# ---- seg_scan8 ----
===== src/rtl/seg_scan8.sv =====
// rtl/seg_scan8.sv - eight-digit multiplexed 7-segment scan driver
// Pattern store, dwell/blank slot counters and registered segment/digit outputs.
module seg_scan8 #(
  parameter int SCAN_DIV  = 4,
  parameter int BLANK_CYC = 1
) (
  input  logic       clk,
  input  logic       rst,
  input  logic       en,
  input  logic       wr_en,
  input  logic [2:0] wr_addr,
  input  logic [6:0] wr_data,
  output logic [6:0] out,
  output logic [7:0] sel,
  output logic       frame_tick
);

  localparam int CW = (SCAN_DIV > 2) ? $clog2(SCAN_DIV) : 1;
  localparam logic [CW-1:0] LAST_SLOT = CW'(SCAN_DIV - 1);
  localparam logic [CW-1:0] BLANK_LEN = CW'(BLANK_CYC);

  if (SCAN_DIV < 2 || BLANK_CYC < 0 || BLANK_CYC >= SCAN_DIV) begin : g_bad_params
    $error("seg_scan8: need SCAN_DIV >= 2 and 0 <= BLANK_CYC < SCAN_DIV");
  end

  logic [6:0]    r_mem [8];
  logic [CW-1:0] r_div_cnt;
  logic [2:0]    r_dig_idx;
  logic          w_blank;
  logic          w_slot_end;

  assign w_blank    = (r_div_cnt < BLANK_LEN);
  assign w_slot_end = (r_div_cnt == LAST_SLOT);

  // Outputs use the pre-edge counters and pattern, so a same-edge write shows one edge later.
  always_ff @(posedge clk) begin
    if (rst) begin
      out        <= '0;
      sel        <= 8'hFF;
      frame_tick <= 1'b0;
      r_div_cnt  <= '0;
      r_dig_idx  <= '0;
      for (int i = 0; i < 8; i++) r_mem[i] <= '0;
    end else begin
      if (wr_en) r_mem[wr_addr] <= wr_data;
      if (!en) begin
        out        <= '0;
        sel        <= 8'hFF;
        frame_tick <= 1'b0;
        r_div_cnt  <= '0;
        r_dig_idx  <= '0;
      end else begin
        out        <= w_blank ? 7'h00 : r_mem[r_dig_idx];
        sel        <= w_blank ? 8'hFF : ~(8'h01 << r_dig_idx);
        frame_tick <= (r_dig_idx == 3'd7) && w_slot_end;
        if (w_slot_end) begin
          r_div_cnt <= '0;
          r_dig_idx <= r_dig_idx + 3'd1;
        end else begin
          r_div_cnt <= r_div_cnt + 1'b1;
        end
      end
    end
  end

endmodule


===== config.mk =====
export PLATFORM = sky130hd
export DESIGN_NAME = seg_scan8
export DESIGN_NICKNAME = d
export VERILOG_FILES = /design/src/rtl/seg_scan8.sv
export SDC_FILE = /design/constraint.sdc
export NUM_CORES = 1
export LEC_CHECK = 0
export ABC_AREA = 1
export CAP_MARGIN = 20
export CORE_MARGIN = 4
export CORE_UTILIZATION = 52
export CTS_CLUSTER_DIAMETER = 200
export CTS_CLUSTER_SIZE = 25
export DETAILED_ROUTE_END_ITERATION = 16
export GPL_ROUTABILITY_DRIVEN = 0
export PLACE_DENSITY = 0.82
export SLEW_MARGIN = 30
export SYNTH_ARGS = -nofsm -noshare
export SYNTH_HDL_FRONTEND = slang
export SYNTH_SLANG_ARGS = --single-unit

===== constraint.sdc =====
create_clock -name clk -period 1.24 [get_ports clk]
set_input_delay 0.248 -clock clk [delete_from_list [all_inputs] [get_ports clk]]
set_output_delay 0.248 -clock clk [all_outputs]
set_load 0.03 [all_outputs]

# ---- split_burst_din ----
`src/rtl/split_burst_din.sv`:
```
// Burst word splitter: replays one wide memory word as burst_index digit-vectors, MSB slice first.
// Optional din_last output enabled by defining SPLIT_LAST_EN.
module split_burst_din #(
    parameter int no_of_digits = 8,
    parameter int radix_bits   = 3,
    parameter int burst_index  = 8,
    localparam int W  = (no_of_digits + 1) * radix_bits,
    localparam int B  = W * burst_index,
    localparam int CW = (burst_index > 1) ? $clog2(burst_index) : 1
) (
    input  logic         variable_clk,
    input  logic         rst_n,
    input  logic [B-1:0] mem_out,
    input  logic         mem_valid,
    output logic         mem_ready,
    output logic [W-1:0] din,
    output logic         din_valid,
`ifdef SPLIT_LAST_EN
    input  logic         din_ready,
    output logic         din_last
`else
    input  logic         din_ready
`endif
);

    typedef enum logic {
        IDLE,
        STREAM
    } state_t;

    localparam logic [CW-1:0] LAST_CNT = CW'(burst_index - 1);

    state_t        state_q, state_d;
    logic [B-1:0]  data_q, data_d;
    logic [CW-1:0] cnt_q, cnt_d;
    logic          is_last;

    assign is_last   = (cnt_q == LAST_CNT);
    assign din       = data_q[B-1 -: W];
    assign din_valid = (state_q == STREAM);
    assign mem_ready = (state_q == IDLE)
                     | ((state_q == STREAM) & din_ready & is_last);

`ifdef SPLIT_LAST_EN
    assign din_last = (state_q == STREAM) & is_last;
`endif

    always_comb begin
        state_d = state_q;
        data_d  = data_q;
        cnt_d   = cnt_q;
        unique case (state_q)
            IDLE: begin
                if (mem_valid) begin
                    data_d  = mem_out;
                    cnt_d   = '0;
                    state_d = STREAM;
                end
            end
            STREAM: begin
                if (din_ready) begin
                    if (!is_last) begin
                        data_d = data_q << W;
                        cnt_d  = cnt_q + CW'(1);
                    end else if (mem_valid) begin
                        // back-to-back reload, no bubble between bursts
                        data_d = mem_out;
                        cnt_d  = '0;
                    end else begin
                        data_d  = '0;
                        cnt_d   = '0;
                        state_d = IDLE;
                    end
                end
            end
            default: begin
                state_d = IDLE;
                data_d  = '0;
                cnt_d   = '0;
            end
        endcase
    end

    always_ff @(posedge variable_clk or negedge rst_n) begin
        if (!rst_n) begin
            state_q <= IDLE;
            data_q  <= '0;
            cnt_q   <= '0;
        end else begin
            state_q <= state_d;
            data_q  <= data_d;
            cnt_q   <= cnt_d;
        end
    end

endmodule

```
`config.mk`:
```
export PLATFORM = sky130hd
export DESIGN_NAME = split_burst_din
export DESIGN_NICKNAME = d
export VERILOG_FILES = /design/src/rtl/split_burst_din.sv
export SDC_FILE = /design/constraint.sdc
export NUM_CORES = 1
export LEC_CHECK = 0
export CAP_MARGIN = 30
export CORE_ASPECT_RATIO = 1.75
export CORE_MARGIN = 8
export CORE_UTILIZATION = 53
export DETAILED_ROUTE_END_ITERATION = 16
export DONT_BUFFER_PORTS = 1
export GPL_ROUTABILITY_DRIVEN = 0
export MAX_ROUTING_LAYER = met4
export PLACE_DENSITY_LB_ADDON = 0.1
export SYNTH_ARGS = -nofsm -noshare
export SYNTH_HDL_FRONTEND = slang
export SYNTH_SLANG_ARGS = --single-unit
```
`constraint.sdc`:
```
create_clock -name variable_clk -period 2.08 [get_ports variable_clk]
set_clock_uncertainty 0.1 [all_clocks]
set_input_delay 0.208 -clock variable_clk [delete_from_list [all_inputs] [get_ports variable_clk]]
set_output_delay 0.208 -clock variable_clk [all_outputs]
set_load 0.05 [all_outputs]
```
# ---- engine_cmd_dispatcher ----
<file path="src/rtl/cmd_pkg.sv">
// Shared command definitions: opcode map, field widths and dispatcher state encoding.
package cmd_pkg;

  localparam int unsigned OPC_W  = 8;
  localparam int unsigned SLOT_W = 4;
  localparam int unsigned ADDR_W = 48;
  localparam int unsigned CNT_W  = 16;

  localparam logic [OPC_W-1:0] OP_HALT  = 8'h00;
  localparam logic [OPC_W-1:0] OP_LOAD  = 8'h01;
  localparam logic [OPC_W-1:0] OP_STORE = 8'h02;
  localparam logic [OPC_W-1:0] OP_NTT   = 8'h10;
  localparam logic [OPC_W-1:0] OP_INTT  = 8'h11;

  typedef enum logic [2:0] {
    S_IDLE     = 3'd0,
    S_DMA_REQ  = 3'd1,
    S_DMA_WAIT = 3'd2,
    S_OP_START = 3'd3,
    S_OP_WAIT  = 3'd4,
    S_RETIRE   = 3'd5
  } state_e;

endpackage

</file>
<file path="src/rtl/cmd_decode.sv">
// Combinational opcode/slot classifier; also usable by the command processor for pre-checks.
module cmd_decode
  import cmd_pkg::*;
#(
  parameter int unsigned NUM_SLOTS = 8
) (
  input  logic [OPC_W-1:0]  i_opcode,
  input  logic [SLOT_W-1:0] i_slot,
  output logic              o_is_dma_c,
  output logic              o_is_write_c,
  output logic              o_is_op_c,
  output logic              o_is_inverse_c,
  output logic              o_illegal_c
);

  logic w_slot_bad;

  // Widen by one bit so NUM_SLOTS = 2**SLOT_W still compares correctly.
  assign w_slot_bad = ({1'b0, i_slot} >= (SLOT_W + 1)'(NUM_SLOTS));

  always_comb begin
    o_is_dma_c     = 1'b0;
    o_is_write_c   = 1'b0;
    o_is_op_c      = 1'b0;
    o_is_inverse_c = 1'b0;
    case (i_opcode)
      OP_LOAD:  o_is_dma_c = 1'b1;
      OP_STORE: begin
        o_is_dma_c   = 1'b1;
        o_is_write_c = 1'b1;
      end
      OP_NTT:   o_is_op_c = 1'b1;
      OP_INTT:  begin
        o_is_op_c      = 1'b1;
        o_is_inverse_c = 1'b1;
      end
      default:  ;
    endcase
    o_illegal_c = !(o_is_dma_c || o_is_op_c) || w_slot_bad;
  end

endmodule

</file>
<file path="src/rtl/engine_cmd_dispatcher.sv">
// Engine-side command responder: captures strobed commands and dispatches to DMA or transform core.
// Optional watchdog (err_timeout port, TIMEOUT_CYCLES parameter) enabled by CMD_WATCHDOG_EN.
module engine_cmd_dispatcher
  import cmd_pkg::*;
#(
  parameter int unsigned NUM_SLOTS = 8
`ifdef CMD_WATCHDOG_EN
  , parameter int unsigned TIMEOUT_CYCLES = 65535
`endif
) (
  input  logic              clk,
  input  logic              rst,
  input  logic              cmd_valid,
  input  logic [OPC_W-1:0]  cmd_opcode,
  input  logic [SLOT_W-1:0] cmd_slot,
  input  logic [ADDR_W-1:0] cmd_dma_addr,
  output logic              engine_ready,
  output logic              dma_req_valid,
  input  logic              dma_req_ready,
  output logic              dma_req_write,
  output logic [ADDR_W-1:0] dma_req_addr,
  output logic [SLOT_W-1:0] dma_req_slot,
  input  logic              dma_done,
  output logic              op_start,
  output logic              op_inverse,
  output logic [SLOT_W-1:0] op_slot,
  input  logic              op_done,
  output logic              err_illegal,
  output logic              err_dropped,
`ifdef CMD_WATCHDOG_EN
  output logic              err_timeout,
`endif
  output logic [CNT_W-1:0]  retired_count
);

  state_e            r_state, w_next;
  logic              w_is_dma, w_is_write, w_is_op, w_is_inverse, w_illegal;
  logic              w_capture, w_timeout;
  logic              r_engine_ready, r_dma_req_valid, r_op_start;
  logic              r_write, r_inverse, r_err_illegal, r_err_dropped;
  logic [ADDR_W-1:0] r_addr;
  logic [SLOT_W-1:0] r_slot;
  logic [CNT_W-1:0]  r_retired;

  cmd_decode #(.NUM_SLOTS(NUM_SLOTS)) u_decode (
    .i_opcode       (cmd_opcode),
    .i_slot         (cmd_slot),
    .o_is_dma_c     (w_is_dma),
    .o_is_write_c   (w_is_write),
    .o_is_op_c      (w_is_op),
    .o_is_inverse_c (w_is_inverse),
    .o_illegal_c    (w_illegal)
  );

  assign w_capture = (r_state == S_IDLE) && cmd_valid;

`ifdef CMD_WATCHDOG_EN
  localparam int unsigned WD_W = $clog2(TIMEOUT_CYCLES + 1);
  logic [WD_W-1:0] r_wd_cnt;
  logic            r_err_timeout;
  logic            w_wd_active;

  assign w_wd_active = (r_state == S_DMA_REQ) || (r_state == S_DMA_WAIT) ||
                       (r_state == S_OP_WAIT);
  assign w_timeout   = w_wd_active && (r_wd_cnt == WD_W'(TIMEOUT_CYCLES - 1));

  // Counter restarts on every state change, so each waiting state gets a full budget.
  always_ff @(posedge clk or posedge rst) begin
    if (rst) begin
      r_wd_cnt      <= '0;
      r_err_timeout <= 1'b0;
    end else begin
      if (w_next != r_state) r_wd_cnt <= '0;
      else if (w_wd_active)  r_wd_cnt <= r_wd_cnt + WD_W'(1);
      if (w_timeout) r_err_timeout <= 1'b1;
    end
  end

  assign err_timeout = r_err_timeout;
`else
  assign w_timeout = 1'b0;
`endif

  always_ff @(posedge clk or posedge rst) begin
    if (rst) r_state <= S_IDLE;
    else     r_state <= w_next;
  end

  always_comb begin
    w_next = r_state;
    case (r_state)
      S_IDLE:     if (cmd_valid && !w_illegal) w_next = w_is_dma ? S_DMA_REQ : S_OP_START;
      S_DMA_REQ:  if (dma_req_ready) w_next = S_DMA_WAIT;
      S_DMA_WAIT: if (dma_done) w_next = S_RETIRE;
      S_OP_START: w_next = S_OP_WAIT;
      S_OP_WAIT:  if (op_done) w_next = S_RETIRE;
      S_RETIRE:   w_next = S_IDLE;
      default:    w_next = S_IDLE;
    endcase
    if (w_timeout) w_next = S_IDLE;
  end

  // Handshake outputs are registered images of the next state, so they align with it.
  always_ff @(posedge clk or posedge rst) begin
    if (rst) begin
      r_engine_ready  <= 1'b1;
      r_dma_req_valid <= 1'b0;
      r_op_start      <= 1'b0;
      r_write         <= 1'b0;
      r_inverse       <= 1'b0;
      r_addr          <= '0;
      r_slot          <= '0;
      r_err_illegal   <= 1'b0;
      r_err_dropped   <= 1'b0;
      r_retired       <= '0;
    end else begin
      r_engine_ready  <= (w_next == S_IDLE);
      r_dma_req_valid <= (w_next == S_DMA_REQ);
      r_op_start      <= (w_next == S_OP_START);
      if (w_capture) begin
        r_write   <= w_is_write;
        r_inverse <= w_is_inverse;
        r_addr    <= cmd_dma_addr;
        r_slot    <= cmd_slot;
        if (w_illegal) r_err_illegal <= 1'b1;
      end
      if (cmd_valid && (r_state != S_IDLE)) r_err_dropped <= 1'b1;
      if (r_state == S_RETIRE) r_retired <= r_retired + CNT_W'(1);
    end
  end

  assign engine_ready  = r_engine_ready;
  assign dma_req_valid = r_dma_req_valid;
  assign dma_req_write = r_write;
  assign dma_req_addr  = r_addr;
  assign dma_req_slot  = r_slot;
  assign op_start      = r_op_start;
  assign op_inverse    = r_inverse;
  assign op_slot       = r_slot;
  assign err_illegal   = r_err_illegal;
  assign err_dropped   = r_err_dropped;
  assign retired_count = r_retired;

endmodule

</file>
<file path="config.mk">
export PLATFORM = sky130hd
export DESIGN_NAME = engine_cmd_dispatcher
export DESIGN_NICKNAME = d
export VERILOG_FILES = /design/src/rtl/cmd_pkg.sv /design/src/rtl/cmd_decode.sv /design/src/rtl/engine_cmd_dispatcher.sv
export SDC_FILE = /design/constraint.sdc
export NUM_CORES = 1
export LEC_CHECK = 0
export ABC_AREA = 0
export CORE_ASPECT_RATIO = 1.4
export CORE_MARGIN = 2
export CORE_UTILIZATION = 35
export DETAILED_ROUTE_END_ITERATION = 7
export MAX_ROUTING_LAYER = met4
export PLACE_DENSITY_LB_ADDON = 0.25
export SLEW_MARGIN = 40
export SYNTH_ARGS = -nofsm -noshare
export SYNTH_HDL_FRONTEND = slang
export SYNTH_SLANG_ARGS = --single-unit
export TNS_END_PERCENT = 5
</file>
<file path="constraint.sdc">
create_clock -name clk -period 3.25 [get_ports clk]
set_clock_uncertainty 0.15 [all_clocks]
set_input_delay 0.4875 -clock clk [delete_from_list [all_inputs] [get_ports clk]]
set_output_delay 0.4875 -clock clk [all_outputs]
set_load 0.03 [all_outputs]
</file>
# ---- osc_multi ----
==> src/rtl/osc_multi.sv <==
// Purpose: N_CH independent emulated-time square-wave oscillators sharing one dt request.
// Latency: state and pulses update on each emu_clk edge; dt_req is combinational from registers only.
// Backpressure: none; the granted emu_dt is consumed every cycle. Optional macro OSC_MULTI_PHASE_EN adds the t_ph start offset input.
module osc_multi #(
    parameter int                  N_CH     = 4,
    parameter int                  DT_WIDTH = 27,
    parameter logic [DT_WIDTH-1:0] DT_MAX   = {DT_WIDTH{1'b1}}
) (
    input  logic                     emu_clk,
    input  logic                     emu_rst,
    input  logic [DT_WIDTH-1:0]      emu_dt,
    output logic [DT_WIDTH-1:0]      dt_req,
    input  logic [N_CH-1:0]          en,
    input  logic [N_CH*DT_WIDTH-1:0] t_lo,
    input  logic [N_CH*DT_WIDTH-1:0] t_hi,
`ifdef OSC_MULTI_PHASE_EN
    input  logic [N_CH*DT_WIDTH-1:0] t_ph,
`endif
    output logic [N_CH-1:0]          clk_val,
    output logic [N_CH-1:0]          rise,
    output logic [N_CH-1:0]          fall,
    output logic                     dt_err
);

    logic [N_CH-1:0]     act;
    logic [DT_WIDTH-1:0] rem [N_CH];
    logic [N_CH-1:0]     err_hit;

    for (genvar g = 0; g < N_CH; g++) begin : g_ch
        logic                act_r;
        logic                val_r;
        logic                rise_r;
        logic                fall_r;
        logic [DT_WIDTH-1:0] rem_r;
        logic [DT_WIDTH-1:0] lo_dur;
        logic [DT_WIDTH-1:0] hi_dur;
        logic [DT_WIDTH-1:0] start_dur;

        assign lo_dur = t_lo[g*DT_WIDTH +: DT_WIDTH];
        assign hi_dur = t_hi[g*DT_WIDTH +: DT_WIDTH];
`ifdef OSC_MULTI_PHASE_EN
        // First low phase after enable is the programmable phase offset.
        assign start_dur = t_ph[g*DT_WIDTH +: DT_WIDTH];
`else
        assign start_dur = lo_dur;
`endif

        // Channel state machine: disable, start, edge, or count down, in priority order.
        always_ff @(posedge emu_clk or posedge emu_rst) begin
            if (emu_rst) begin
                act_r  <= 1'b0;
                val_r  <= 1'b0;
                rem_r  <= '0;
                rise_r <= 1'b0;
                fall_r <= 1'b0;
            end else begin
                rise_r <= 1'b0;
                fall_r <= 1'b0;
                if (!en[g]) begin
                    act_r  <= 1'b0;
                    val_r  <= 1'b0;
                    rem_r  <= '0;
                    fall_r <= val_r;
                end else if (!act_r) begin
                    act_r <= 1'b1;
                    val_r <= 1'b0;
                    rem_r <= start_dur;
                end else if (emu_dt >= rem_r) begin
                    // Durations are sampled only here, so mid-period changes wait for the next reload.
                    val_r  <= ~val_r;
                    rem_r  <= val_r ? lo_dur : hi_dur;
                    rise_r <= ~val_r;
                    fall_r <= val_r;
                end else begin
                    rem_r <= rem_r - emu_dt;
                end
            end
        end

        // Overshoot only counts for a channel that is actually running this cycle.
        assign err_hit[g] = en[g] & act_r & (emu_dt > rem_r);
        assign act[g]     = act_r;
        assign rem[g]     = rem_r;
        assign clk_val[g] = val_r;
        assign rise[g]    = rise_r;
        assign fall[g]    = fall_r;
    end

    // Sticky step-overshoot flag, cleared only by reset.
    always_ff @(posedge emu_clk or posedge emu_rst) begin
        if (emu_rst) begin
            dt_err <= 1'b0;
        end else if (|err_hit) begin
            dt_err <= 1'b1;
        end
    end

    // Minimum remaining time over active channels; idle request is DT_MAX.
    always_comb begin
        logic [DT_WIDTH-1:0] min_v;
        min_v = DT_MAX;
        for (int i = 0; i < N_CH; i++) begin
            if (act[i] && (rem[i] < min_v)) begin
                min_v = rem[i];
            end
        end
        dt_req = min_v;
    end

endmodule

==> config.mk <==
export PLATFORM = sky130hd
export DESIGN_NAME = osc_multi
export DESIGN_NICKNAME = d
export VERILOG_FILES = /design/src/rtl/osc_multi.sv
export SDC_FILE = /design/constraint.sdc
export NUM_CORES = 1
export LEC_CHECK = 0
export ABC_AREA = 1
export CAP_MARGIN = 10
export CORE_MARGIN = 2
export CORE_UTILIZATION = 50
export DETAILED_ROUTE_END_ITERATION = 16
export PLACE_DENSITY = 0.78
export SLEW_MARGIN = 10
export SYNTH_ARGS = -nofsm -noshare
export SYNTH_HDL_FRONTEND = slang
export SYNTH_SLANG_ARGS = --single-unit
export TNS_END_PERCENT = 5
==> constraint.sdc <==
create_clock -name emu_clk -period 21.7 [get_ports emu_clk]
set_input_delay 5.425 -clock emu_clk [delete_from_list [all_inputs] [get_ports emu_clk]]
set_output_delay 5.425 -clock emu_clk [all_outputs]
set_load 0.05 [all_outputs]
# ---- aria_round_ctrl ----
**src/rtl/aria_round_ctrl.sv**
```systemverilog
// -----------------------------------------------------------------------------
// aria_round_ctrl
//
// Control FSM for an ARIA block-cipher core. It sequences key expansion and
// block processing against an external round counter. The counter is cleared
// by nr_clr, advanced by nr_en, and reports back through two flags:
// flg_klast for the last key-schedule step and flg_rlast for the last round.
//
// Request handshake: key_start and blk_start are single-cycle request pulses
// with no backpressure. A request is acted upon only when the FSM is idle
// (IDLE or KRDY), that is, when busy is 0. Requests that arrive while busy is 1
// are dropped silently. A request that is illegal in the current state is
// dropped and reported with a one-cycle err pulse one clock later. done is a
// one-cycle pulse in the final cycle of a block operation.
//
// Parameters
//   KEY_REQ    1: blk_start is rejected until a key expansion has completed.
//              0: blk_start is accepted in IDLE without a key check.
//
// Ports
//   clk        single clock; all state changes on its rising edge
//   rst        asynchronous active-high reset
//   key_start  request to run key expansion (ksize sampled on acceptance)
//   blk_start  request to process one block
//   ksize      key size: 01=128, 10=192, 11=256, 00=illegal
//   flg_klast  round counter: final key-schedule step reached
//   flg_rlast  round counter: final round reached
//   nr_clr     round counter clear
//   nr_en      round counter increment
//   st_ksize   latched key size, driven to the round counter
//   ks_en      key-schedule step enable
//   rnd_en     datapath round step enable
//   rnd_last   final-round select for the datapath
//   key_ready  expanded key is valid
//   busy       operation in progress
//   done       completion pulse for a block
//   err        rejected-request pulse
// -----------------------------------------------------------------------------
module aria_round_ctrl #(
  parameter int KEY_REQ = 1
) (
  input  logic       clk,
  input  logic       rst,
  input  logic       key_start,
  input  logic       blk_start,
  input  logic [1:0] ksize,
  input  logic       flg_klast,
  input  logic       flg_rlast,
  output logic       nr_clr,
  output logic       nr_en,
  output logic [1:0] st_ksize,
  output logic       ks_en,
  output logic       rnd_en,
  output logic       rnd_last,
  output logic       key_ready,
  output logic       busy,
  output logic       done,
  output logic       err
);

  typedef enum logic [2:0] {
    IDLE  = 3'd0,
    KINIT = 3'd1,
    KEXP  = 3'd2,
    KRDY  = 3'd3,
    RINIT = 3'd4,
    ROUND = 3'd5,
    DONE  = 3'd6
  } state_t;

  // The state register is visible hierarchically as "state" so that checkers
  // can bind to it directly.
  state_t state;
  state_t state_nx;

  logic key_acc;   // key_start accepted this cycle
  logic key_set;   // key expansion finishes this cycle
  logic err_nx;    // request rejected this cycle

  // ---------------------------------------------------------------------------
  // State register
  // ---------------------------------------------------------------------------
  always_ff @(posedge clk or posedge rst) begin
    if (rst) begin
      state <= IDLE;
    end else begin
      state <= state_nx;
    end
  end

  // ---------------------------------------------------------------------------
  // Next-state logic
  // ---------------------------------------------------------------------------
  always_comb begin
    state_nx = state;
    key_acc  = 1'b0;
    key_set  = 1'b0;
    err_nx   = 1'b0;

    case (state)
      IDLE, KRDY: begin
        // key_start has priority. When it is present, blk_start is dropped
        // even if the key request itself is rejected for an illegal size.
        if (key_start) begin
          if (ksize != 2'b00) begin
            key_acc  = 1'b1;
            state_nx = KINIT;
          end else begin
            err_nx = 1'b1;
          end
        end else if (blk_start) begin
          if ((state == KRDY) || (KEY_REQ == 0)) begin
            state_nx = RINIT;
          end else begin
            err_nx = 1'b1;
          end
        end
      end

      KINIT: begin
        state_nx = KEXP;
      end

      KEXP: begin
        if (flg_klast) begin
          key_set  = 1'b1;
          state_nx = KRDY;
        end
      end

      RINIT: begin
        state_nx = ROUND;
      end

      ROUND: begin
        if (flg_rlast) begin
          state_nx = DONE;
        end
      end

      DONE: begin
        // The key stays valid, so the FSM returns to KRDY for the next block.
        state_nx = KRDY;
      end

      default: begin
        state_nx = IDLE;
      end
    endcase
  end

  // ---------------------------------------------------------------------------
  // Registered status: latched key size, key validity, and error pulse
  // ---------------------------------------------------------------------------
  always_ff @(posedge clk or posedge rst) begin
    if (rst) begin
      st_ksize  <= 2'b00;
      key_ready <= 1'b0;
      err       <= 1'b0;
    end else begin
      err <= err_nx;
      if (key_acc) begin
        st_ksize  <= ksize;
        key_ready <= 1'b0;
      end else if (key_set) begin
        key_ready <= 1'b1;
      end
    end
  end

  // ---------------------------------------------------------------------------
  // Control outputs are decoded from the state. The counter flags are used
  // only in KEXP and ROUND. The counter increments on every step except the
  // last one, so it holds its final value when the FSM leaves the state.
  // ---------------------------------------------------------------------------
  always_comb begin
    nr_clr   = 1'b0;
    nr_en    = 1'b0;
    ks_en    = 1'b0;
    rnd_en   = 1'b0;
    rnd_last = 1'b0;
    busy     = 1'b0;
    done     = 1'b0;

    case (state)
      KINIT: begin
        busy   = 1'b1;
        nr_clr = 1'b1;
      end
      KEXP: begin
        busy  = 1'b1;
        ks_en = 1'b1;
        nr_en = ~flg_klast;
      end
      RINIT: begin
        busy   = 1'b1;
        nr_clr = 1'b1;
      end
      ROUND: begin
        busy     = 1'b1;
        rnd_en   = 1'b1;
        nr_en    = ~flg_rlast;
        rnd_last = flg_rlast;
      end
      DONE: begin
        busy = 1'b1;
        done = 1'b1;
      end
      default: begin
        busy = 1'b0;
      end
    endcase
  end

endmodule

```
**config.mk**
```make
export PLATFORM = sky130hd
export DESIGN_NAME = aria_round_ctrl
export DESIGN_NICKNAME = d
export VERILOG_FILES = /design/src/rtl/aria_round_ctrl.sv
export SDC_FILE = /design/constraint.sdc
export NUM_CORES = 1
export LEC_CHECK = 0
export CORE_UTILIZATION = 32
export DETAILED_ROUTE_END_ITERATION = 8
export PLACE_DENSITY = 0.66
export SYNTH_ARGS = -nofsm -noshare
export SYNTH_HDL_FRONTEND = slang
export SYNTH_SLANG_ARGS = --single-unit
```
**constraint.sdc**
```tcl
create_clock -name clk -period 1.9 [get_ports clk]
set_clock_uncertainty 0.05 [all_clocks]
set_input_delay 0.38 -clock clk [delete_from_list [all_inputs] [get_ports clk]]
set_output_delay 0.38 -clock clk [all_outputs]
set_load 0.1 [all_outputs]
```
Fig. 1: engine_cmd_dispatcher, gate-type map
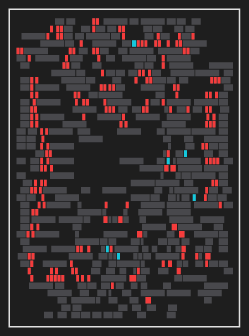
[inv cells] cyan | cells: 6 | most used: inv_1
[nand cells] red | cells: 179 | most used: nand2_1 | where: all over the die
most frequent logic cell in the layout: nand2_1
fin cells: 593
logic share of the area: 22.7%

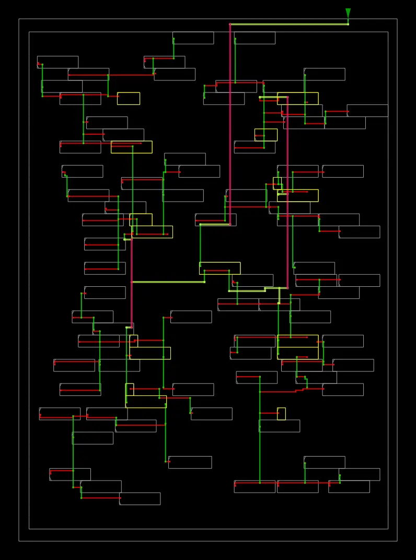
Fig. 2. Clock routing (engine_cmd_dispatcher).
clock buf count: 12
cts bufs inserted: 9

==> out/qor.csv, engine_cmd_dispatcher <==
metric,value,unit
setup_slack,1110,ps
grt.met2_usage,29.3,%
wl_met2,4.37,mm
critPathLaunchType,flop,
ys_cells,342,
warning_count,26,
status,finished clean,
adder_share,0.391,%
r2r-start,r_state[2]$_DFF_PP0_,
ant_nets,0,
area_growth,56.4,%
dp_slack,883,ps
fmaxAchievable,466,MHz
r2r_end,op_inverse$_DFFE_PP0P_,
post_drt_wl_per_cell,13.6,um
slowest_delay,660,ps
grt_usage,16.8,%
yosys.area_share.simple,27.6,%
antenna_found_initial,0,
use_met3,2.95,%
yosysWarnings,0,
clkTransAtPathRegs,60,ps
grtUsageMet1,18.4,%
slew_violations,0,
required,2610,ps
setup_viol,0,
num_antenna_cells,0,
fp_util,35.7,%
dieArea,9940,um^2
ctsResizeCount,0,
path_cells,clkdlybuf4s50_1,
rsz0062_at_grt,false,
drv_cap,0,
fin_crit_sh,66.0,%
fin_crit,2140,ps
via_per_inst,4.61,
max_slew_margin,57.9,%
synthXorXnorAreaFrac,4.38,%
dpl_cell_area,4720,um^2
worstPathArrival,1510,ps
io_pins,145,
reg2regPathDepth,4,
rows,41,
ctsHoldBuffers,0,
dp.cells,577,
cts_tree,done,
min-delay-start,err_dropped$_DFFE_PP0P_,
dpl.hpwl,5.84,mm
cpLargestDelayFamily,buffers and inverters,
compound_area_share,2.70,%
synth_nets,409,
core_area,8980,um^2
largest_area_cell,dfrtp_1,
globalplace.congestion,0.781,
wl,8.05,mm
==> engine_cmd_dispatcher: sequential cells by signal, summed over array words and instances, names as in the netlist <==
register	cells
err_dropped	1
engine_ready	1
dma_req_addr	48
dma_req_write	1
r_state	3
op_start	1
dma_req_valid	1
op_inverse	1
retired_count	16
err_illegal	1
dma_req_slot	4
==> engine_cmd_dispatcher: cell type report <==
cell class / count / area [um^2]
Clock buffer: 12 / 267
Inverter: 6 / 23.8
Fill cell: 823 / 3970
Sequential cell: 78 / 1950
Tap cell: 107 / 134
Clock inverter: 4 / 20.0
Multi-Input combinational cell: 239 / 1130
Timing Repair Buffer: 147 / 1480
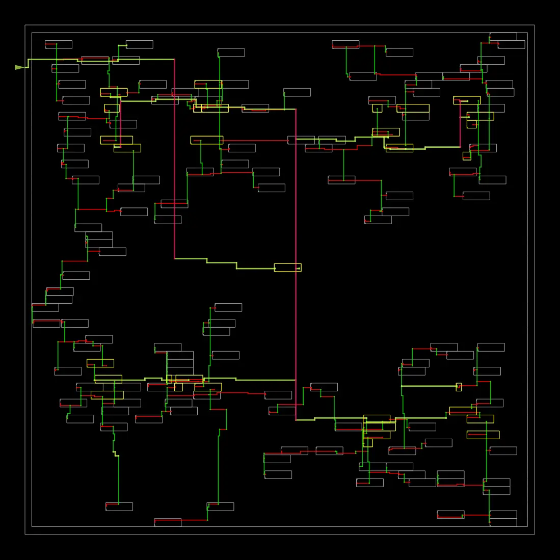
Fig. 3. Clock routing (osc_multi).
cts bufs inserted: 17

==> out/qor.csv, osc_multi <==
metric,value,unit
status,finished clean,
yosys.area_share.simple,21.0,%
clkbuf_count,18,
comb_cells,1733,
clock_area_share,3.75,%
ctsHoldBuffers,0,
yosysMostFrequentCell,nand2_1,
grt_usage,36.5,%
slowest_stage,o21ai_0,
seq_area,3130,um^2
r2r-start,g_ch[0].rem_r[2]$_DFF_PP0_,
ys_types,49,
hp-class,flop to flop,
tightest_slew,1130,ps
core_area,28500,um^2
slowest_delay,830,ps
setup_slack,5520,ps
flop_cell,dfrtp_1,
rows,62,
cts_tree,done,
combGateArea,10200,um^2
post_route_cells_drive_above_1_share,2.97,%
ff_count,125,
startpoint,g_ch[0].act_r$_DFF_PP0_,
reg2regPathDepth,18,
vias,16168,
crit_end,dt_req[7],
grt_pass1_vias,15417,
critPathCaptureType,output port,
rsz0062_at_grt,false,
cpLargestDelayFamily,simple AND/OR/NAND/NOR gates,
final_common_cell,nand2_1,
cts_setup_buffers,0,
dpl.hpwl,43.3,mm
n_all_inverters,169,
globalplace.congestion,1.04,
buffers,298,
required,16270,ps
r2r_slack,16720,ps
synthXorXnorAreaFrac,5.82,%
osc_multi: layer usage:
metal	track usage (%)	vias to the layer above	wire length (um)
met5	0	-	13
met2	60.6	733	26400
met3	7.15	156	3790
met1	44.2	7539	22700
met4	21.3	2	3390
li1	-	7738	-
osc_multi: sequential cells by signal, summed over array words and instances, names as in the netlist:
register     count
dt_err           1
g_ch.rem_r     108
g_ch.fall_r      4
g_ch.act_r       4
g_ch.rise_r      4
g_ch.val_r       4
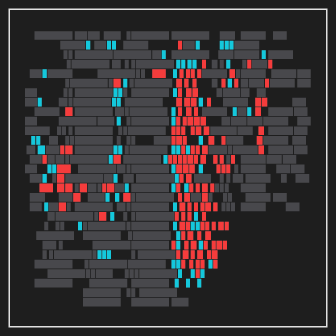
Fig. 4. Gate-type map (seg_scan8).
[inv cells] cyan | cells: 76 | most used: inv_1
[nand cells] red | cells: 136 | most used: nand2_1
fin cells: 525
most frequent logic cell in the layout: nand2_1
logic share of the area: 24.8%

==> out/qor.csv, seg_scan8 <==
metric,value,unit
status,finished clean,
cts_made_buffers,9,
clkbuf_count,10,
slowest_stage,clkdlybuf4s50_1,
buffers,52,
r2r_slack,80,ps
max_slew_margin,81.0,%
fillers,477,
grtUsageMet1,22.2,%
required,1300,ps
slowest_delay,440,ps
num_antenna_cells,0,
busiest_layer,met2,
cts_setup_buffers,0,
-- seg_scan8: synthesized netlist by cell type (2+ instances only) --
cell,count,share of area [%]
nand2_1,86,9.2
o21ai_0,2,0.28
nand3_1,42,6.0
dfxtp_1,21,12
nand2_4,2,0.64
nor2_4,2,0.64
edfxtp_1,56,48
nor2_1,76,8.1
buf_6,4,1.3
inv_1,74,7.9
buf_2,5,0.71
ha_1,8,2.8
buf_4,2,0.43
nand2_2,6,1.1
-- seg_scan8: registers in the layout, summed over array words and instances, names as in the netlist --
name and count:
frame_tick 1, r_dig_idx 3, out 7, r_mem 56
sel 8, r_div_cnt 2
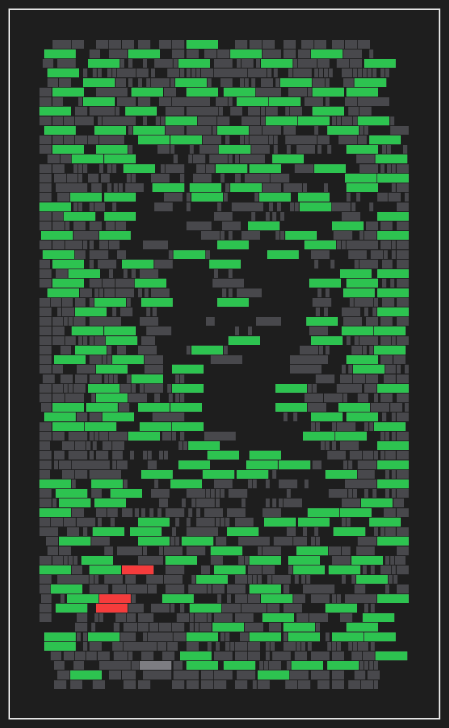
Fig. 5. Register map, names as in the netlist (split_burst_din).
[`cnt_q`] red | sequential cells: 3
[`data_q`] green | sequential cells: 216 | where: all over the die
not coloured: 1
post-layout util: 70.2%
sequential share of cell area: 40.2%
Flop area: 5510 um^2

==> out/qor.csv, split_burst_din <==
metric,value,unit
num_tap_cells,245,
largest_area_cell,dfrtp_1,
status,"finished, violations left",
clockBufferDepth,3,
cts_tree,done,
flop_cell,dfrtp_1,
grt_usage,24.3,%
rows,68,
post_route_cells_drive_above_1_share,19.7,%
fin_cells,1385,
dp_slack,21.3,ps
critPathLaunchType,flop,
whs,-686,ps
ys_types,18,
tightest_slew,502,ps
drt_iter0_drc,570,
critPathCaptureType,flop,
ctsHoldBuffers,219,
cts.sink_count,220,
setup_viol,1,
drv_cap,0,
r2r_end,data_q[194]$_DFFE_PN0P_,
dp.cells,1123,
setup_slack,-3.48,ps
path_max_fanout,51,
required,2350,ps
violations,"hold timing, setup timing",
grt_overflow,0,
hp-class,input pin to asynchronous set/reset pin,
final-hold-violation-count,220,
dr.pass1.iters,5,
comb_cells,612,
-- split_burst_din: kinds of logic (layout without fill, tap and decap cells) --
family	after synthesis	after routing	synth area share, %
simple gates	383	383	13.9
mux	5	5	0.648
buf+inv	118	302	7.15
other cells	0	6	0
compound gates	221	221	25.2
flops	220	220	52.8
fa+ha+maj	3	3	0.360
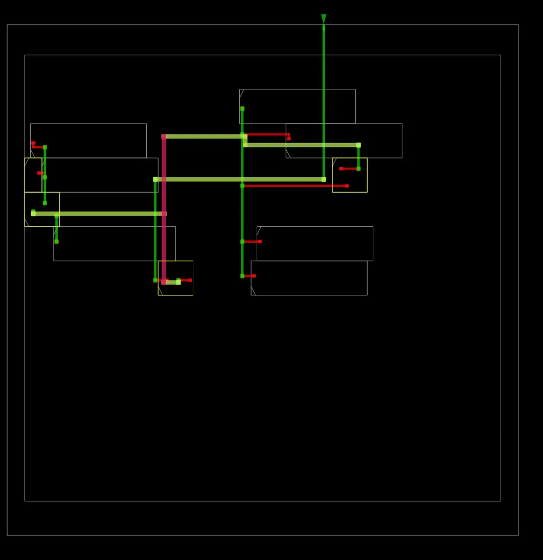
Fig. 6. Clock routing (aria_round_ctrl).
Clock Sinks: 7
Latency at later pin: 260 ps
cts bufs inserted: 3
clock buf count: 4
flip-flops: 7

==> out/qor.csv, aria_round_ctrl <==
metric,value,unit
crit_type,flop to output port,
grt_overflow,0,
dr.pass1.iters,3,
vias,514,
post_drt_wl_per_cell,11.8,um
num_antenna_cells,0,
synth_nets,66,
htree_levels,1,
synthArstFlopShare,100,%
clockBufferDepth,2,
status,"finished, violations left",
yosysWarnings,0,
dr_wl_met3,65,um
adder_share,0,%
slowest_stage,dfrtp_1,
fmaxAchievable,524,MHz
clockRootBuffer,clkbuf_4,
flop_cell,dfrtp_1,
critPathCaptureType,output port,
logic_family,simple AND/OR/NAND/NOR gates,
fin_cells,107,
use_met3,8.33,%
final_common_cell,buf_4,
violations,setup timing,
setup_slack,-10.1,ps
grt.met2_usage,30.6,%
dpl_cell_area,867,um^2
syn_inst,58,
post_route_cells_drive_above_1_share,48.9,%
drv_cap,0,
core_area,1330,um^2
io_buffers,18,
ant_nets,0,
setup_viol,1,
final-hold-violation-count,0,
dp.cells,97,
die_y,40.5,um
final_cell_area,950,um^2
## aria_round_ctrl: what timing repair did
action,4_1_cts,5_1_grt
pin swaps,1,2
setup buffers,4,2
hold endpoints to repair,0,0
endpoints found under the setup margin,1,3
resized,3,0
## aria_round_ctrl: layout make-up
type	instances	area, um^2	area share [%]
repair buffers	34	409	43.1
multi-input cells	43	297	31.2
inverters	4	22.5	2.37
clock buffers	4	26.3	2.77
flip-flops and latches	7	176	18.6
well taps	15	18.8	1.98
## aria_round_ctrl: state kept, by name (all words and copies together), names as in the netlist
name	cells
state	3
err	1
st_ksize	2
key_ready	1

# ---- ahb_wait_slave_flat ----
Fig. 7: ahb_wait_slave_flat, register map, names as in the netlist
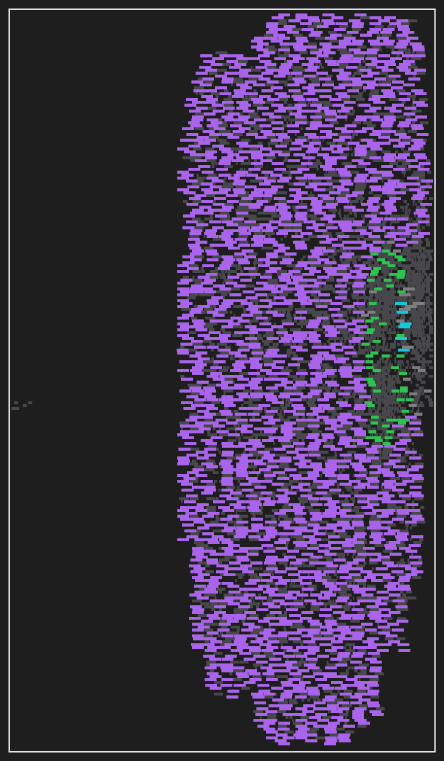

--- src/rtl/ahb_wait_slave_if.sv ---
// AHB slave-side bus bundle for ahb_wait_slave: address/control, write data
// and the HREADY/HRESP/HRDATA response.
interface ahb_wait_slave_if;
  logic        HSEL;
  logic [31:0] HADDR;
  logic [1:0]  HTRANS;
  logic        HWRITE;
  logic [2:0]  HSIZE;
  logic [2:0]  HBURST;
  logic [31:0] HWDATA;
  logic        HREADYin;
  logic [31:0] HRDATA;
  logic [1:0]  HRESP;
  logic        HREADYout;

  modport master (
    output HSEL, HADDR, HTRANS, HWRITE, HSIZE, HBURST, HWDATA, HREADYin,
    input  HRDATA, HRESP, HREADYout
  );

  modport slave (
    input  HSEL, HADDR, HTRANS, HWRITE, HSIZE, HBURST, HWDATA, HREADYin,
    output HRDATA, HRESP, HREADYout
  );
endinterface

--- src/rtl/ahb_wait_slave.sv ---
// AHB slave with a word-organised register memory, DELAY wait states per
// transfer and a two-cycle ERROR response for misaligned/oversize accesses.
module ahb_wait_slave #(
  parameter int ADD_WIDTH = 6,
  parameter int DELAY     = 2
) (
  input logic             HCLK,
  input logic             HRESET,
  ahb_wait_slave_if.slave bus
);
  localparam int         DEPTH    = 1 << ADD_WIDTH;
  localparam logic [1:0] ST_IDLE  = 2'd0;
  localparam logic [1:0] ST_WAIT  = 2'd1;
  localparam logic [1:0] ST_ERR1  = 2'd2;
  localparam logic [1:0] ST_ERR2  = 2'd3;
  localparam logic [3:0] CNT_LOAD = (DELAY > 0) ? 4'(DELAY - 1) : 4'd0;

  logic [1:0]           state;
  logic [3:0]           cnt;
  logic                 vld_p0;
  logic [ADD_WIDTH-1:0] widx_p0;
  logic [1:0]           boff_p0;
  logic [2:0]           size_p0;
  logic                 write_p0;
  logic [31:0]          mem [DEPTH];
  logic [DEPTH-1:0]     wvalid;

  logic        hready;
  logic        accept;
  logic        addr_err;
  logic        done;
  logic        wr_en;
  logic [31:0] cur_word;
  logic [31:0] merged;
  logic        unused_bits;

  function automatic logic size_err(input logic [2:0] sz, input logic [1:0] a);
    return (sz > 3'd2) || (sz == 3'd1 && a[0]) || (sz == 3'd2 && a != 2'b00);
  endfunction

  function automatic logic [3:0] lane_mask(input logic [2:0] sz, input logic [1:0] a);
    case (sz)
      3'd0:    return 4'b0001 << a;
      3'd1:    return a[1] ? 4'b1100 : 4'b0011;
      default: return 4'b1111;
    endcase
  endfunction

  function automatic logic [31:0] merge_lanes(input logic [31:0] old_w,
                                              input logic [31:0] new_w,
                                              input logic [3:0]  be);
    logic [31:0] r;
    for (int i = 0; i < 4; i++) r[8*i +: 8] = be[i] ? new_w[8*i +: 8] : old_w[8*i +: 8];
    return r;
  endfunction

  assign hready   = (state == ST_IDLE) || (state == ST_ERR2);
  assign accept   = bus.HSEL && bus.HREADYin && bus.HTRANS[1] && hready;
  assign addr_err = size_err(bus.HSIZE, bus.HADDR[1:0]);
  assign done     = (state == ST_IDLE) && vld_p0;
  assign wr_en    = done && write_p0 && !HRESET;

  // Unwritten words read as zero, so reset only has to clear the valid bits.
  // A read issued alongside a completing write sees the merged word because
  // its data phase starts after that write's commit edge.
  assign cur_word = wvalid[widx_p0] ? mem[widx_p0] : 32'd0;
  assign merged   = merge_lanes(cur_word, bus.HWDATA, lane_mask(size_p0, boff_p0));

  assign bus.HREADYout = hready;
  assign bus.HRESP     = (state == ST_ERR1 || state == ST_ERR2) ? 2'd1 : 2'd0;
  assign bus.HRDATA    = (done && !write_p0) ? cur_word : 32'd0;

  assign unused_bits = ^{bus.HBURST, bus.HADDR[31:ADD_WIDTH+2], bus.HTRANS[0]};

  // Address phase -> data phase (p0)
  always_ff @(posedge HCLK) begin
    if (accept) begin
      widx_p0  <= bus.HADDR[ADD_WIDTH+1:2];
      boff_p0  <= bus.HADDR[1:0];
      size_p0  <= bus.HSIZE;
      write_p0 <= bus.HWRITE;
    end
  end

  always_ff @(posedge HCLK) begin
    if (HRESET) begin
      state  <= ST_IDLE;
      cnt    <= 4'd0;
      vld_p0 <= 1'b0;
    end else begin
      case (state)
        ST_WAIT: begin
          if (cnt == 4'd0) state <= ST_IDLE;
          else             cnt   <= cnt - 4'd1;
        end
        ST_ERR1: state <= ST_ERR2;
        default: begin
          if (accept) begin
            vld_p0 <= !addr_err;
            if (addr_err) begin
              state <= ST_ERR1;
            end else if (DELAY > 0) begin
              state <= ST_WAIT;
              cnt   <= CNT_LOAD;
            end else begin
              state <= ST_IDLE;
            end
          end else begin
            vld_p0 <= 1'b0;
            state  <= ST_IDLE;
          end
        end
      endcase
    end
  end

  // Data phase completion -> memory commit
  always_ff @(posedge HCLK) begin
    if (HRESET)     wvalid <= '0;
    else if (wr_en) wvalid[widx_p0] <= 1'b1;
  end

  always_ff @(posedge HCLK) begin
    if (wr_en) mem[widx_p0] <= merged;
  end
endmodule

--- src/flat_wrapper.sv ---
// flat-port wrapper written by rule: the top's interface ports become plain ports
module ahb_wait_slave_flat 
#(
  parameter int ADD_WIDTH = 6,
  parameter int DELAY     = 2
)
  (HCLK, HRESET, bus_HSEL, bus_HADDR, bus_HTRANS, bus_HWRITE, bus_HSIZE, bus_HBURST, bus_HWDATA, bus_HREADYin, bus_HRDATA, bus_HRESP, bus_HREADYout);
  ahb_wait_slave_if bus_i ();
  input logic HCLK;
  input logic HRESET;
  input wire logic [$bits(bus_i.HSEL)-1:0] bus_HSEL;
  input wire logic [$bits(bus_i.HADDR)-1:0] bus_HADDR;
  input wire logic [$bits(bus_i.HTRANS)-1:0] bus_HTRANS;
  input wire logic [$bits(bus_i.HWRITE)-1:0] bus_HWRITE;
  input wire logic [$bits(bus_i.HSIZE)-1:0] bus_HSIZE;
  input wire logic [$bits(bus_i.HBURST)-1:0] bus_HBURST;
  input wire logic [$bits(bus_i.HWDATA)-1:0] bus_HWDATA;
  input wire logic [$bits(bus_i.HREADYin)-1:0] bus_HREADYin;
  output wire logic [$bits(bus_i.HRDATA)-1:0] bus_HRDATA;
  output wire logic [$bits(bus_i.HRESP)-1:0] bus_HRESP;
  output wire logic [$bits(bus_i.HREADYout)-1:0] bus_HREADYout;
  assign bus_i.HSEL = bus_HSEL;
  assign bus_i.HADDR = bus_HADDR;
  assign bus_i.HTRANS = bus_HTRANS;
  assign bus_i.HWRITE = bus_HWRITE;
  assign bus_i.HSIZE = bus_HSIZE;
  assign bus_i.HBURST = bus_HBURST;
  assign bus_i.HWDATA = bus_HWDATA;
  assign bus_i.HREADYin = bus_HREADYin;
  assign bus_HRDATA = bus_i.HRDATA;
  assign bus_HRESP = bus_i.HRESP;
  assign bus_HREADYout = bus_i.HREADYout;
  ahb_wait_slave #(.ADD_WIDTH(ADD_WIDTH), .DELAY(DELAY)) u_core (.HCLK(HCLK), .HRESET(HRESET), .bus(bus_i));
endmodule
--- config.mk ---
export PLATFORM = sky130hd
export DESIGN_NAME = ahb_wait_slave_flat
export DESIGN_NICKNAME = d
export VERILOG_FILES = /design/src/rtl/ahb_wait_slave_if.sv /design/src/rtl/ahb_wait_slave.sv /design/src/flat_wrapper.sv
export SDC_FILE = /design/constraint.sdc
export NUM_CORES = 2
export LEC_CHECK = 0
export CORE_ASPECT_RATIO = 1.75
export CORE_UTILIZATION = 30
export DETAILED_ROUTE_END_ITERATION = 8
export GPL_TIMING_DRIVEN = 0
export SETUP_SLACK_MARGIN = 0.1
export SLEW_MARGIN = 20
export SYNTH_ARGS = -nofsm -noshare
export SYNTH_HDL_FRONTEND = slang
export SYNTH_SLANG_ARGS = --single-unit
--- constraint.sdc ---
create_clock -name HCLK -period 6.9 [get_ports HCLK]
set_input_delay 1.035 -clock HCLK [delete_from_list [all_inputs] [get_ports HCLK]]
set_output_delay 1.035 -clock HCLK [all_outputs]
set_load 0.01 [all_outputs]
# ---- card_slot_writer ----
==> config.mk <==
export PLATFORM = sky130hd
export DESIGN_NAME = card_slot_writer
export DESIGN_NICKNAME = d
export VERILOG_FILES = /design/src/rtl/display_pkg.sv /design/src/rtl/deal_fifo.sv /design/src/rtl/card_slot_writer.sv
export SDC_FILE = /design/constraint.sdc
export NUM_CORES = 1
export LEC_CHECK = 0
export CAP_MARGIN = 20
export CORE_ASPECT_RATIO = 0.8
export CORE_UTILIZATION = 47
export CTS_CLUSTER_DIAMETER = 40
export CTS_CLUSTER_SIZE = 8
export DETAILED_ROUTE_END_ITERATION = 7
export GPL_ROUTABILITY_DRIVEN = 0
export HOLD_SLACK_MARGIN = 0.15
export MAX_ROUTING_LAYER = met4
export PLACE_DENSITY = 0.9
export SETUP_SLACK_MARGIN = 0.05
export SYNTH_ARGS = -nofsm -noshare
export SYNTH_HDL_FRONTEND = slang
export SYNTH_HIERARCHICAL = 1
export SYNTH_SLANG_ARGS = --single-unit
==> constraint.sdc <==
create_clock -name clk -period 3.6 [get_ports clk]
set_input_delay 0.36 -clock clk [delete_from_list [all_inputs] [get_ports clk]]
set_output_delay 0.36 -clock clk [all_outputs]
set_load 0.01 [all_outputs]
==> src/rtl/display_pkg.sv <==
// Shared constants for the display RAM card-slot region, plus the writer FSM
// state encoding. The VGA controller derives its slot read address from BASE_ADDR.
package display_pkg;

  localparam logic [31:0] BASE_ADDR = 32'd16;
  localparam logic [2:0]  MAX_SLOTS = 3'd7;
  localparam int          CARD_W    = 4;
  localparam logic [CARD_W-1:0] CARD_MAX = 4'd13;

  typedef enum logic [1:0] {
    IDLE       = 2'd0,
    WAIT_BLANK = 2'd1,
    DRAIN      = 2'd2,
    CLEAR      = 2'd3
  } state_t;

  // Index 0 is reserved for "empty slot", so a real card is 1..CARD_MAX.
  function automatic logic cardValid(input logic [CARD_W-1:0] card);
    return (card != '0) && (card <= CARD_MAX);
  endfunction

endpackage

==> src/rtl/deal_fifo.sv <==
// Small synchronous FIFO buffering deal requests until the next blanking window.
// Push and pop may occur together (also when full); flush empties it at once.
module deal_fifo #(
  parameter int DEPTH = 4,
  parameter int W     = 4,
  localparam int PW   = $clog2(DEPTH),
  localparam int CW   = PW + 1
) (
  input  logic          clk,
  input  logic          reset,
  input  logic          push,
  input  logic          pop,
  input  logic          flush,
  input  logic [W-1:0]  wrData,
  output logic [W-1:0]  rdData,
  output logic [CW-1:0] count,
  output logic          full,
  output logic          empty
);

  logic [W-1:0]  mem [DEPTH];
  logic [PW-1:0] rdPtr;
  logic [PW-1:0] wrPtr;
  logic          doPush;
  logic          doPop;

  assign full   = (count == CW'(DEPTH));
  assign empty  = (count == '0);
  assign doPop  = pop && !empty;
  assign doPush = push && (!full || doPop);
  assign rdData = mem[rdPtr];

  // Pointer and occupancy bookkeeping; flush wins over any push/pop.
  always_ff @(posedge clk or posedge reset) begin
    if (reset) begin
      rdPtr <= '0;
      wrPtr <= '0;
      count <= '0;
    end else if (flush) begin
      rdPtr <= '0;
      wrPtr <= '0;
      count <= '0;
    end else begin
      if (doPush) wrPtr <= wrPtr + PW'(1);
      if (doPop)  rdPtr <= rdPtr + PW'(1);
      case ({doPush, doPop})
        2'b10:   count <= count + CW'(1);
        2'b01:   count <= count - CW'(1);
        default: count <= count;
      endcase
    end
  end

  // Storage array; needs no reset because count gates every read.
  always_ff @(posedge clk) begin
    if (doPush && !flush) mem[wrPtr] <= wrData;
  end

endmodule

==> src/rtl/card_slot_writer.sv <==
// Writer for the card-slot region of the display RAM. Deal requests are
// buffered and only committed (or the hand zero-filled) right after a
// screenEnd pulse, so a frame never shows a half-updated hand.
//
// Handshake: a deal beat transfers on the rising clk edge where
// dealValid && dealReady are both high; dealReady never depends on dealValid.
module card_slot_writer
  import display_pkg::*;
#(
  parameter int FIFO_DEPTH = 4
) (
  input  logic              clk,
  input  logic              reset,
  input  logic              dealValid,
  input  logic [CARD_W-1:0] dealCard,
  output logic              dealReady,
  input  logic              clearReq,
  input  logic              screenEnd,
  output logic [31:0]       memAddr,
  output logic [31:0]       memData,
  output logic              memWEn,
  output logic [2:0]        slotCount,
  output logic              busy,
  output logic              err,
  output logic [1:0]        dbgState
);

  localparam int CW = $clog2(FIFO_DEPTH) + 1;

  state_t            state;
  state_t            stateNext;
  logic [2:0]        slotCountNext;
  logic [2:0]        clrIdx;
  logic [2:0]        clrIdxNext;
  logic              clearPending;
  logic              clearPendingNext;
  logic              errNext;
  logic [31:0]       memAddrNext;
  logic [31:0]       memDataNext;
  logic              memWEnNext;

  logic              dealAccept;
  logic              fifoPush;
  logic              fifoPop;
  logic              fifoFlush;
  logic [CARD_W-1:0] fifoRdData;
  logic [CW-1:0]     fifoCount;
  logic              fifoFull;
  logic              fifoEmpty;
  logic [3:0]        occupancy;

  // Slots already committed plus slots still queued must stay within the hand.
  assign occupancy  = 4'(slotCount) + 4'(fifoCount);
  assign dealReady  = !clearReq && !clearPending && (state != CLEAR) &&
                      (occupancy < 4'(MAX_SLOTS)) && !fifoFull;
  assign dealAccept = dealValid && dealReady;
  // Invalid cards complete the handshake but are never queued.
  assign fifoPush   = dealAccept && cardValid(dealCard);
  assign fifoFlush  = clearReq;
  assign busy       = (state != IDLE) || clearPending;
  assign dbgState   = state;

  deal_fifo #(
    .DEPTH (FIFO_DEPTH),
    .W     (CARD_W)
  ) u_fifo (
    .clk    (clk),
    .reset  (reset),
    .push   (fifoPush),
    .pop    (fifoPop),
    .flush  (fifoFlush),
    .wrData (dealCard),
    .rdData (fifoRdData),
    .count  (fifoCount),
    .full   (fifoFull),
    .empty  (fifoEmpty)
  );

  // FSM state register.
  always_ff @(posedge clk or posedge reset) begin
    if (reset) state <= IDLE;
    else       state <= stateNext;
  end

  // Next-state logic and next values for the slot bookkeeping and RAM port.
  always_comb begin
    stateNext        = state;
    slotCountNext    = slotCount;
    clrIdxNext       = clrIdx;
    clearPendingNext = clearPending;
    errNext          = err;
    memAddrNext      = memAddr;
    memDataNext      = memData;
    memWEnNext       = 1'b0;
    fifoPop          = 1'b0;

    if (dealAccept && !cardValid(dealCard)) errNext = 1'b1;

    case (state)
      IDLE: begin
        // Looking at the push too lets a beat catch the very next screenEnd.
        if (!fifoEmpty || fifoPush || clearPending || clearReq) stateNext = WAIT_BLANK;
      end
      WAIT_BLANK: begin
        if (screenEnd) begin
          if (clearPending || clearReq) begin
            stateNext  = CLEAR;
            clrIdxNext = '0;
          end else if (!fifoEmpty) begin
            stateNext = DRAIN;
          end else begin
            stateNext = IDLE;
          end
        end
      end
      DRAIN: begin
        if (clearReq) begin
          // Abandon the rest of the window; the flush drops queued cards.
          stateNext = WAIT_BLANK;
        end else if (!fifoEmpty) begin
          fifoPop     = 1'b1;
          memWEnNext  = 1'b1;
          memAddrNext = BASE_ADDR + 32'(slotCount);
          memDataNext = 32'(fifoRdData);
          if (slotCount < MAX_SLOTS) slotCountNext = slotCount + 3'd1;
          if ((fifoCount == CW'(1)) && !fifoPush) stateNext = IDLE;
        end else begin
          stateNext = IDLE;
        end
      end
      CLEAR: begin
        memWEnNext  = 1'b1;
        memAddrNext = BASE_ADDR + 32'(clrIdx);
        memDataNext = 32'd0;
        if (clrIdx == MAX_SLOTS - 3'd1) begin
          slotCountNext    = '0;
          clearPendingNext = 1'b0;
          errNext          = 1'b0;
          stateNext        = IDLE;
        end else begin
          clrIdxNext = clrIdx + 3'd1;
        end
      end
      default: stateNext = IDLE;
    endcase

    // A new clear request always wins over the end of a previous clear.
    if (clearReq) clearPendingNext = 1'b1;
  end

  // Registered datapath; reset leaves a pending clear so the first blank zero-fills.
  always_ff @(posedge clk or posedge reset) begin
    if (reset) begin
      slotCount    <= '0;
      clrIdx       <= '0;
      clearPending <= 1'b1;
      err          <= 1'b0;
      memAddr      <= '0;
      memData      <= '0;
      memWEn       <= 1'b0;
    end else begin
      slotCount    <= slotCountNext;
      clrIdx       <= clrIdxNext;
      clearPending <= clearPendingNext;
      err          <= errNext;
      memAddr      <= memAddrNext;
      memData      <= memDataNext;
      memWEn       <= memWEnNext;
    end
  end

endmodule

# ---- time_keeper ----
==> config.mk <==
export PLATFORM = sky130hd
export DESIGN_NAME = time_keeper
export DESIGN_NICKNAME = d
export VERILOG_FILES = /design/src/rtl/clock_pkg.sv /design/src/rtl/mod_counter.sv /design/src/rtl/time_keeper.sv
export SDC_FILE = /design/constraint.sdc
export NUM_CORES = 1
export LEC_CHECK = 0
export CORE_ASPECT_RATIO = 1.5
export CORE_MARGIN = 1
export CORE_UTILIZATION = 56
export DETAILED_ROUTE_END_ITERATION = 8
export HOLD_SLACK_MARGIN = 0.1
export MAX_ROUTING_LAYER = met4
export PLACE_DENSITY = 0.87
export SLEW_MARGIN = 25
export SYNTH_ARGS = -nofsm -noshare
export SYNTH_HDL_FRONTEND = slang
export SYNTH_SLANG_ARGS = --single-unit
==> constraint.sdc <==
create_clock -name clk -period 2.7 [get_ports clk]
set_input_delay 0.54 -clock clk [delete_from_list [all_inputs] [get_ports clk]]
set_output_delay 0.54 -clock clk [all_outputs]
set_load 0.01 [all_outputs]
==> src/rtl/clock_pkg.sv <==
// Shared time-of-day types and field limits.
// Used by the time keeper, mode selector, alarm and display blocks.
package clock_pkg;

    localparam int unsigned HOURS_W   = 5;
    localparam int unsigned MINUTES_W = 6;
    localparam int unsigned SECONDS_W = 6;
    localparam int unsigned TIME_W    = HOURS_W + MINUTES_W + SECONDS_W;

    localparam int unsigned HOURS_MAX   = 23;
    localparam int unsigned MINUTES_MAX = 59;
    localparam int unsigned SECONDS_MAX = 59;

    typedef struct packed {
        logic [HOURS_W-1:0]   hours;
        logic [MINUTES_W-1:0] minutes;
        logic [SECONDS_W-1:0] seconds;
    } time_t;

endpackage

==> src/rtl/mod_counter.sv <==
// Modulo-(MAX+1) counter used for each time field.
// Ports:
//   clk    in   clock
//   clr    in   synchronous clear to 0 (wins over inc)
//   inc    in   advance by one, wrapping MAX -> 0
//   value  out  registered count, always 0..MAX
//   carry  out  combinational: inc while value == MAX (wrap about to happen)
module mod_counter #(
    parameter int unsigned MAX = 59,
    parameter int unsigned W   = 6
) (
    input  logic         clk,
    input  logic         clr,
    input  logic         inc,
    output logic [W-1:0] value,
    output logic         carry
);

    logic [W-1:0] value_q;
    logic [W-1:0] value_d;
    logic         at_max;

    assign at_max = (value_q == W'(MAX));
    assign carry  = inc && at_max;
    assign value  = value_q;

    // Next count: clear, wrap at MAX, or hold.
    always_comb begin
        value_d = value_q;
        if (clr) begin
            value_d = '0;
        end else if (inc) begin
            value_d = at_max ? '0 : value_q + W'(1);
        end
    end

    always_ff @(posedge clk) begin
        value_q <= value_d;
    end

endmodule

==> src/rtl/time_keeper.sv <==
// Real-time clock core: prescales clk to a 1 Hz tick and keeps 24 h hh:mm:ss.
// Ports:
//   clk           in   clock, single domain
//   reset         in   synchronous active-high reset
//   edit_btns     in   one-cycle edit pulses: [1] hours +1, [0] minutes +1
//   alarm_time    in   alarm setpoint (ALARM_MATCH_EN builds only)
//   alarm_match   out  one-cycle alarm pulse (ALARM_MATCH_EN builds only)
//   current_time  out  {hours, minutes, seconds}, registered
//   sec_tick      out  one-cycle pulse aligned with each seconds advance
// Optional feature macro: ALARM_MATCH_EN adds the alarm compare.
module time_keeper
    import clock_pkg::*;
#(
    parameter int unsigned CLK_FREQ = 100_000_000
) (
    input  logic              clk,
    input  logic              reset,
    input  logic [1:0]        edit_btns,
`ifdef ALARM_MATCH_EN
    input  logic [TIME_W-1:0] alarm_time,
    output logic              alarm_match,
`endif
    output logic [TIME_W-1:0] current_time,
    output logic              sec_tick
);

    localparam int unsigned PS_W = $clog2(CLK_FREQ);
    localparam logic [PS_W-1:0] PS_LAST = PS_W'(CLK_FREQ - 1);

    logic [PS_W-1:0] prescale_q;
    logic [PS_W-1:0] prescale_d;
    logic            sec_tick_q;
    logic            sec_tick_d;
    logic            tick_c;

    logic [SECONDS_W-1:0] seconds;
    logic [MINUTES_W-1:0] minutes;
    logic [HOURS_W-1:0]   hours;
    logic                 sec_carry;
    logic                 min_carry;
    logic                 min_inc;
    logic                 hr_inc;
    logic                 unused_hours_carry;
    time_t                now;

    assign tick_c = (prescale_q == PS_LAST);

    // Prescaler and tick register; reset discards a tick due in the same cycle.
    always_comb begin
        prescale_d = tick_c ? '0 : prescale_q + PS_W'(1);
        sec_tick_d = tick_c;
        if (reset) begin
            prescale_d = '0;
            sec_tick_d = 1'b0;
        end
    end

    always_ff @(posedge clk) begin
        prescale_q <= prescale_d;
        sec_tick_q <= sec_tick_d;
    end

    // A field being edited takes exactly +1; a carry from below into it is dropped,
    // and the edit's own wrap never carries upward.
    assign min_inc = edit_btns[0] | sec_carry;
    assign hr_inc  = edit_btns[1] | (min_carry & ~edit_btns[0]);

    mod_counter #(.MAX(SECONDS_MAX), .W(SECONDS_W)) u_seconds (
        .clk   (clk),
        .clr   (reset),
        .inc   (tick_c),
        .value (seconds),
        .carry (sec_carry)
    );

    mod_counter #(.MAX(MINUTES_MAX), .W(MINUTES_W)) u_minutes (
        .clk   (clk),
        .clr   (reset),
        .inc   (min_inc),
        .value (minutes),
        .carry (min_carry)
    );

    // Midnight wrap carry has no consumer.
    mod_counter #(.MAX(HOURS_MAX), .W(HOURS_W)) u_hours (
        .clk   (clk),
        .clr   (reset),
        .inc   (hr_inc),
        .value (hours),
        .carry (unused_hours_carry)
    );

    always_comb begin
        now         = '0;
        now.hours   = hours;
        now.minutes = minutes;
        now.seconds = seconds;
    end

    assign current_time = now;
    assign sec_tick     = sec_tick_q;

`ifdef ALARM_MATCH_EN
    time_t                alarm_set;
    logic                 edit_seen_q;
    logic                 edit_seen_d;
    logic                 alarm_match_q;
    logic                 alarm_match_d;
    logic [SECONDS_W-1:0] unused_alarm_seconds;

    assign alarm_set            = alarm_time;
    assign unused_alarm_seconds = alarm_set.seconds;

    // Fire only when a tick, not an edit, rolled the clock onto hh:mm:00.
    always_comb begin
        edit_seen_d   = |edit_btns;
        alarm_match_d = sec_tick_q && !edit_seen_q
                        && (now.seconds == '0)
                        && (now.hours   == alarm_set.hours)
                        && (now.minutes == alarm_set.minutes);
        if (reset) begin
            edit_seen_d   = 1'b0;
            alarm_match_d = 1'b0;
        end
    end

    always_ff @(posedge clk) begin
        edit_seen_q   <= edit_seen_d;
        alarm_match_q <= alarm_match_d;
    end

    assign alarm_match = alarm_match_q;
`endif

endmodule

Fig. 8: ahb_wait_slave_flat, metal 1
Supply wires on this layer in grey.
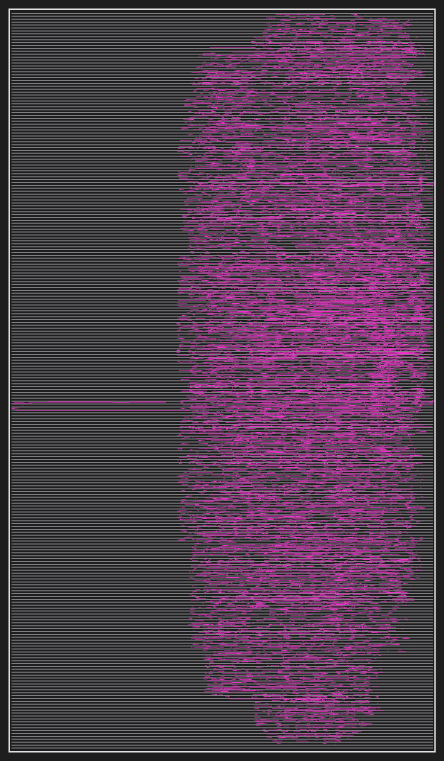
main direction: horizontal
wire length on this layer: 79.3 mm
longest straight run: 159 um
nets with wire on the layer: 4202
drt total wl: 251 mm
M1 GR Usage: 18.2%
via count: 41.8k

## Picture notes: Fig. 7
[`u_core.widx_p0`] cyan | sequential cells: 6 | where: east
[`u_core.wvalid`] green | sequential cells: 64 | where: east
[`u_core.mem`] purple | sequential cells: 2048
not coloured: 19
sequential share of cell area: 64.8%
sequential power: 14200 uW
post-layout util: 36.3%
Flop area: 63400 um^2

==> out/qor.csv, ahb_wait_slave_flat <==
metric,value,unit
clockBufferDepth,4,
topCellsByArea,"edfxtp_1 (76%), mux4_2 (14%), a22oi_1 (2.2%)",
tightest_slew,1360,ps
m1WireLength,79.3,mm
top_layer,met4,
ys_seq_share,77.8,%
ctsHoldBuffers,0,
path_buffers,4,
fin_nets,4361,
r2r_end,u_core.mem[42][2]$_DFFE_PP_,
drv_cap,0,
warning_count,59,
cts_made_buffers,175,
syn_inst,3775,
cts_setup_buffers,0,
dieArea,274000,um^2
edf_count,2060,
comb_cells,1406,
rsz0062_at_grt,false,
synthArstFlopShare,0,%
die_y,691,um
critPathLaunchType,flop,
synth_nets,3857,
drt_iter0_drc,4486,
logic_family,multiplexers,
largest_class,registers,
ctsResizeCount,22,
worstPathArrival,5810,ps
crit_type,flop to output port,
hold_depth,2,
num_antenna_cells,5,
slowest_delay,860,ps
ys_cells,3775,
post_route_cells_drive_above_1_share,28.9,%
p_sw,5700,uW
fin_setup_tns,0,ps
largest_area_cell,edfxtp_1,
ys_area,81500,um^2
fillers,24323,
p_comb,1610,uW
via_per_inst,5.25,
wl_met2,131,mm
remaining_drc_errors,0,
final_common_cell,edfxtp_1,
status,finished clean,
grt_usage,18.0,%
finClkSkew,63.3,ps
top_cells_by_count,"edfxtp_1 (2060), mux4_2 (512), a22oi_1 (235)",
dpl.hpwl,185,mm
-- ahb_wait_slave_flat: through the flow --
step | hold WS (ps) | cells | setup WS, ps | total power [uW] | cell area [um^2]
2_1_floorplan | 433 | 3775 | 1770 | 15300 | 81500
3_3_place_gp | 448 | 7412 | -7030 | 16000 | 86700
3_5_place_dp | 456 | 7658 | 611 | 16100 | 92200
6_report | 474 | 7964 | 54.9 | 26000 | 97900
5_1_grt | 498 | 7960 | 153 | 26500 | 97900
4_1_cts | 473 | 7959 | 87.0 | 26100 | 97800
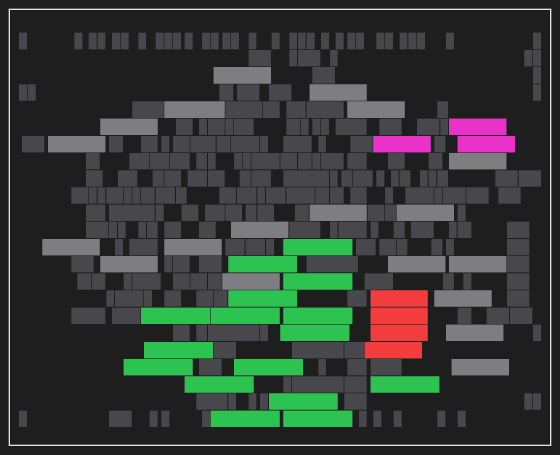
Fig. 9. Register map, names as in the netlist (card_slot_writer).
[`u_fifo/mem`] green | sequential cells: 16 | where: south
[`memData`] red | sequential cells: 4 | where: south-east
[`slotCount`] magenta | sequential cells: 3
not coloured: 19
Flop area: 1130 um^2
sequential share of cell area: 39.6%
post-layout util: 55.2%
sequential power: 652 uW

==> out/qor.csv, card_slot_writer <==
metric,value,unit
status,finished clean,
r2r_slack,320,ps
r2r_end,u_fifo/count[2]$_DFFE_PP0P_,
final_cell_area,2860,um^2
ys_seq_share,43.2,%
cpMostUsedCell,or4_1,
crit_cells,10,
p_leak,0.00127,uW
p_sw,504,uW
irDropWorstVdd,0.168,mV
post_drt_wl_per_cell,13.7,um
clockRootBuffer,clkbuf_8,
fin_nets,299,
final_common_cell,conb_1,
compound_area_share,10.4,%
path_buffers,1,
mux_share,5.15,%
largest_register,u_fifo/mem,
cts.sink_count,42,
slowest_stage,dfrtp_1,
powerClk,316,uW
top_power_group,sequential cells,
slowest_delay,570,ps
crit_type,flop to flop,
core_area,5180,um^2
dr_wl_met3,259,um
r2r-start,u_fifo/count[0]$_DFFE_PP0P_,
logic_family,buffers and inverters,
grt_max_degree,20,
card_slot_writer: stage by stage:
step / worst slack [ps] / cells
floorplan: 357 / 300
global placement: 329 / 333
detailed placement: 232 / 333
CTS: 332 / 341
global route: 57.7 / 341
finish: 323 / 341
card_slot_writer: final cells by class:
cell class                 instances  area, um^2
sequential                        42        1130
clock buffer                       5        68.8
clock inverter                     3        22.5
fill                             424        2320
multi-input combinational        181        1180
tap                               62        77.6
inverter                          12        45.0
timing repair buffer              36         333
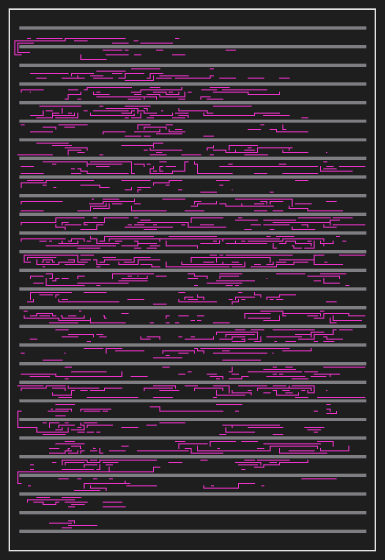
Fig. 10. Metal 1 (time_keeper).
Supply wires on this layer in grey.
share of all routed wire: 41%
longest straight run: 24.8 um
drt total wl: 4.58 mm
via count: 1943
M1 GR Usage: 25.0%

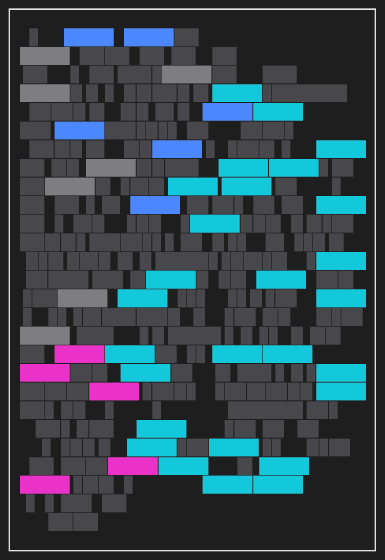
Fig. 11. Register map, names as in the netlist (time_keeper).
[`prescale_q`] cyan | sequential cells: 27
[`u_seconds.value`] blue | sequential cells: 6
[`u_hours.value`] magenta | sequential cells: 5
Flop area: 901 um^2
sequential share of cell area: 34.8%
post-layout util: 69.7%
sequential power: 684 uW

==> out/qor.csv, time_keeper <==
metric,value,unit
use_met3,5.75,%
ant_nets,0,
cts_tree,done,
dr_wl_met3,147,um
final_cell_area,2590,um^2
ys_types,42,
status,finished clean,
topCellsByArea,"dfxtp_1 (41%), nor2_1 (7.3%), xor2_1 (6.4%)",
crit_cells,6,
top_layer,met4,
clkTransAtPathRegs,90,ps
buffers,24,
fin_crit,2180,ps
flop_cell,dfxtp_1,
cts.sink_count,45,
p_leak,0.000925,uW
p_total,1340,uW
final_cell_mix,"dfxtp_1 (45), nor2_1 (43), nand2_1 (22)",
startpoint,prescale_q[0]$_SDFF_PP0_,
dieArea,4190,um^2
largest_area_cell,dfxtp_1,
ys_ff,45,
time_keeper: state kept, by name (all words and copies together) (netlist names):
register / count
u_seconds.value: 6
u_hours.value: 5
prescale_q: 27
sec_tick: 1
u_minutes.value: 6
time_keeper: cells by family after synthesis:
family          Yosys count  synth area share, %
compound gates           28                 9.04
xor+xnor                 25                 9.95
fa+ha+maj                 4                 2.27
buf+inv                  16                 2.90
flops                    45                 40.9
mux                       5                 2.27
simple gates            137                 32.6
time_keeper: report_power, final:
group	internal, uW	leakage [uW]	switching (uW)
combinational	28.8	0.000493	32.4
sequential	673	0.000364	11.6
clock	368	0.0000681	231

# ---- activation_unit ----
Fig. 12: activation_unit, metal 1
Supply wires on this layer in grey.
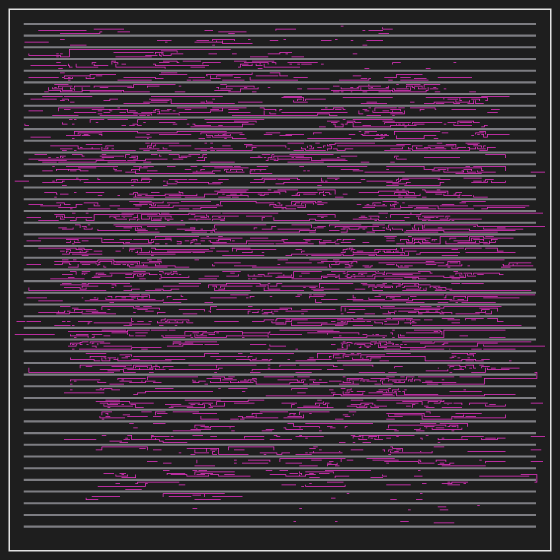

[src/rtl/activation_unit.sv]
// activation_unit: multi-lane 3-stage pipelined fixed-point ReLU / ReLU6 / hard-sigmoid / hard-swish
// Ports:
//   clk, rst_n (async, active-low)
//   mode      2-bit function select, captured with each accepted beat
//   in_valid / in_ready / in_data    input beat handshake, lane i at [i*DATA_WIDTH +: DATA_WIDTH]
//   out_valid / out_ready / out_data output beat handshake, same lane packing
// Build option: ACT_HSWISH_EN enables hard-sigmoid and hard-swish; otherwise modes 10/11 act as ReLU6
module activation_unit #(
   parameter int DATA_WIDTH = 14,
   parameter int FRAC_BITS  = 7,
   parameter int LANES      = 4
) (
   input  logic                          clk,
   input  logic                          rst_n,
   input  logic [1:0]                    mode,
   input  logic                          in_valid,
   output logic                          in_ready,
   input  logic [LANES*DATA_WIDTH-1:0]   in_data,
   output logic                          out_valid,
   input  logic                          out_ready,
   output logic [LANES*DATA_WIDTH-1:0]   out_data
);
   localparam int W        = DATA_WIDTH;
   localparam int F        = FRAC_BITS;
   localparam int INT_BITS = W - F;
   localparam logic signed [W:0] SIX      = (W+1)'(6 << F);
   localparam logic signed [W:0] RELU_MAX = (W+1)'(((1 << (INT_BITS-1)) - 1) << F);
`ifdef ACT_HSWISH_EN
   localparam logic signed [W:0]   THREE = (W+1)'(3 << F);
   localparam logic signed [2*W:0] HALF  = {{(2*W+1-F){1'b0}}, 1'b1, {(F-1){1'b0}}};
   localparam logic signed [2*W:0] YMAX  = {{(W+2){1'b0}}, {(W-1){1'b1}}};
   localparam logic signed [2*W:0] YMIN  = {{(W+2){1'b1}}, {(W-1){1'b0}}};
`endif

   function automatic logic [W-1:0] clamp(input logic signed [W:0] v, input logic signed [W:0] hi);
      return v[W] ? '0 : (v > hi) ? hi[W-1:0] : v[W-1:0];
   endfunction

   // Extended by one bit so x+THREE cannot wrap before clamping
   function automatic logic [W-1:0] stage1(input logic [W-1:0] x, input logic [1:0] m);
      logic signed [W:0] sx;
      sx = $signed({x[W-1], x});
`ifdef ACT_HSWISH_EN
      return m == 2'b00 ? clamp(sx, RELU_MAX) : m[1] ? clamp(sx + THREE, SIX) : clamp(sx, SIX);
`else
      return m == 2'b00 ? clamp(sx, RELU_MAX) : clamp(sx, SIX);
`endif
   endfunction

`ifdef ACT_HSWISH_EN
   // r is non-negative here, so an unsigned product with the 1/6 constant is exact
   function automatic logic [W-1:0] stage2(input logic [W-1:0] r, input logic sig);
      logic [W+16:0] rk;
      rk = {17'd0, r} * {{W{1'b0}}, 17'd10923} + {{(W+1){1'b0}}, 16'h8000};
      return sig ? rk[W+15:16] : r;
   endfunction

   function automatic logic [W-1:0] stage3(input logic [W-1:0] h, input logic [W-1:0] x, input logic [1:0] m);
      logic signed [2*W:0] xs, hs, y;
      xs = {{(W+1){x[W-1]}}, x};
      hs = {{(W+1){1'b0}}, h};
      y  = (xs * hs + HALF) >>> F;
      return m != 2'b11 ? h : y > YMAX ? YMAX[W-1:0] : y < YMIN ? YMIN[W-1:0] : y[W-1:0];
   endfunction
`endif

   logic           adv, v1, v2;
   logic [W-1:0]   d1 [LANES];
   logic [W-1:0]   d2 [LANES];
   logic [W-1:0]   d3 [LANES];
`ifdef ACT_HSWISH_EN
   logic [W-1:0]   x1 [LANES];
   logic [W-1:0]   x2 [LANES];
   logic [1:0]     m1, m2;
`endif

   // One global enable: the whole pipe freezes only when a valid output is held
   assign adv      = !out_valid || out_ready;
   assign in_ready = adv;

   always_ff @(posedge clk or negedge rst_n)
      if (!rst_n) begin
         v1        <= 1'b0;
         v2        <= 1'b0;
         out_valid <= 1'b0;
`ifdef ACT_HSWISH_EN
         m1        <= '0;
         m2        <= '0;
`endif
         for (int i = 0; i < LANES; i++) begin
            d1[i] <= '0;
            d2[i] <= '0;
            d3[i] <= '0;
`ifdef ACT_HSWISH_EN
            x1[i] <= '0;
            x2[i] <= '0;
`endif
         end
      end else if (adv) begin
         v1        <= in_valid;
         v2        <= v1;
         out_valid <= v2;
`ifdef ACT_HSWISH_EN
         m1        <= mode;
         m2        <= m1;
`endif
         for (int i = 0; i < LANES; i++) begin
            d1[i] <= stage1(in_data[i*W +: W], mode);
`ifdef ACT_HSWISH_EN
            x1[i] <= in_data[i*W +: W];
            x2[i] <= x1[i];
            d2[i] <= stage2(d1[i], m1[1]);
            d3[i] <= stage3(d2[i], x2[i], m2);
`else
            d2[i] <= d1[i];
            d3[i] <= d2[i];
`endif
         end
      end

   for (genvar g = 0; g < LANES; g++) begin : g_out
      assign out_data[g*W +: W] = d3[g];
   end
endmodule
[config.mk]
export PLATFORM = sky130hd
export DESIGN_NAME = activation_unit
export DESIGN_NICKNAME = d
export VERILOG_FILES = /design/src/rtl/activation_unit.sv
export SDC_FILE = /design/constraint.sdc
export NUM_CORES = 1
export LEC_CHECK = 0
export ABC_AREA = 1
export ABC_CLOCK_PERIOD_IN_PS = 1140
export CAP_MARGIN = 20
export CORE_MARGIN = 3
export CORE_UTILIZATION = 47
export DETAILED_ROUTE_END_ITERATION = 16
export PLACE_DENSITY = 0.75
export SLEW_MARGIN = 20
export SYNTH_ARGS = -nofsm -noshare
export SYNTH_HDL_FRONTEND = slang
export SYNTH_SLANG_ARGS = --single-unit
[constraint.sdc]
create_clock -name clk -period 1.14 [get_ports clk]
set_input_delay 0.114 -clock clk [delete_from_list [all_inputs] [get_ports clk]]
set_output_delay 0.114 -clock clk [all_outputs]
set_load 0.05 [all_outputs]
# ---- link_tx_packetizer ----
===== config.mk =====
export PLATFORM = sky130hd
export DESIGN_NAME = link_tx_packetizer
export DESIGN_NICKNAME = d
export VERILOG_FILES = /design/src/rtl/link_tx_packetizer_pkg.sv /design/src/rtl/link_tx_packetizer_buf.sv /design/src/rtl/link_tx_packetizer.sv
export SDC_FILE = /design/constraint.sdc
export NUM_CORES = 2
export LEC_CHECK = 0
export CAP_MARGIN = 20
export CORE_UTILIZATION = 30
export DETAILED_ROUTE_END_ITERATION = 16
export GPL_ROUTABILITY_DRIVEN = 0
export PLACE_DENSITY = 0.59
export RECOVER_POWER = 25
export SLEW_MARGIN = 10
export SYNTH_ARGS = -nofsm -noshare
export SYNTH_HDL_FRONTEND = slang
export SYNTH_HIERARCHICAL = 1
export SYNTH_SLANG_ARGS = --single-unit

===== constraint.sdc =====
create_clock -name clk -period 34.6 [get_ports clk]
set_input_delay 3.46 -clock clk [delete_from_list [all_inputs] [get_ports clk]]
set_output_delay 3.46 -clock clk [all_outputs]
set_load 0.02 [all_outputs]

===== src/rtl/link_tx_packetizer_pkg.sv =====
// Shared types and header field layout for the link TX packetizer.
package link_tx_packetizer_pkg;

    typedef enum logic [1:0] {
        ACCUM       = 2'd0,
        WAIT_CREDIT = 2'd1,
        SEND_HDR    = 2'd2,
        SEND_PAY    = 2'd3
    } pkt_state_t;

    localparam int HDR_CNT_LSB  = 0;
    localparam int HDR_CNT_W    = 8;
    localparam int HDR_SEQ_LSB  = 8;
    localparam int HDR_SEQ_W    = 16;
    localparam int HDR_DEST_LSB = 24;
    localparam int HDR_DEST_W   = 8;
    localparam int HDR_LAST_BIT = 32;

endpackage


===== src/rtl/link_tx_packetizer_buf.sv =====
// Payload beat store: one indexed write port, one indexed combinational read port.
module link_pkt_buf #(
    parameter int DATA_WIDTH = 512,
    parameter int DEPTH      = 8,
    parameter int IDX_W      = 3
) (
    input  logic                  clk,
    input  logic                  we,
    input  logic [IDX_W-1:0]      wr_idx,
    input  logic [DATA_WIDTH-1:0] wr_data,
    input  logic [IDX_W-1:0]      rd_idx,
    output logic [DATA_WIDTH-1:0] rd_data
);

    // No reset: contents are only read below the valid count, which resets.
    logic [DATA_WIDTH-1:0] mem [DEPTH];

    always_ff @(posedge clk) begin
        if (we) mem[wr_idx] <= wr_data;
    end

    assign rd_data = mem[rd_idx];

endmodule


===== src/rtl/link_tx_packetizer.sv =====
// Packs DMA stream beats into credit-gated link packets: one header beat then payload.
module link_tx_packetizer
    import link_tx_packetizer_pkg::*;
#(
    parameter int DATA_WIDTH   = 512,
    parameter int MAX_BEATS    = 8,
    parameter int CREDIT_WIDTH = 8,
    parameter int INIT_CREDITS = 32,
    parameter int IDLE_TIMEOUT = 16
) (
    input  logic                    clk,
    input  logic                    rst_n,
    input  logic                    s_tvalid,
    output logic                    s_tready,
    input  logic [DATA_WIDTH-1:0]   s_tdata,
    input  logic                    s_tlast,
    input  logic [7:0]              dest_id,
    output logic                    l_valid,
    input  logic                    l_ready,
    output logic [DATA_WIDTH-1:0]   l_data,
    output logic                    l_sop,
    output logic                    l_eop,
    input  logic [CREDIT_WIDTH-1:0] credit_ret
);

    localparam int CNT_W  = 8;
    localparam int IDX_W  = (MAX_BEATS > 1) ? $clog2(MAX_BEATS) : 1;
    localparam int IDLE_W = $clog2(IDLE_TIMEOUT + 1);
    localparam int SUM_W  = ((CREDIT_WIDTH > CNT_W) ? CREDIT_WIDTH : CNT_W) + 2;
    localparam logic [SUM_W-1:0] CRED_MAX = SUM_W'((1 << CREDIT_WIDTH) - 1);

    pkt_state_t            state, nxt;
    logic [CNT_W-1:0]      cnt, rd_idx;
    logic [IDLE_W-1:0]     idle_cnt;
    logic [15:0]           seq;
    logic                  last_flag;
    logic [CREDIT_WIDTH-1:0] credits;
    logic [DATA_WIDTH-1:0] hdr_q, hdr_build, buf_rd;
    logic [SUM_W-1:0]      cred_sum, need, deduct, net;
    logic                  acc, idle_hit, pay_done;

    assign s_tready = rst_n && (state == ACCUM) && (cnt < CNT_W'(MAX_BEATS));
    assign acc      = s_tvalid && s_tready;
    assign idle_hit = (state == ACCUM) && (cnt != '0) && !acc &&
                      (idle_cnt == IDLE_W'(IDLE_TIMEOUT - 1));
    assign pay_done = (state == SEND_PAY) && l_ready && l_eop;

    // Returned credits and the header deduction net in one update, then clamp.
    assign cred_sum = SUM_W'(credits) + SUM_W'(credit_ret);
    assign need     = SUM_W'(cnt) + SUM_W'(1);
    assign deduct   = (state == SEND_HDR && l_ready) ? need : '0;
    assign net      = cred_sum - deduct;

    always_comb begin
        hdr_build = '0;
        hdr_build[HDR_CNT_LSB  +: HDR_CNT_W]  = cnt;
        hdr_build[HDR_SEQ_LSB  +: HDR_SEQ_W]  = seq;
        hdr_build[HDR_DEST_LSB +: HDR_DEST_W] = dest_id;
        hdr_build[HDR_LAST_BIT]               = last_flag;
    end

    link_pkt_buf #(
        .DATA_WIDTH (DATA_WIDTH),
        .DEPTH      (MAX_BEATS),
        .IDX_W      (IDX_W)
    ) u_buf (
        .clk     (clk),
        .we      (acc),
        .wr_idx  (cnt[IDX_W-1:0]),
        .wr_data (s_tdata),
        .rd_idx  (rd_idx[IDX_W-1:0]),
        .rd_data (buf_rd)
    );

    always_comb begin
        nxt     = state;
        l_valid = 1'b0;
        l_sop   = 1'b0;
        l_eop   = 1'b0;
        l_data  = '0;
        case (state)
            ACCUM: begin
                if (acc && ((cnt + CNT_W'(1) == CNT_W'(MAX_BEATS)) || s_tlast)) nxt = WAIT_CREDIT;
                else if (idle_hit) nxt = WAIT_CREDIT;
            end
            WAIT_CREDIT: begin
                if (cred_sum >= need) nxt = SEND_HDR;
            end
            SEND_HDR: begin
                l_valid = 1'b1;
                l_sop   = 1'b1;
                l_data  = hdr_q;
                if (l_ready) nxt = SEND_PAY;
            end
            SEND_PAY: begin
                l_valid = 1'b1;
                l_data  = buf_rd;
                l_eop   = (rd_idx == cnt - CNT_W'(1));
                if (l_ready && l_eop) nxt = ACCUM;
            end
            default: nxt = ACCUM;
        endcase
    end

    always_ff @(posedge clk or negedge rst_n) begin
        if (!rst_n) begin
            state     <= ACCUM;
            cnt       <= '0;
            rd_idx    <= '0;
            idle_cnt  <= '0;
            seq       <= '0;
            last_flag <= 1'b0;
            credits   <= CREDIT_WIDTH'(INIT_CREDITS);
            hdr_q     <= '0;
        end else begin
            state    <= nxt;
            credits  <= (net > CRED_MAX) ? CRED_MAX[CREDIT_WIDTH-1:0] : net[CREDIT_WIDTH-1:0];
            idle_cnt <= (state == ACCUM && cnt != '0 && !acc) ? idle_cnt + IDLE_W'(1) : '0;
            if (acc) begin
                cnt <= cnt + CNT_W'(1);
                if (s_tlast) last_flag <= 1'b1;
            end
            // Snapshot the header so dest_id changes cannot disturb a stalled beat.
            if (state == WAIT_CREDIT && nxt == SEND_HDR) hdr_q <= hdr_build;
            if (state == SEND_PAY && l_ready) begin
                if (pay_done) begin
                    rd_idx    <= '0;
                    cnt       <= '0;
                    last_flag <= 1'b0;
                    seq       <= seq + 16'd1;
                end else begin
                    rd_idx <= rd_idx + CNT_W'(1);
                end
            end
        end
    end

endmodule


Fig. 13: link_tx_packetizer, clock routing
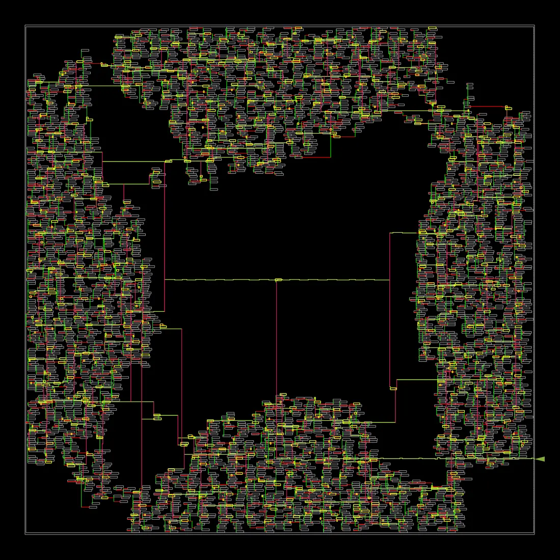
post-route clock skew: 78.6 ps
cts bufs inserted: 432
Latency at later pin: 1040 ps
Clock Sinks: 4177

==> out/qor.csv, link_tx_packetizer <==
metric,value,unit
core_area,538000,um^2
largest_register,u_buf/mem,
yosysMostFrequentCell,edfxtp_1,
required,31140,ps
area_growth,20.5,%
irDropWorstVdd,0.0613,mV
cts_setup_buffers,0,
synth.avg_cell_area,23.0,um^2
final_cell_area,195000,um^2
ys_ff,4177,
startpoint,rd_idx[0]$_DFFE_PN0P_,
p_leak,0.0614,uW
path_cells,buf_4 > buf_4 > buf_4 > buf_4 > buf_4 > buf_4 > buf_4 > buf_4 > mux4_2 > mux2_2 > and3_1 > clkdlybuf4s50_1,
yosys.area_share.simple,2.49,%
grt_max_degree,160,
post-route-util,36.4,%
ys_types,62,
mux_share,18.3,%
largest_area_cell,edfxtp_1,
tightest_slew,1470,ps
flop_cell,edfxtp_1,
synthXorXnorAreaFrac,0.258,%
hp-class,flop to flop,
rows,269,
clkTransAtPathRegs,60,ps
dp_slack,21450,ps
antenna_found_initial,242,
via_per_inst,4.86,
htree_levels,5,
compound_area_share,0.306,%
buffers,1209,
ctsHoldBuffers,0,
logic_family,multiplexers,
largest_class,registers,
status,finished clean,
drt_iter0_drc,6309,
fin_crit,13510,ps
r2r_end,u_buf/mem[1][294]$_DFFE_PP_,
slew_violations,0,
fillers,48755,
synthArstFlopShare,1.94,%
seq_share,64.0,%
grt_pass1_vias,80253,
fin_nets,8828,
edf_count,4096,
yosysWarnings,6,
cts_tree,done,
==> link_tx_packetizer: power breakdown <==
| part | total [uW] | internal, uW | leakage [uW] | switching, uW |
|---|---|---|---|---|
| Sequential | 5610 | 5560 | 0.0378 | 43.6 |
| Clock | 4590 | 2630 | 0.00678 | 1960 |
| Combinational | 3930 | 1900 | 0.0168 | 2030 |
| Total | 14100 | 10100 | 0.0614 | 4030 |
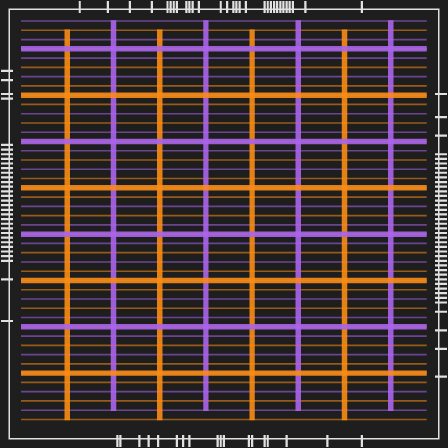
Fig. 14. Floorplan with the power grid (activation_unit).
Pins as bars on the die edge.
[VDD] purple
[VSS] orange
met4 straps: 8
met1 rails: 44
met5 straps: 8
Chip Height: 126 um
core area: 13900 um^2

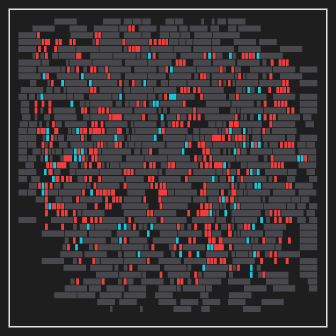
Fig. 15. Gate-type map (activation_unit).
[nand cells] red | cells: 341 | most used: nand2_1
[inv cells] cyan | cells: 80 | most used: inv_1
most frequent logic cell in the layout: nand2_1
logic share of the area: 23.3%
fin cells: 1165

Notes on Fig. 12 above:
wire length on this layer: 7280 um
main direction: horizontal
drt total wl: 17.7 mm
M1 GR Usage: 30.4%
via count: 5818

==> out/qor.csv, activation_unit <==
metric,value,unit
status,"finished, violations left",
violations,setup timing,
powerClk,5970,uW
drv_cap,0,
p_comb,8390,uW
crit_type,flop to output port,
grt_max_degree,46,
clockRootBuffer,clkbuf_16,
ys_types,18,
largest_class,registers,
dp_slack,-385,ps
setup_slack,-315,ps
seq_power_share,34.9,%
final_cell_mix,"nand2_1 (301), dfrtp_1 (156), inv_1 (78)",
swShare,33.6,%
p_total,22100,uW
grt.met2_usage,38.9,%
clkTransAtPathRegs,60,ps
setup_viol,161,
activation_unit: registers in the layout, summed over array words and instances, names as in the netlist:
signal / cells
d2: 52
v2: 1
v1: 1
d1: 52
out_data: 52
out_valid: 1
activation_unit: cell usage after synthesis (all sizes together):
cell,n,area (um^2)
nand2,309,1170
nor2,86,338
inv,80,300
o21bai,28,210
dfrtp,159,3980
o21ai,69,345
nand3,28,160
nand4,4,25.0
buf,27,174
conb,1,3.75
clkbuf,6,22.5
activation_unit: worst max-delay path: stages, from the launching register on:
cell and delay, ps:
dfrtp_2 370, inv_2 50, nor2_4 140, clkinv_4 80, buf_12 140, buf_12 140


==> gallery <==
Clock routing.
panel A
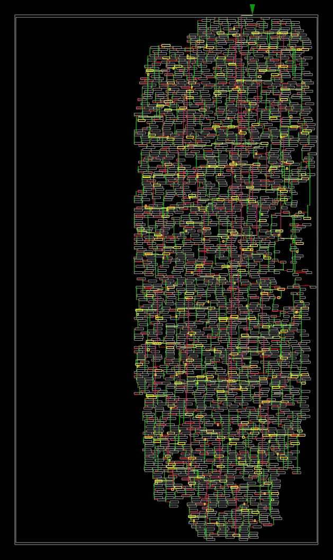
panel B
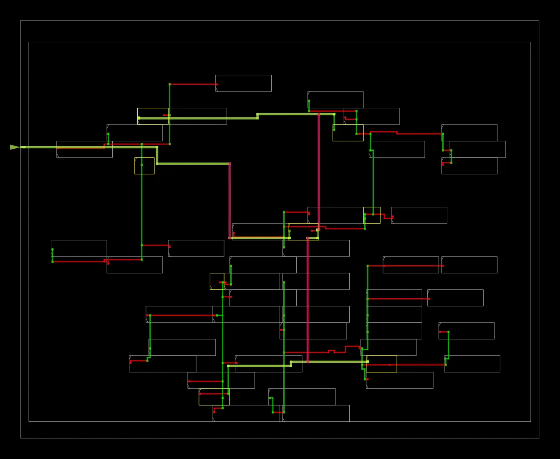
panel C
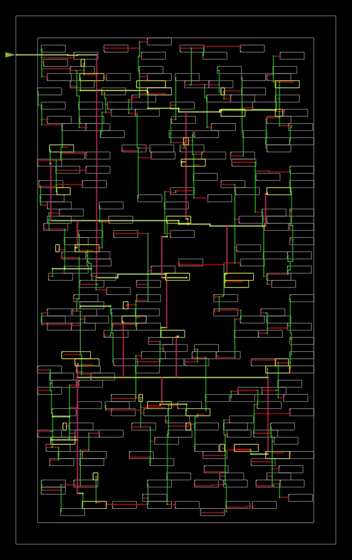
panel D
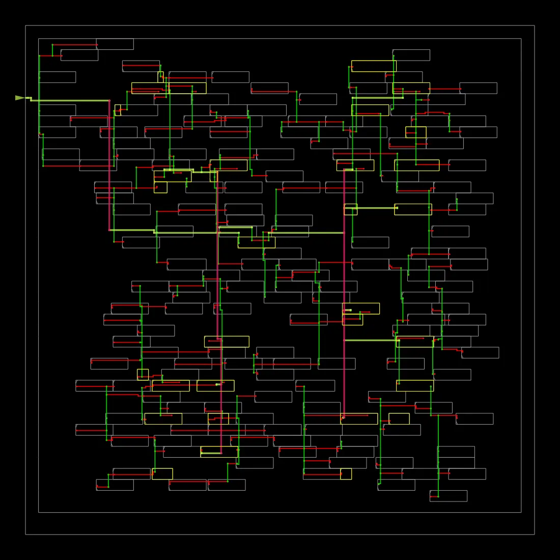
panel E
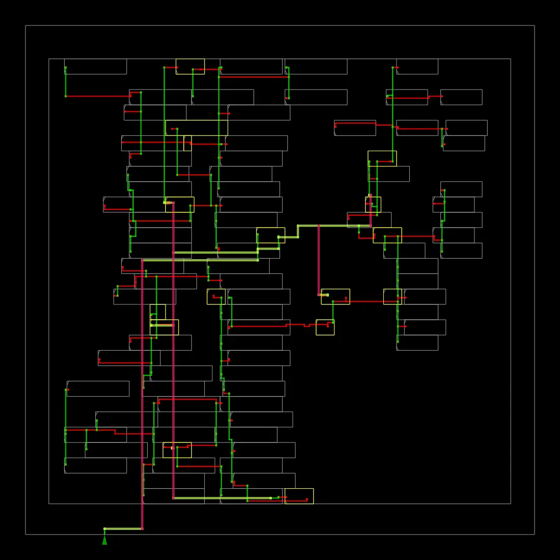
panel F
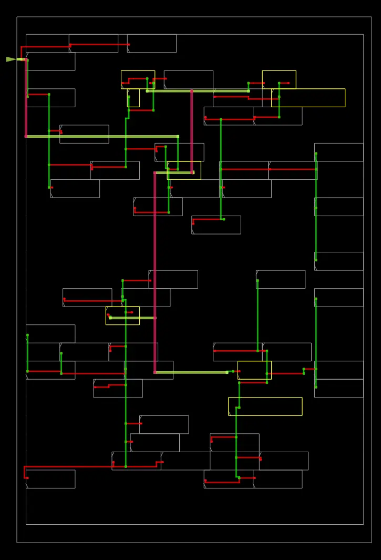
The one with the most clock buffers is panel A.
The one with the most sequential cells is panel A.
panel D -> activation_unit
panel F -> time_keeper
panel B -> card_slot_writer
panel E -> seg_scan8
panel A -> ahb_wait_slave_flat
panel C -> split_burst_din


==> screenshots <==
Floorplan with the power grid.
Pins as bars on the die edge.
image #1
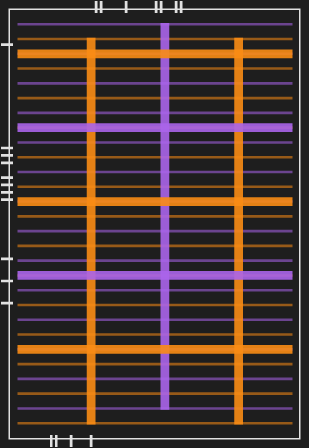
image #2
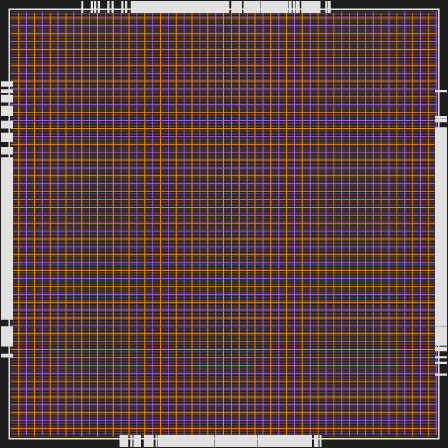
image #3
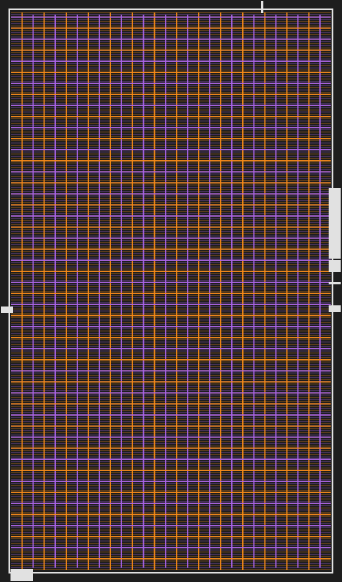
image #4
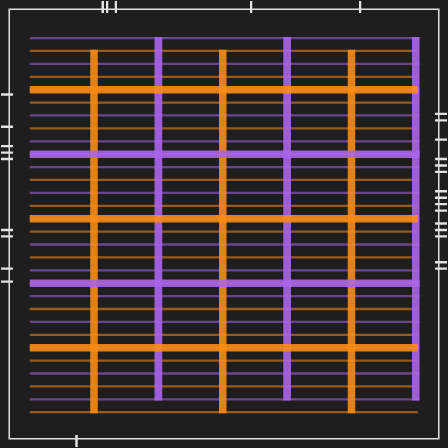
image #5
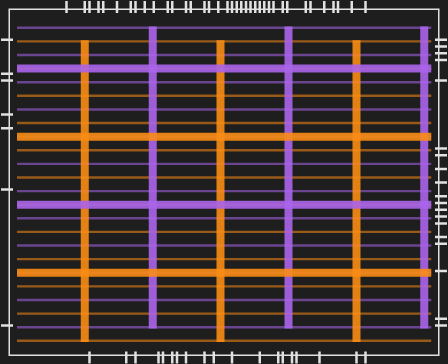
image #6
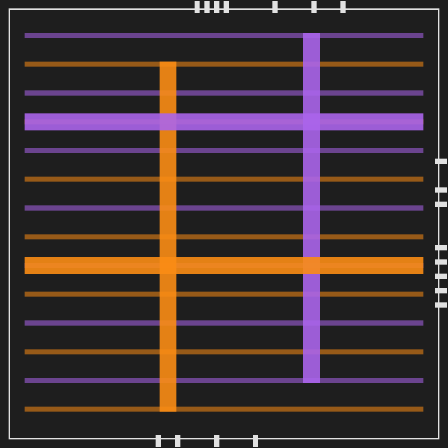
Of these, smallest die: image #6
Of these, most pins: image #2
ahb_wait_slave_flat is image #3.
card_slot_writer is image #5.
seg_scan8 is image #4.
time_keeper is image #1.
link_tx_packetizer is image #2.
aria_round_ctrl is image #6.

Power and IR drop assume default switching activity.
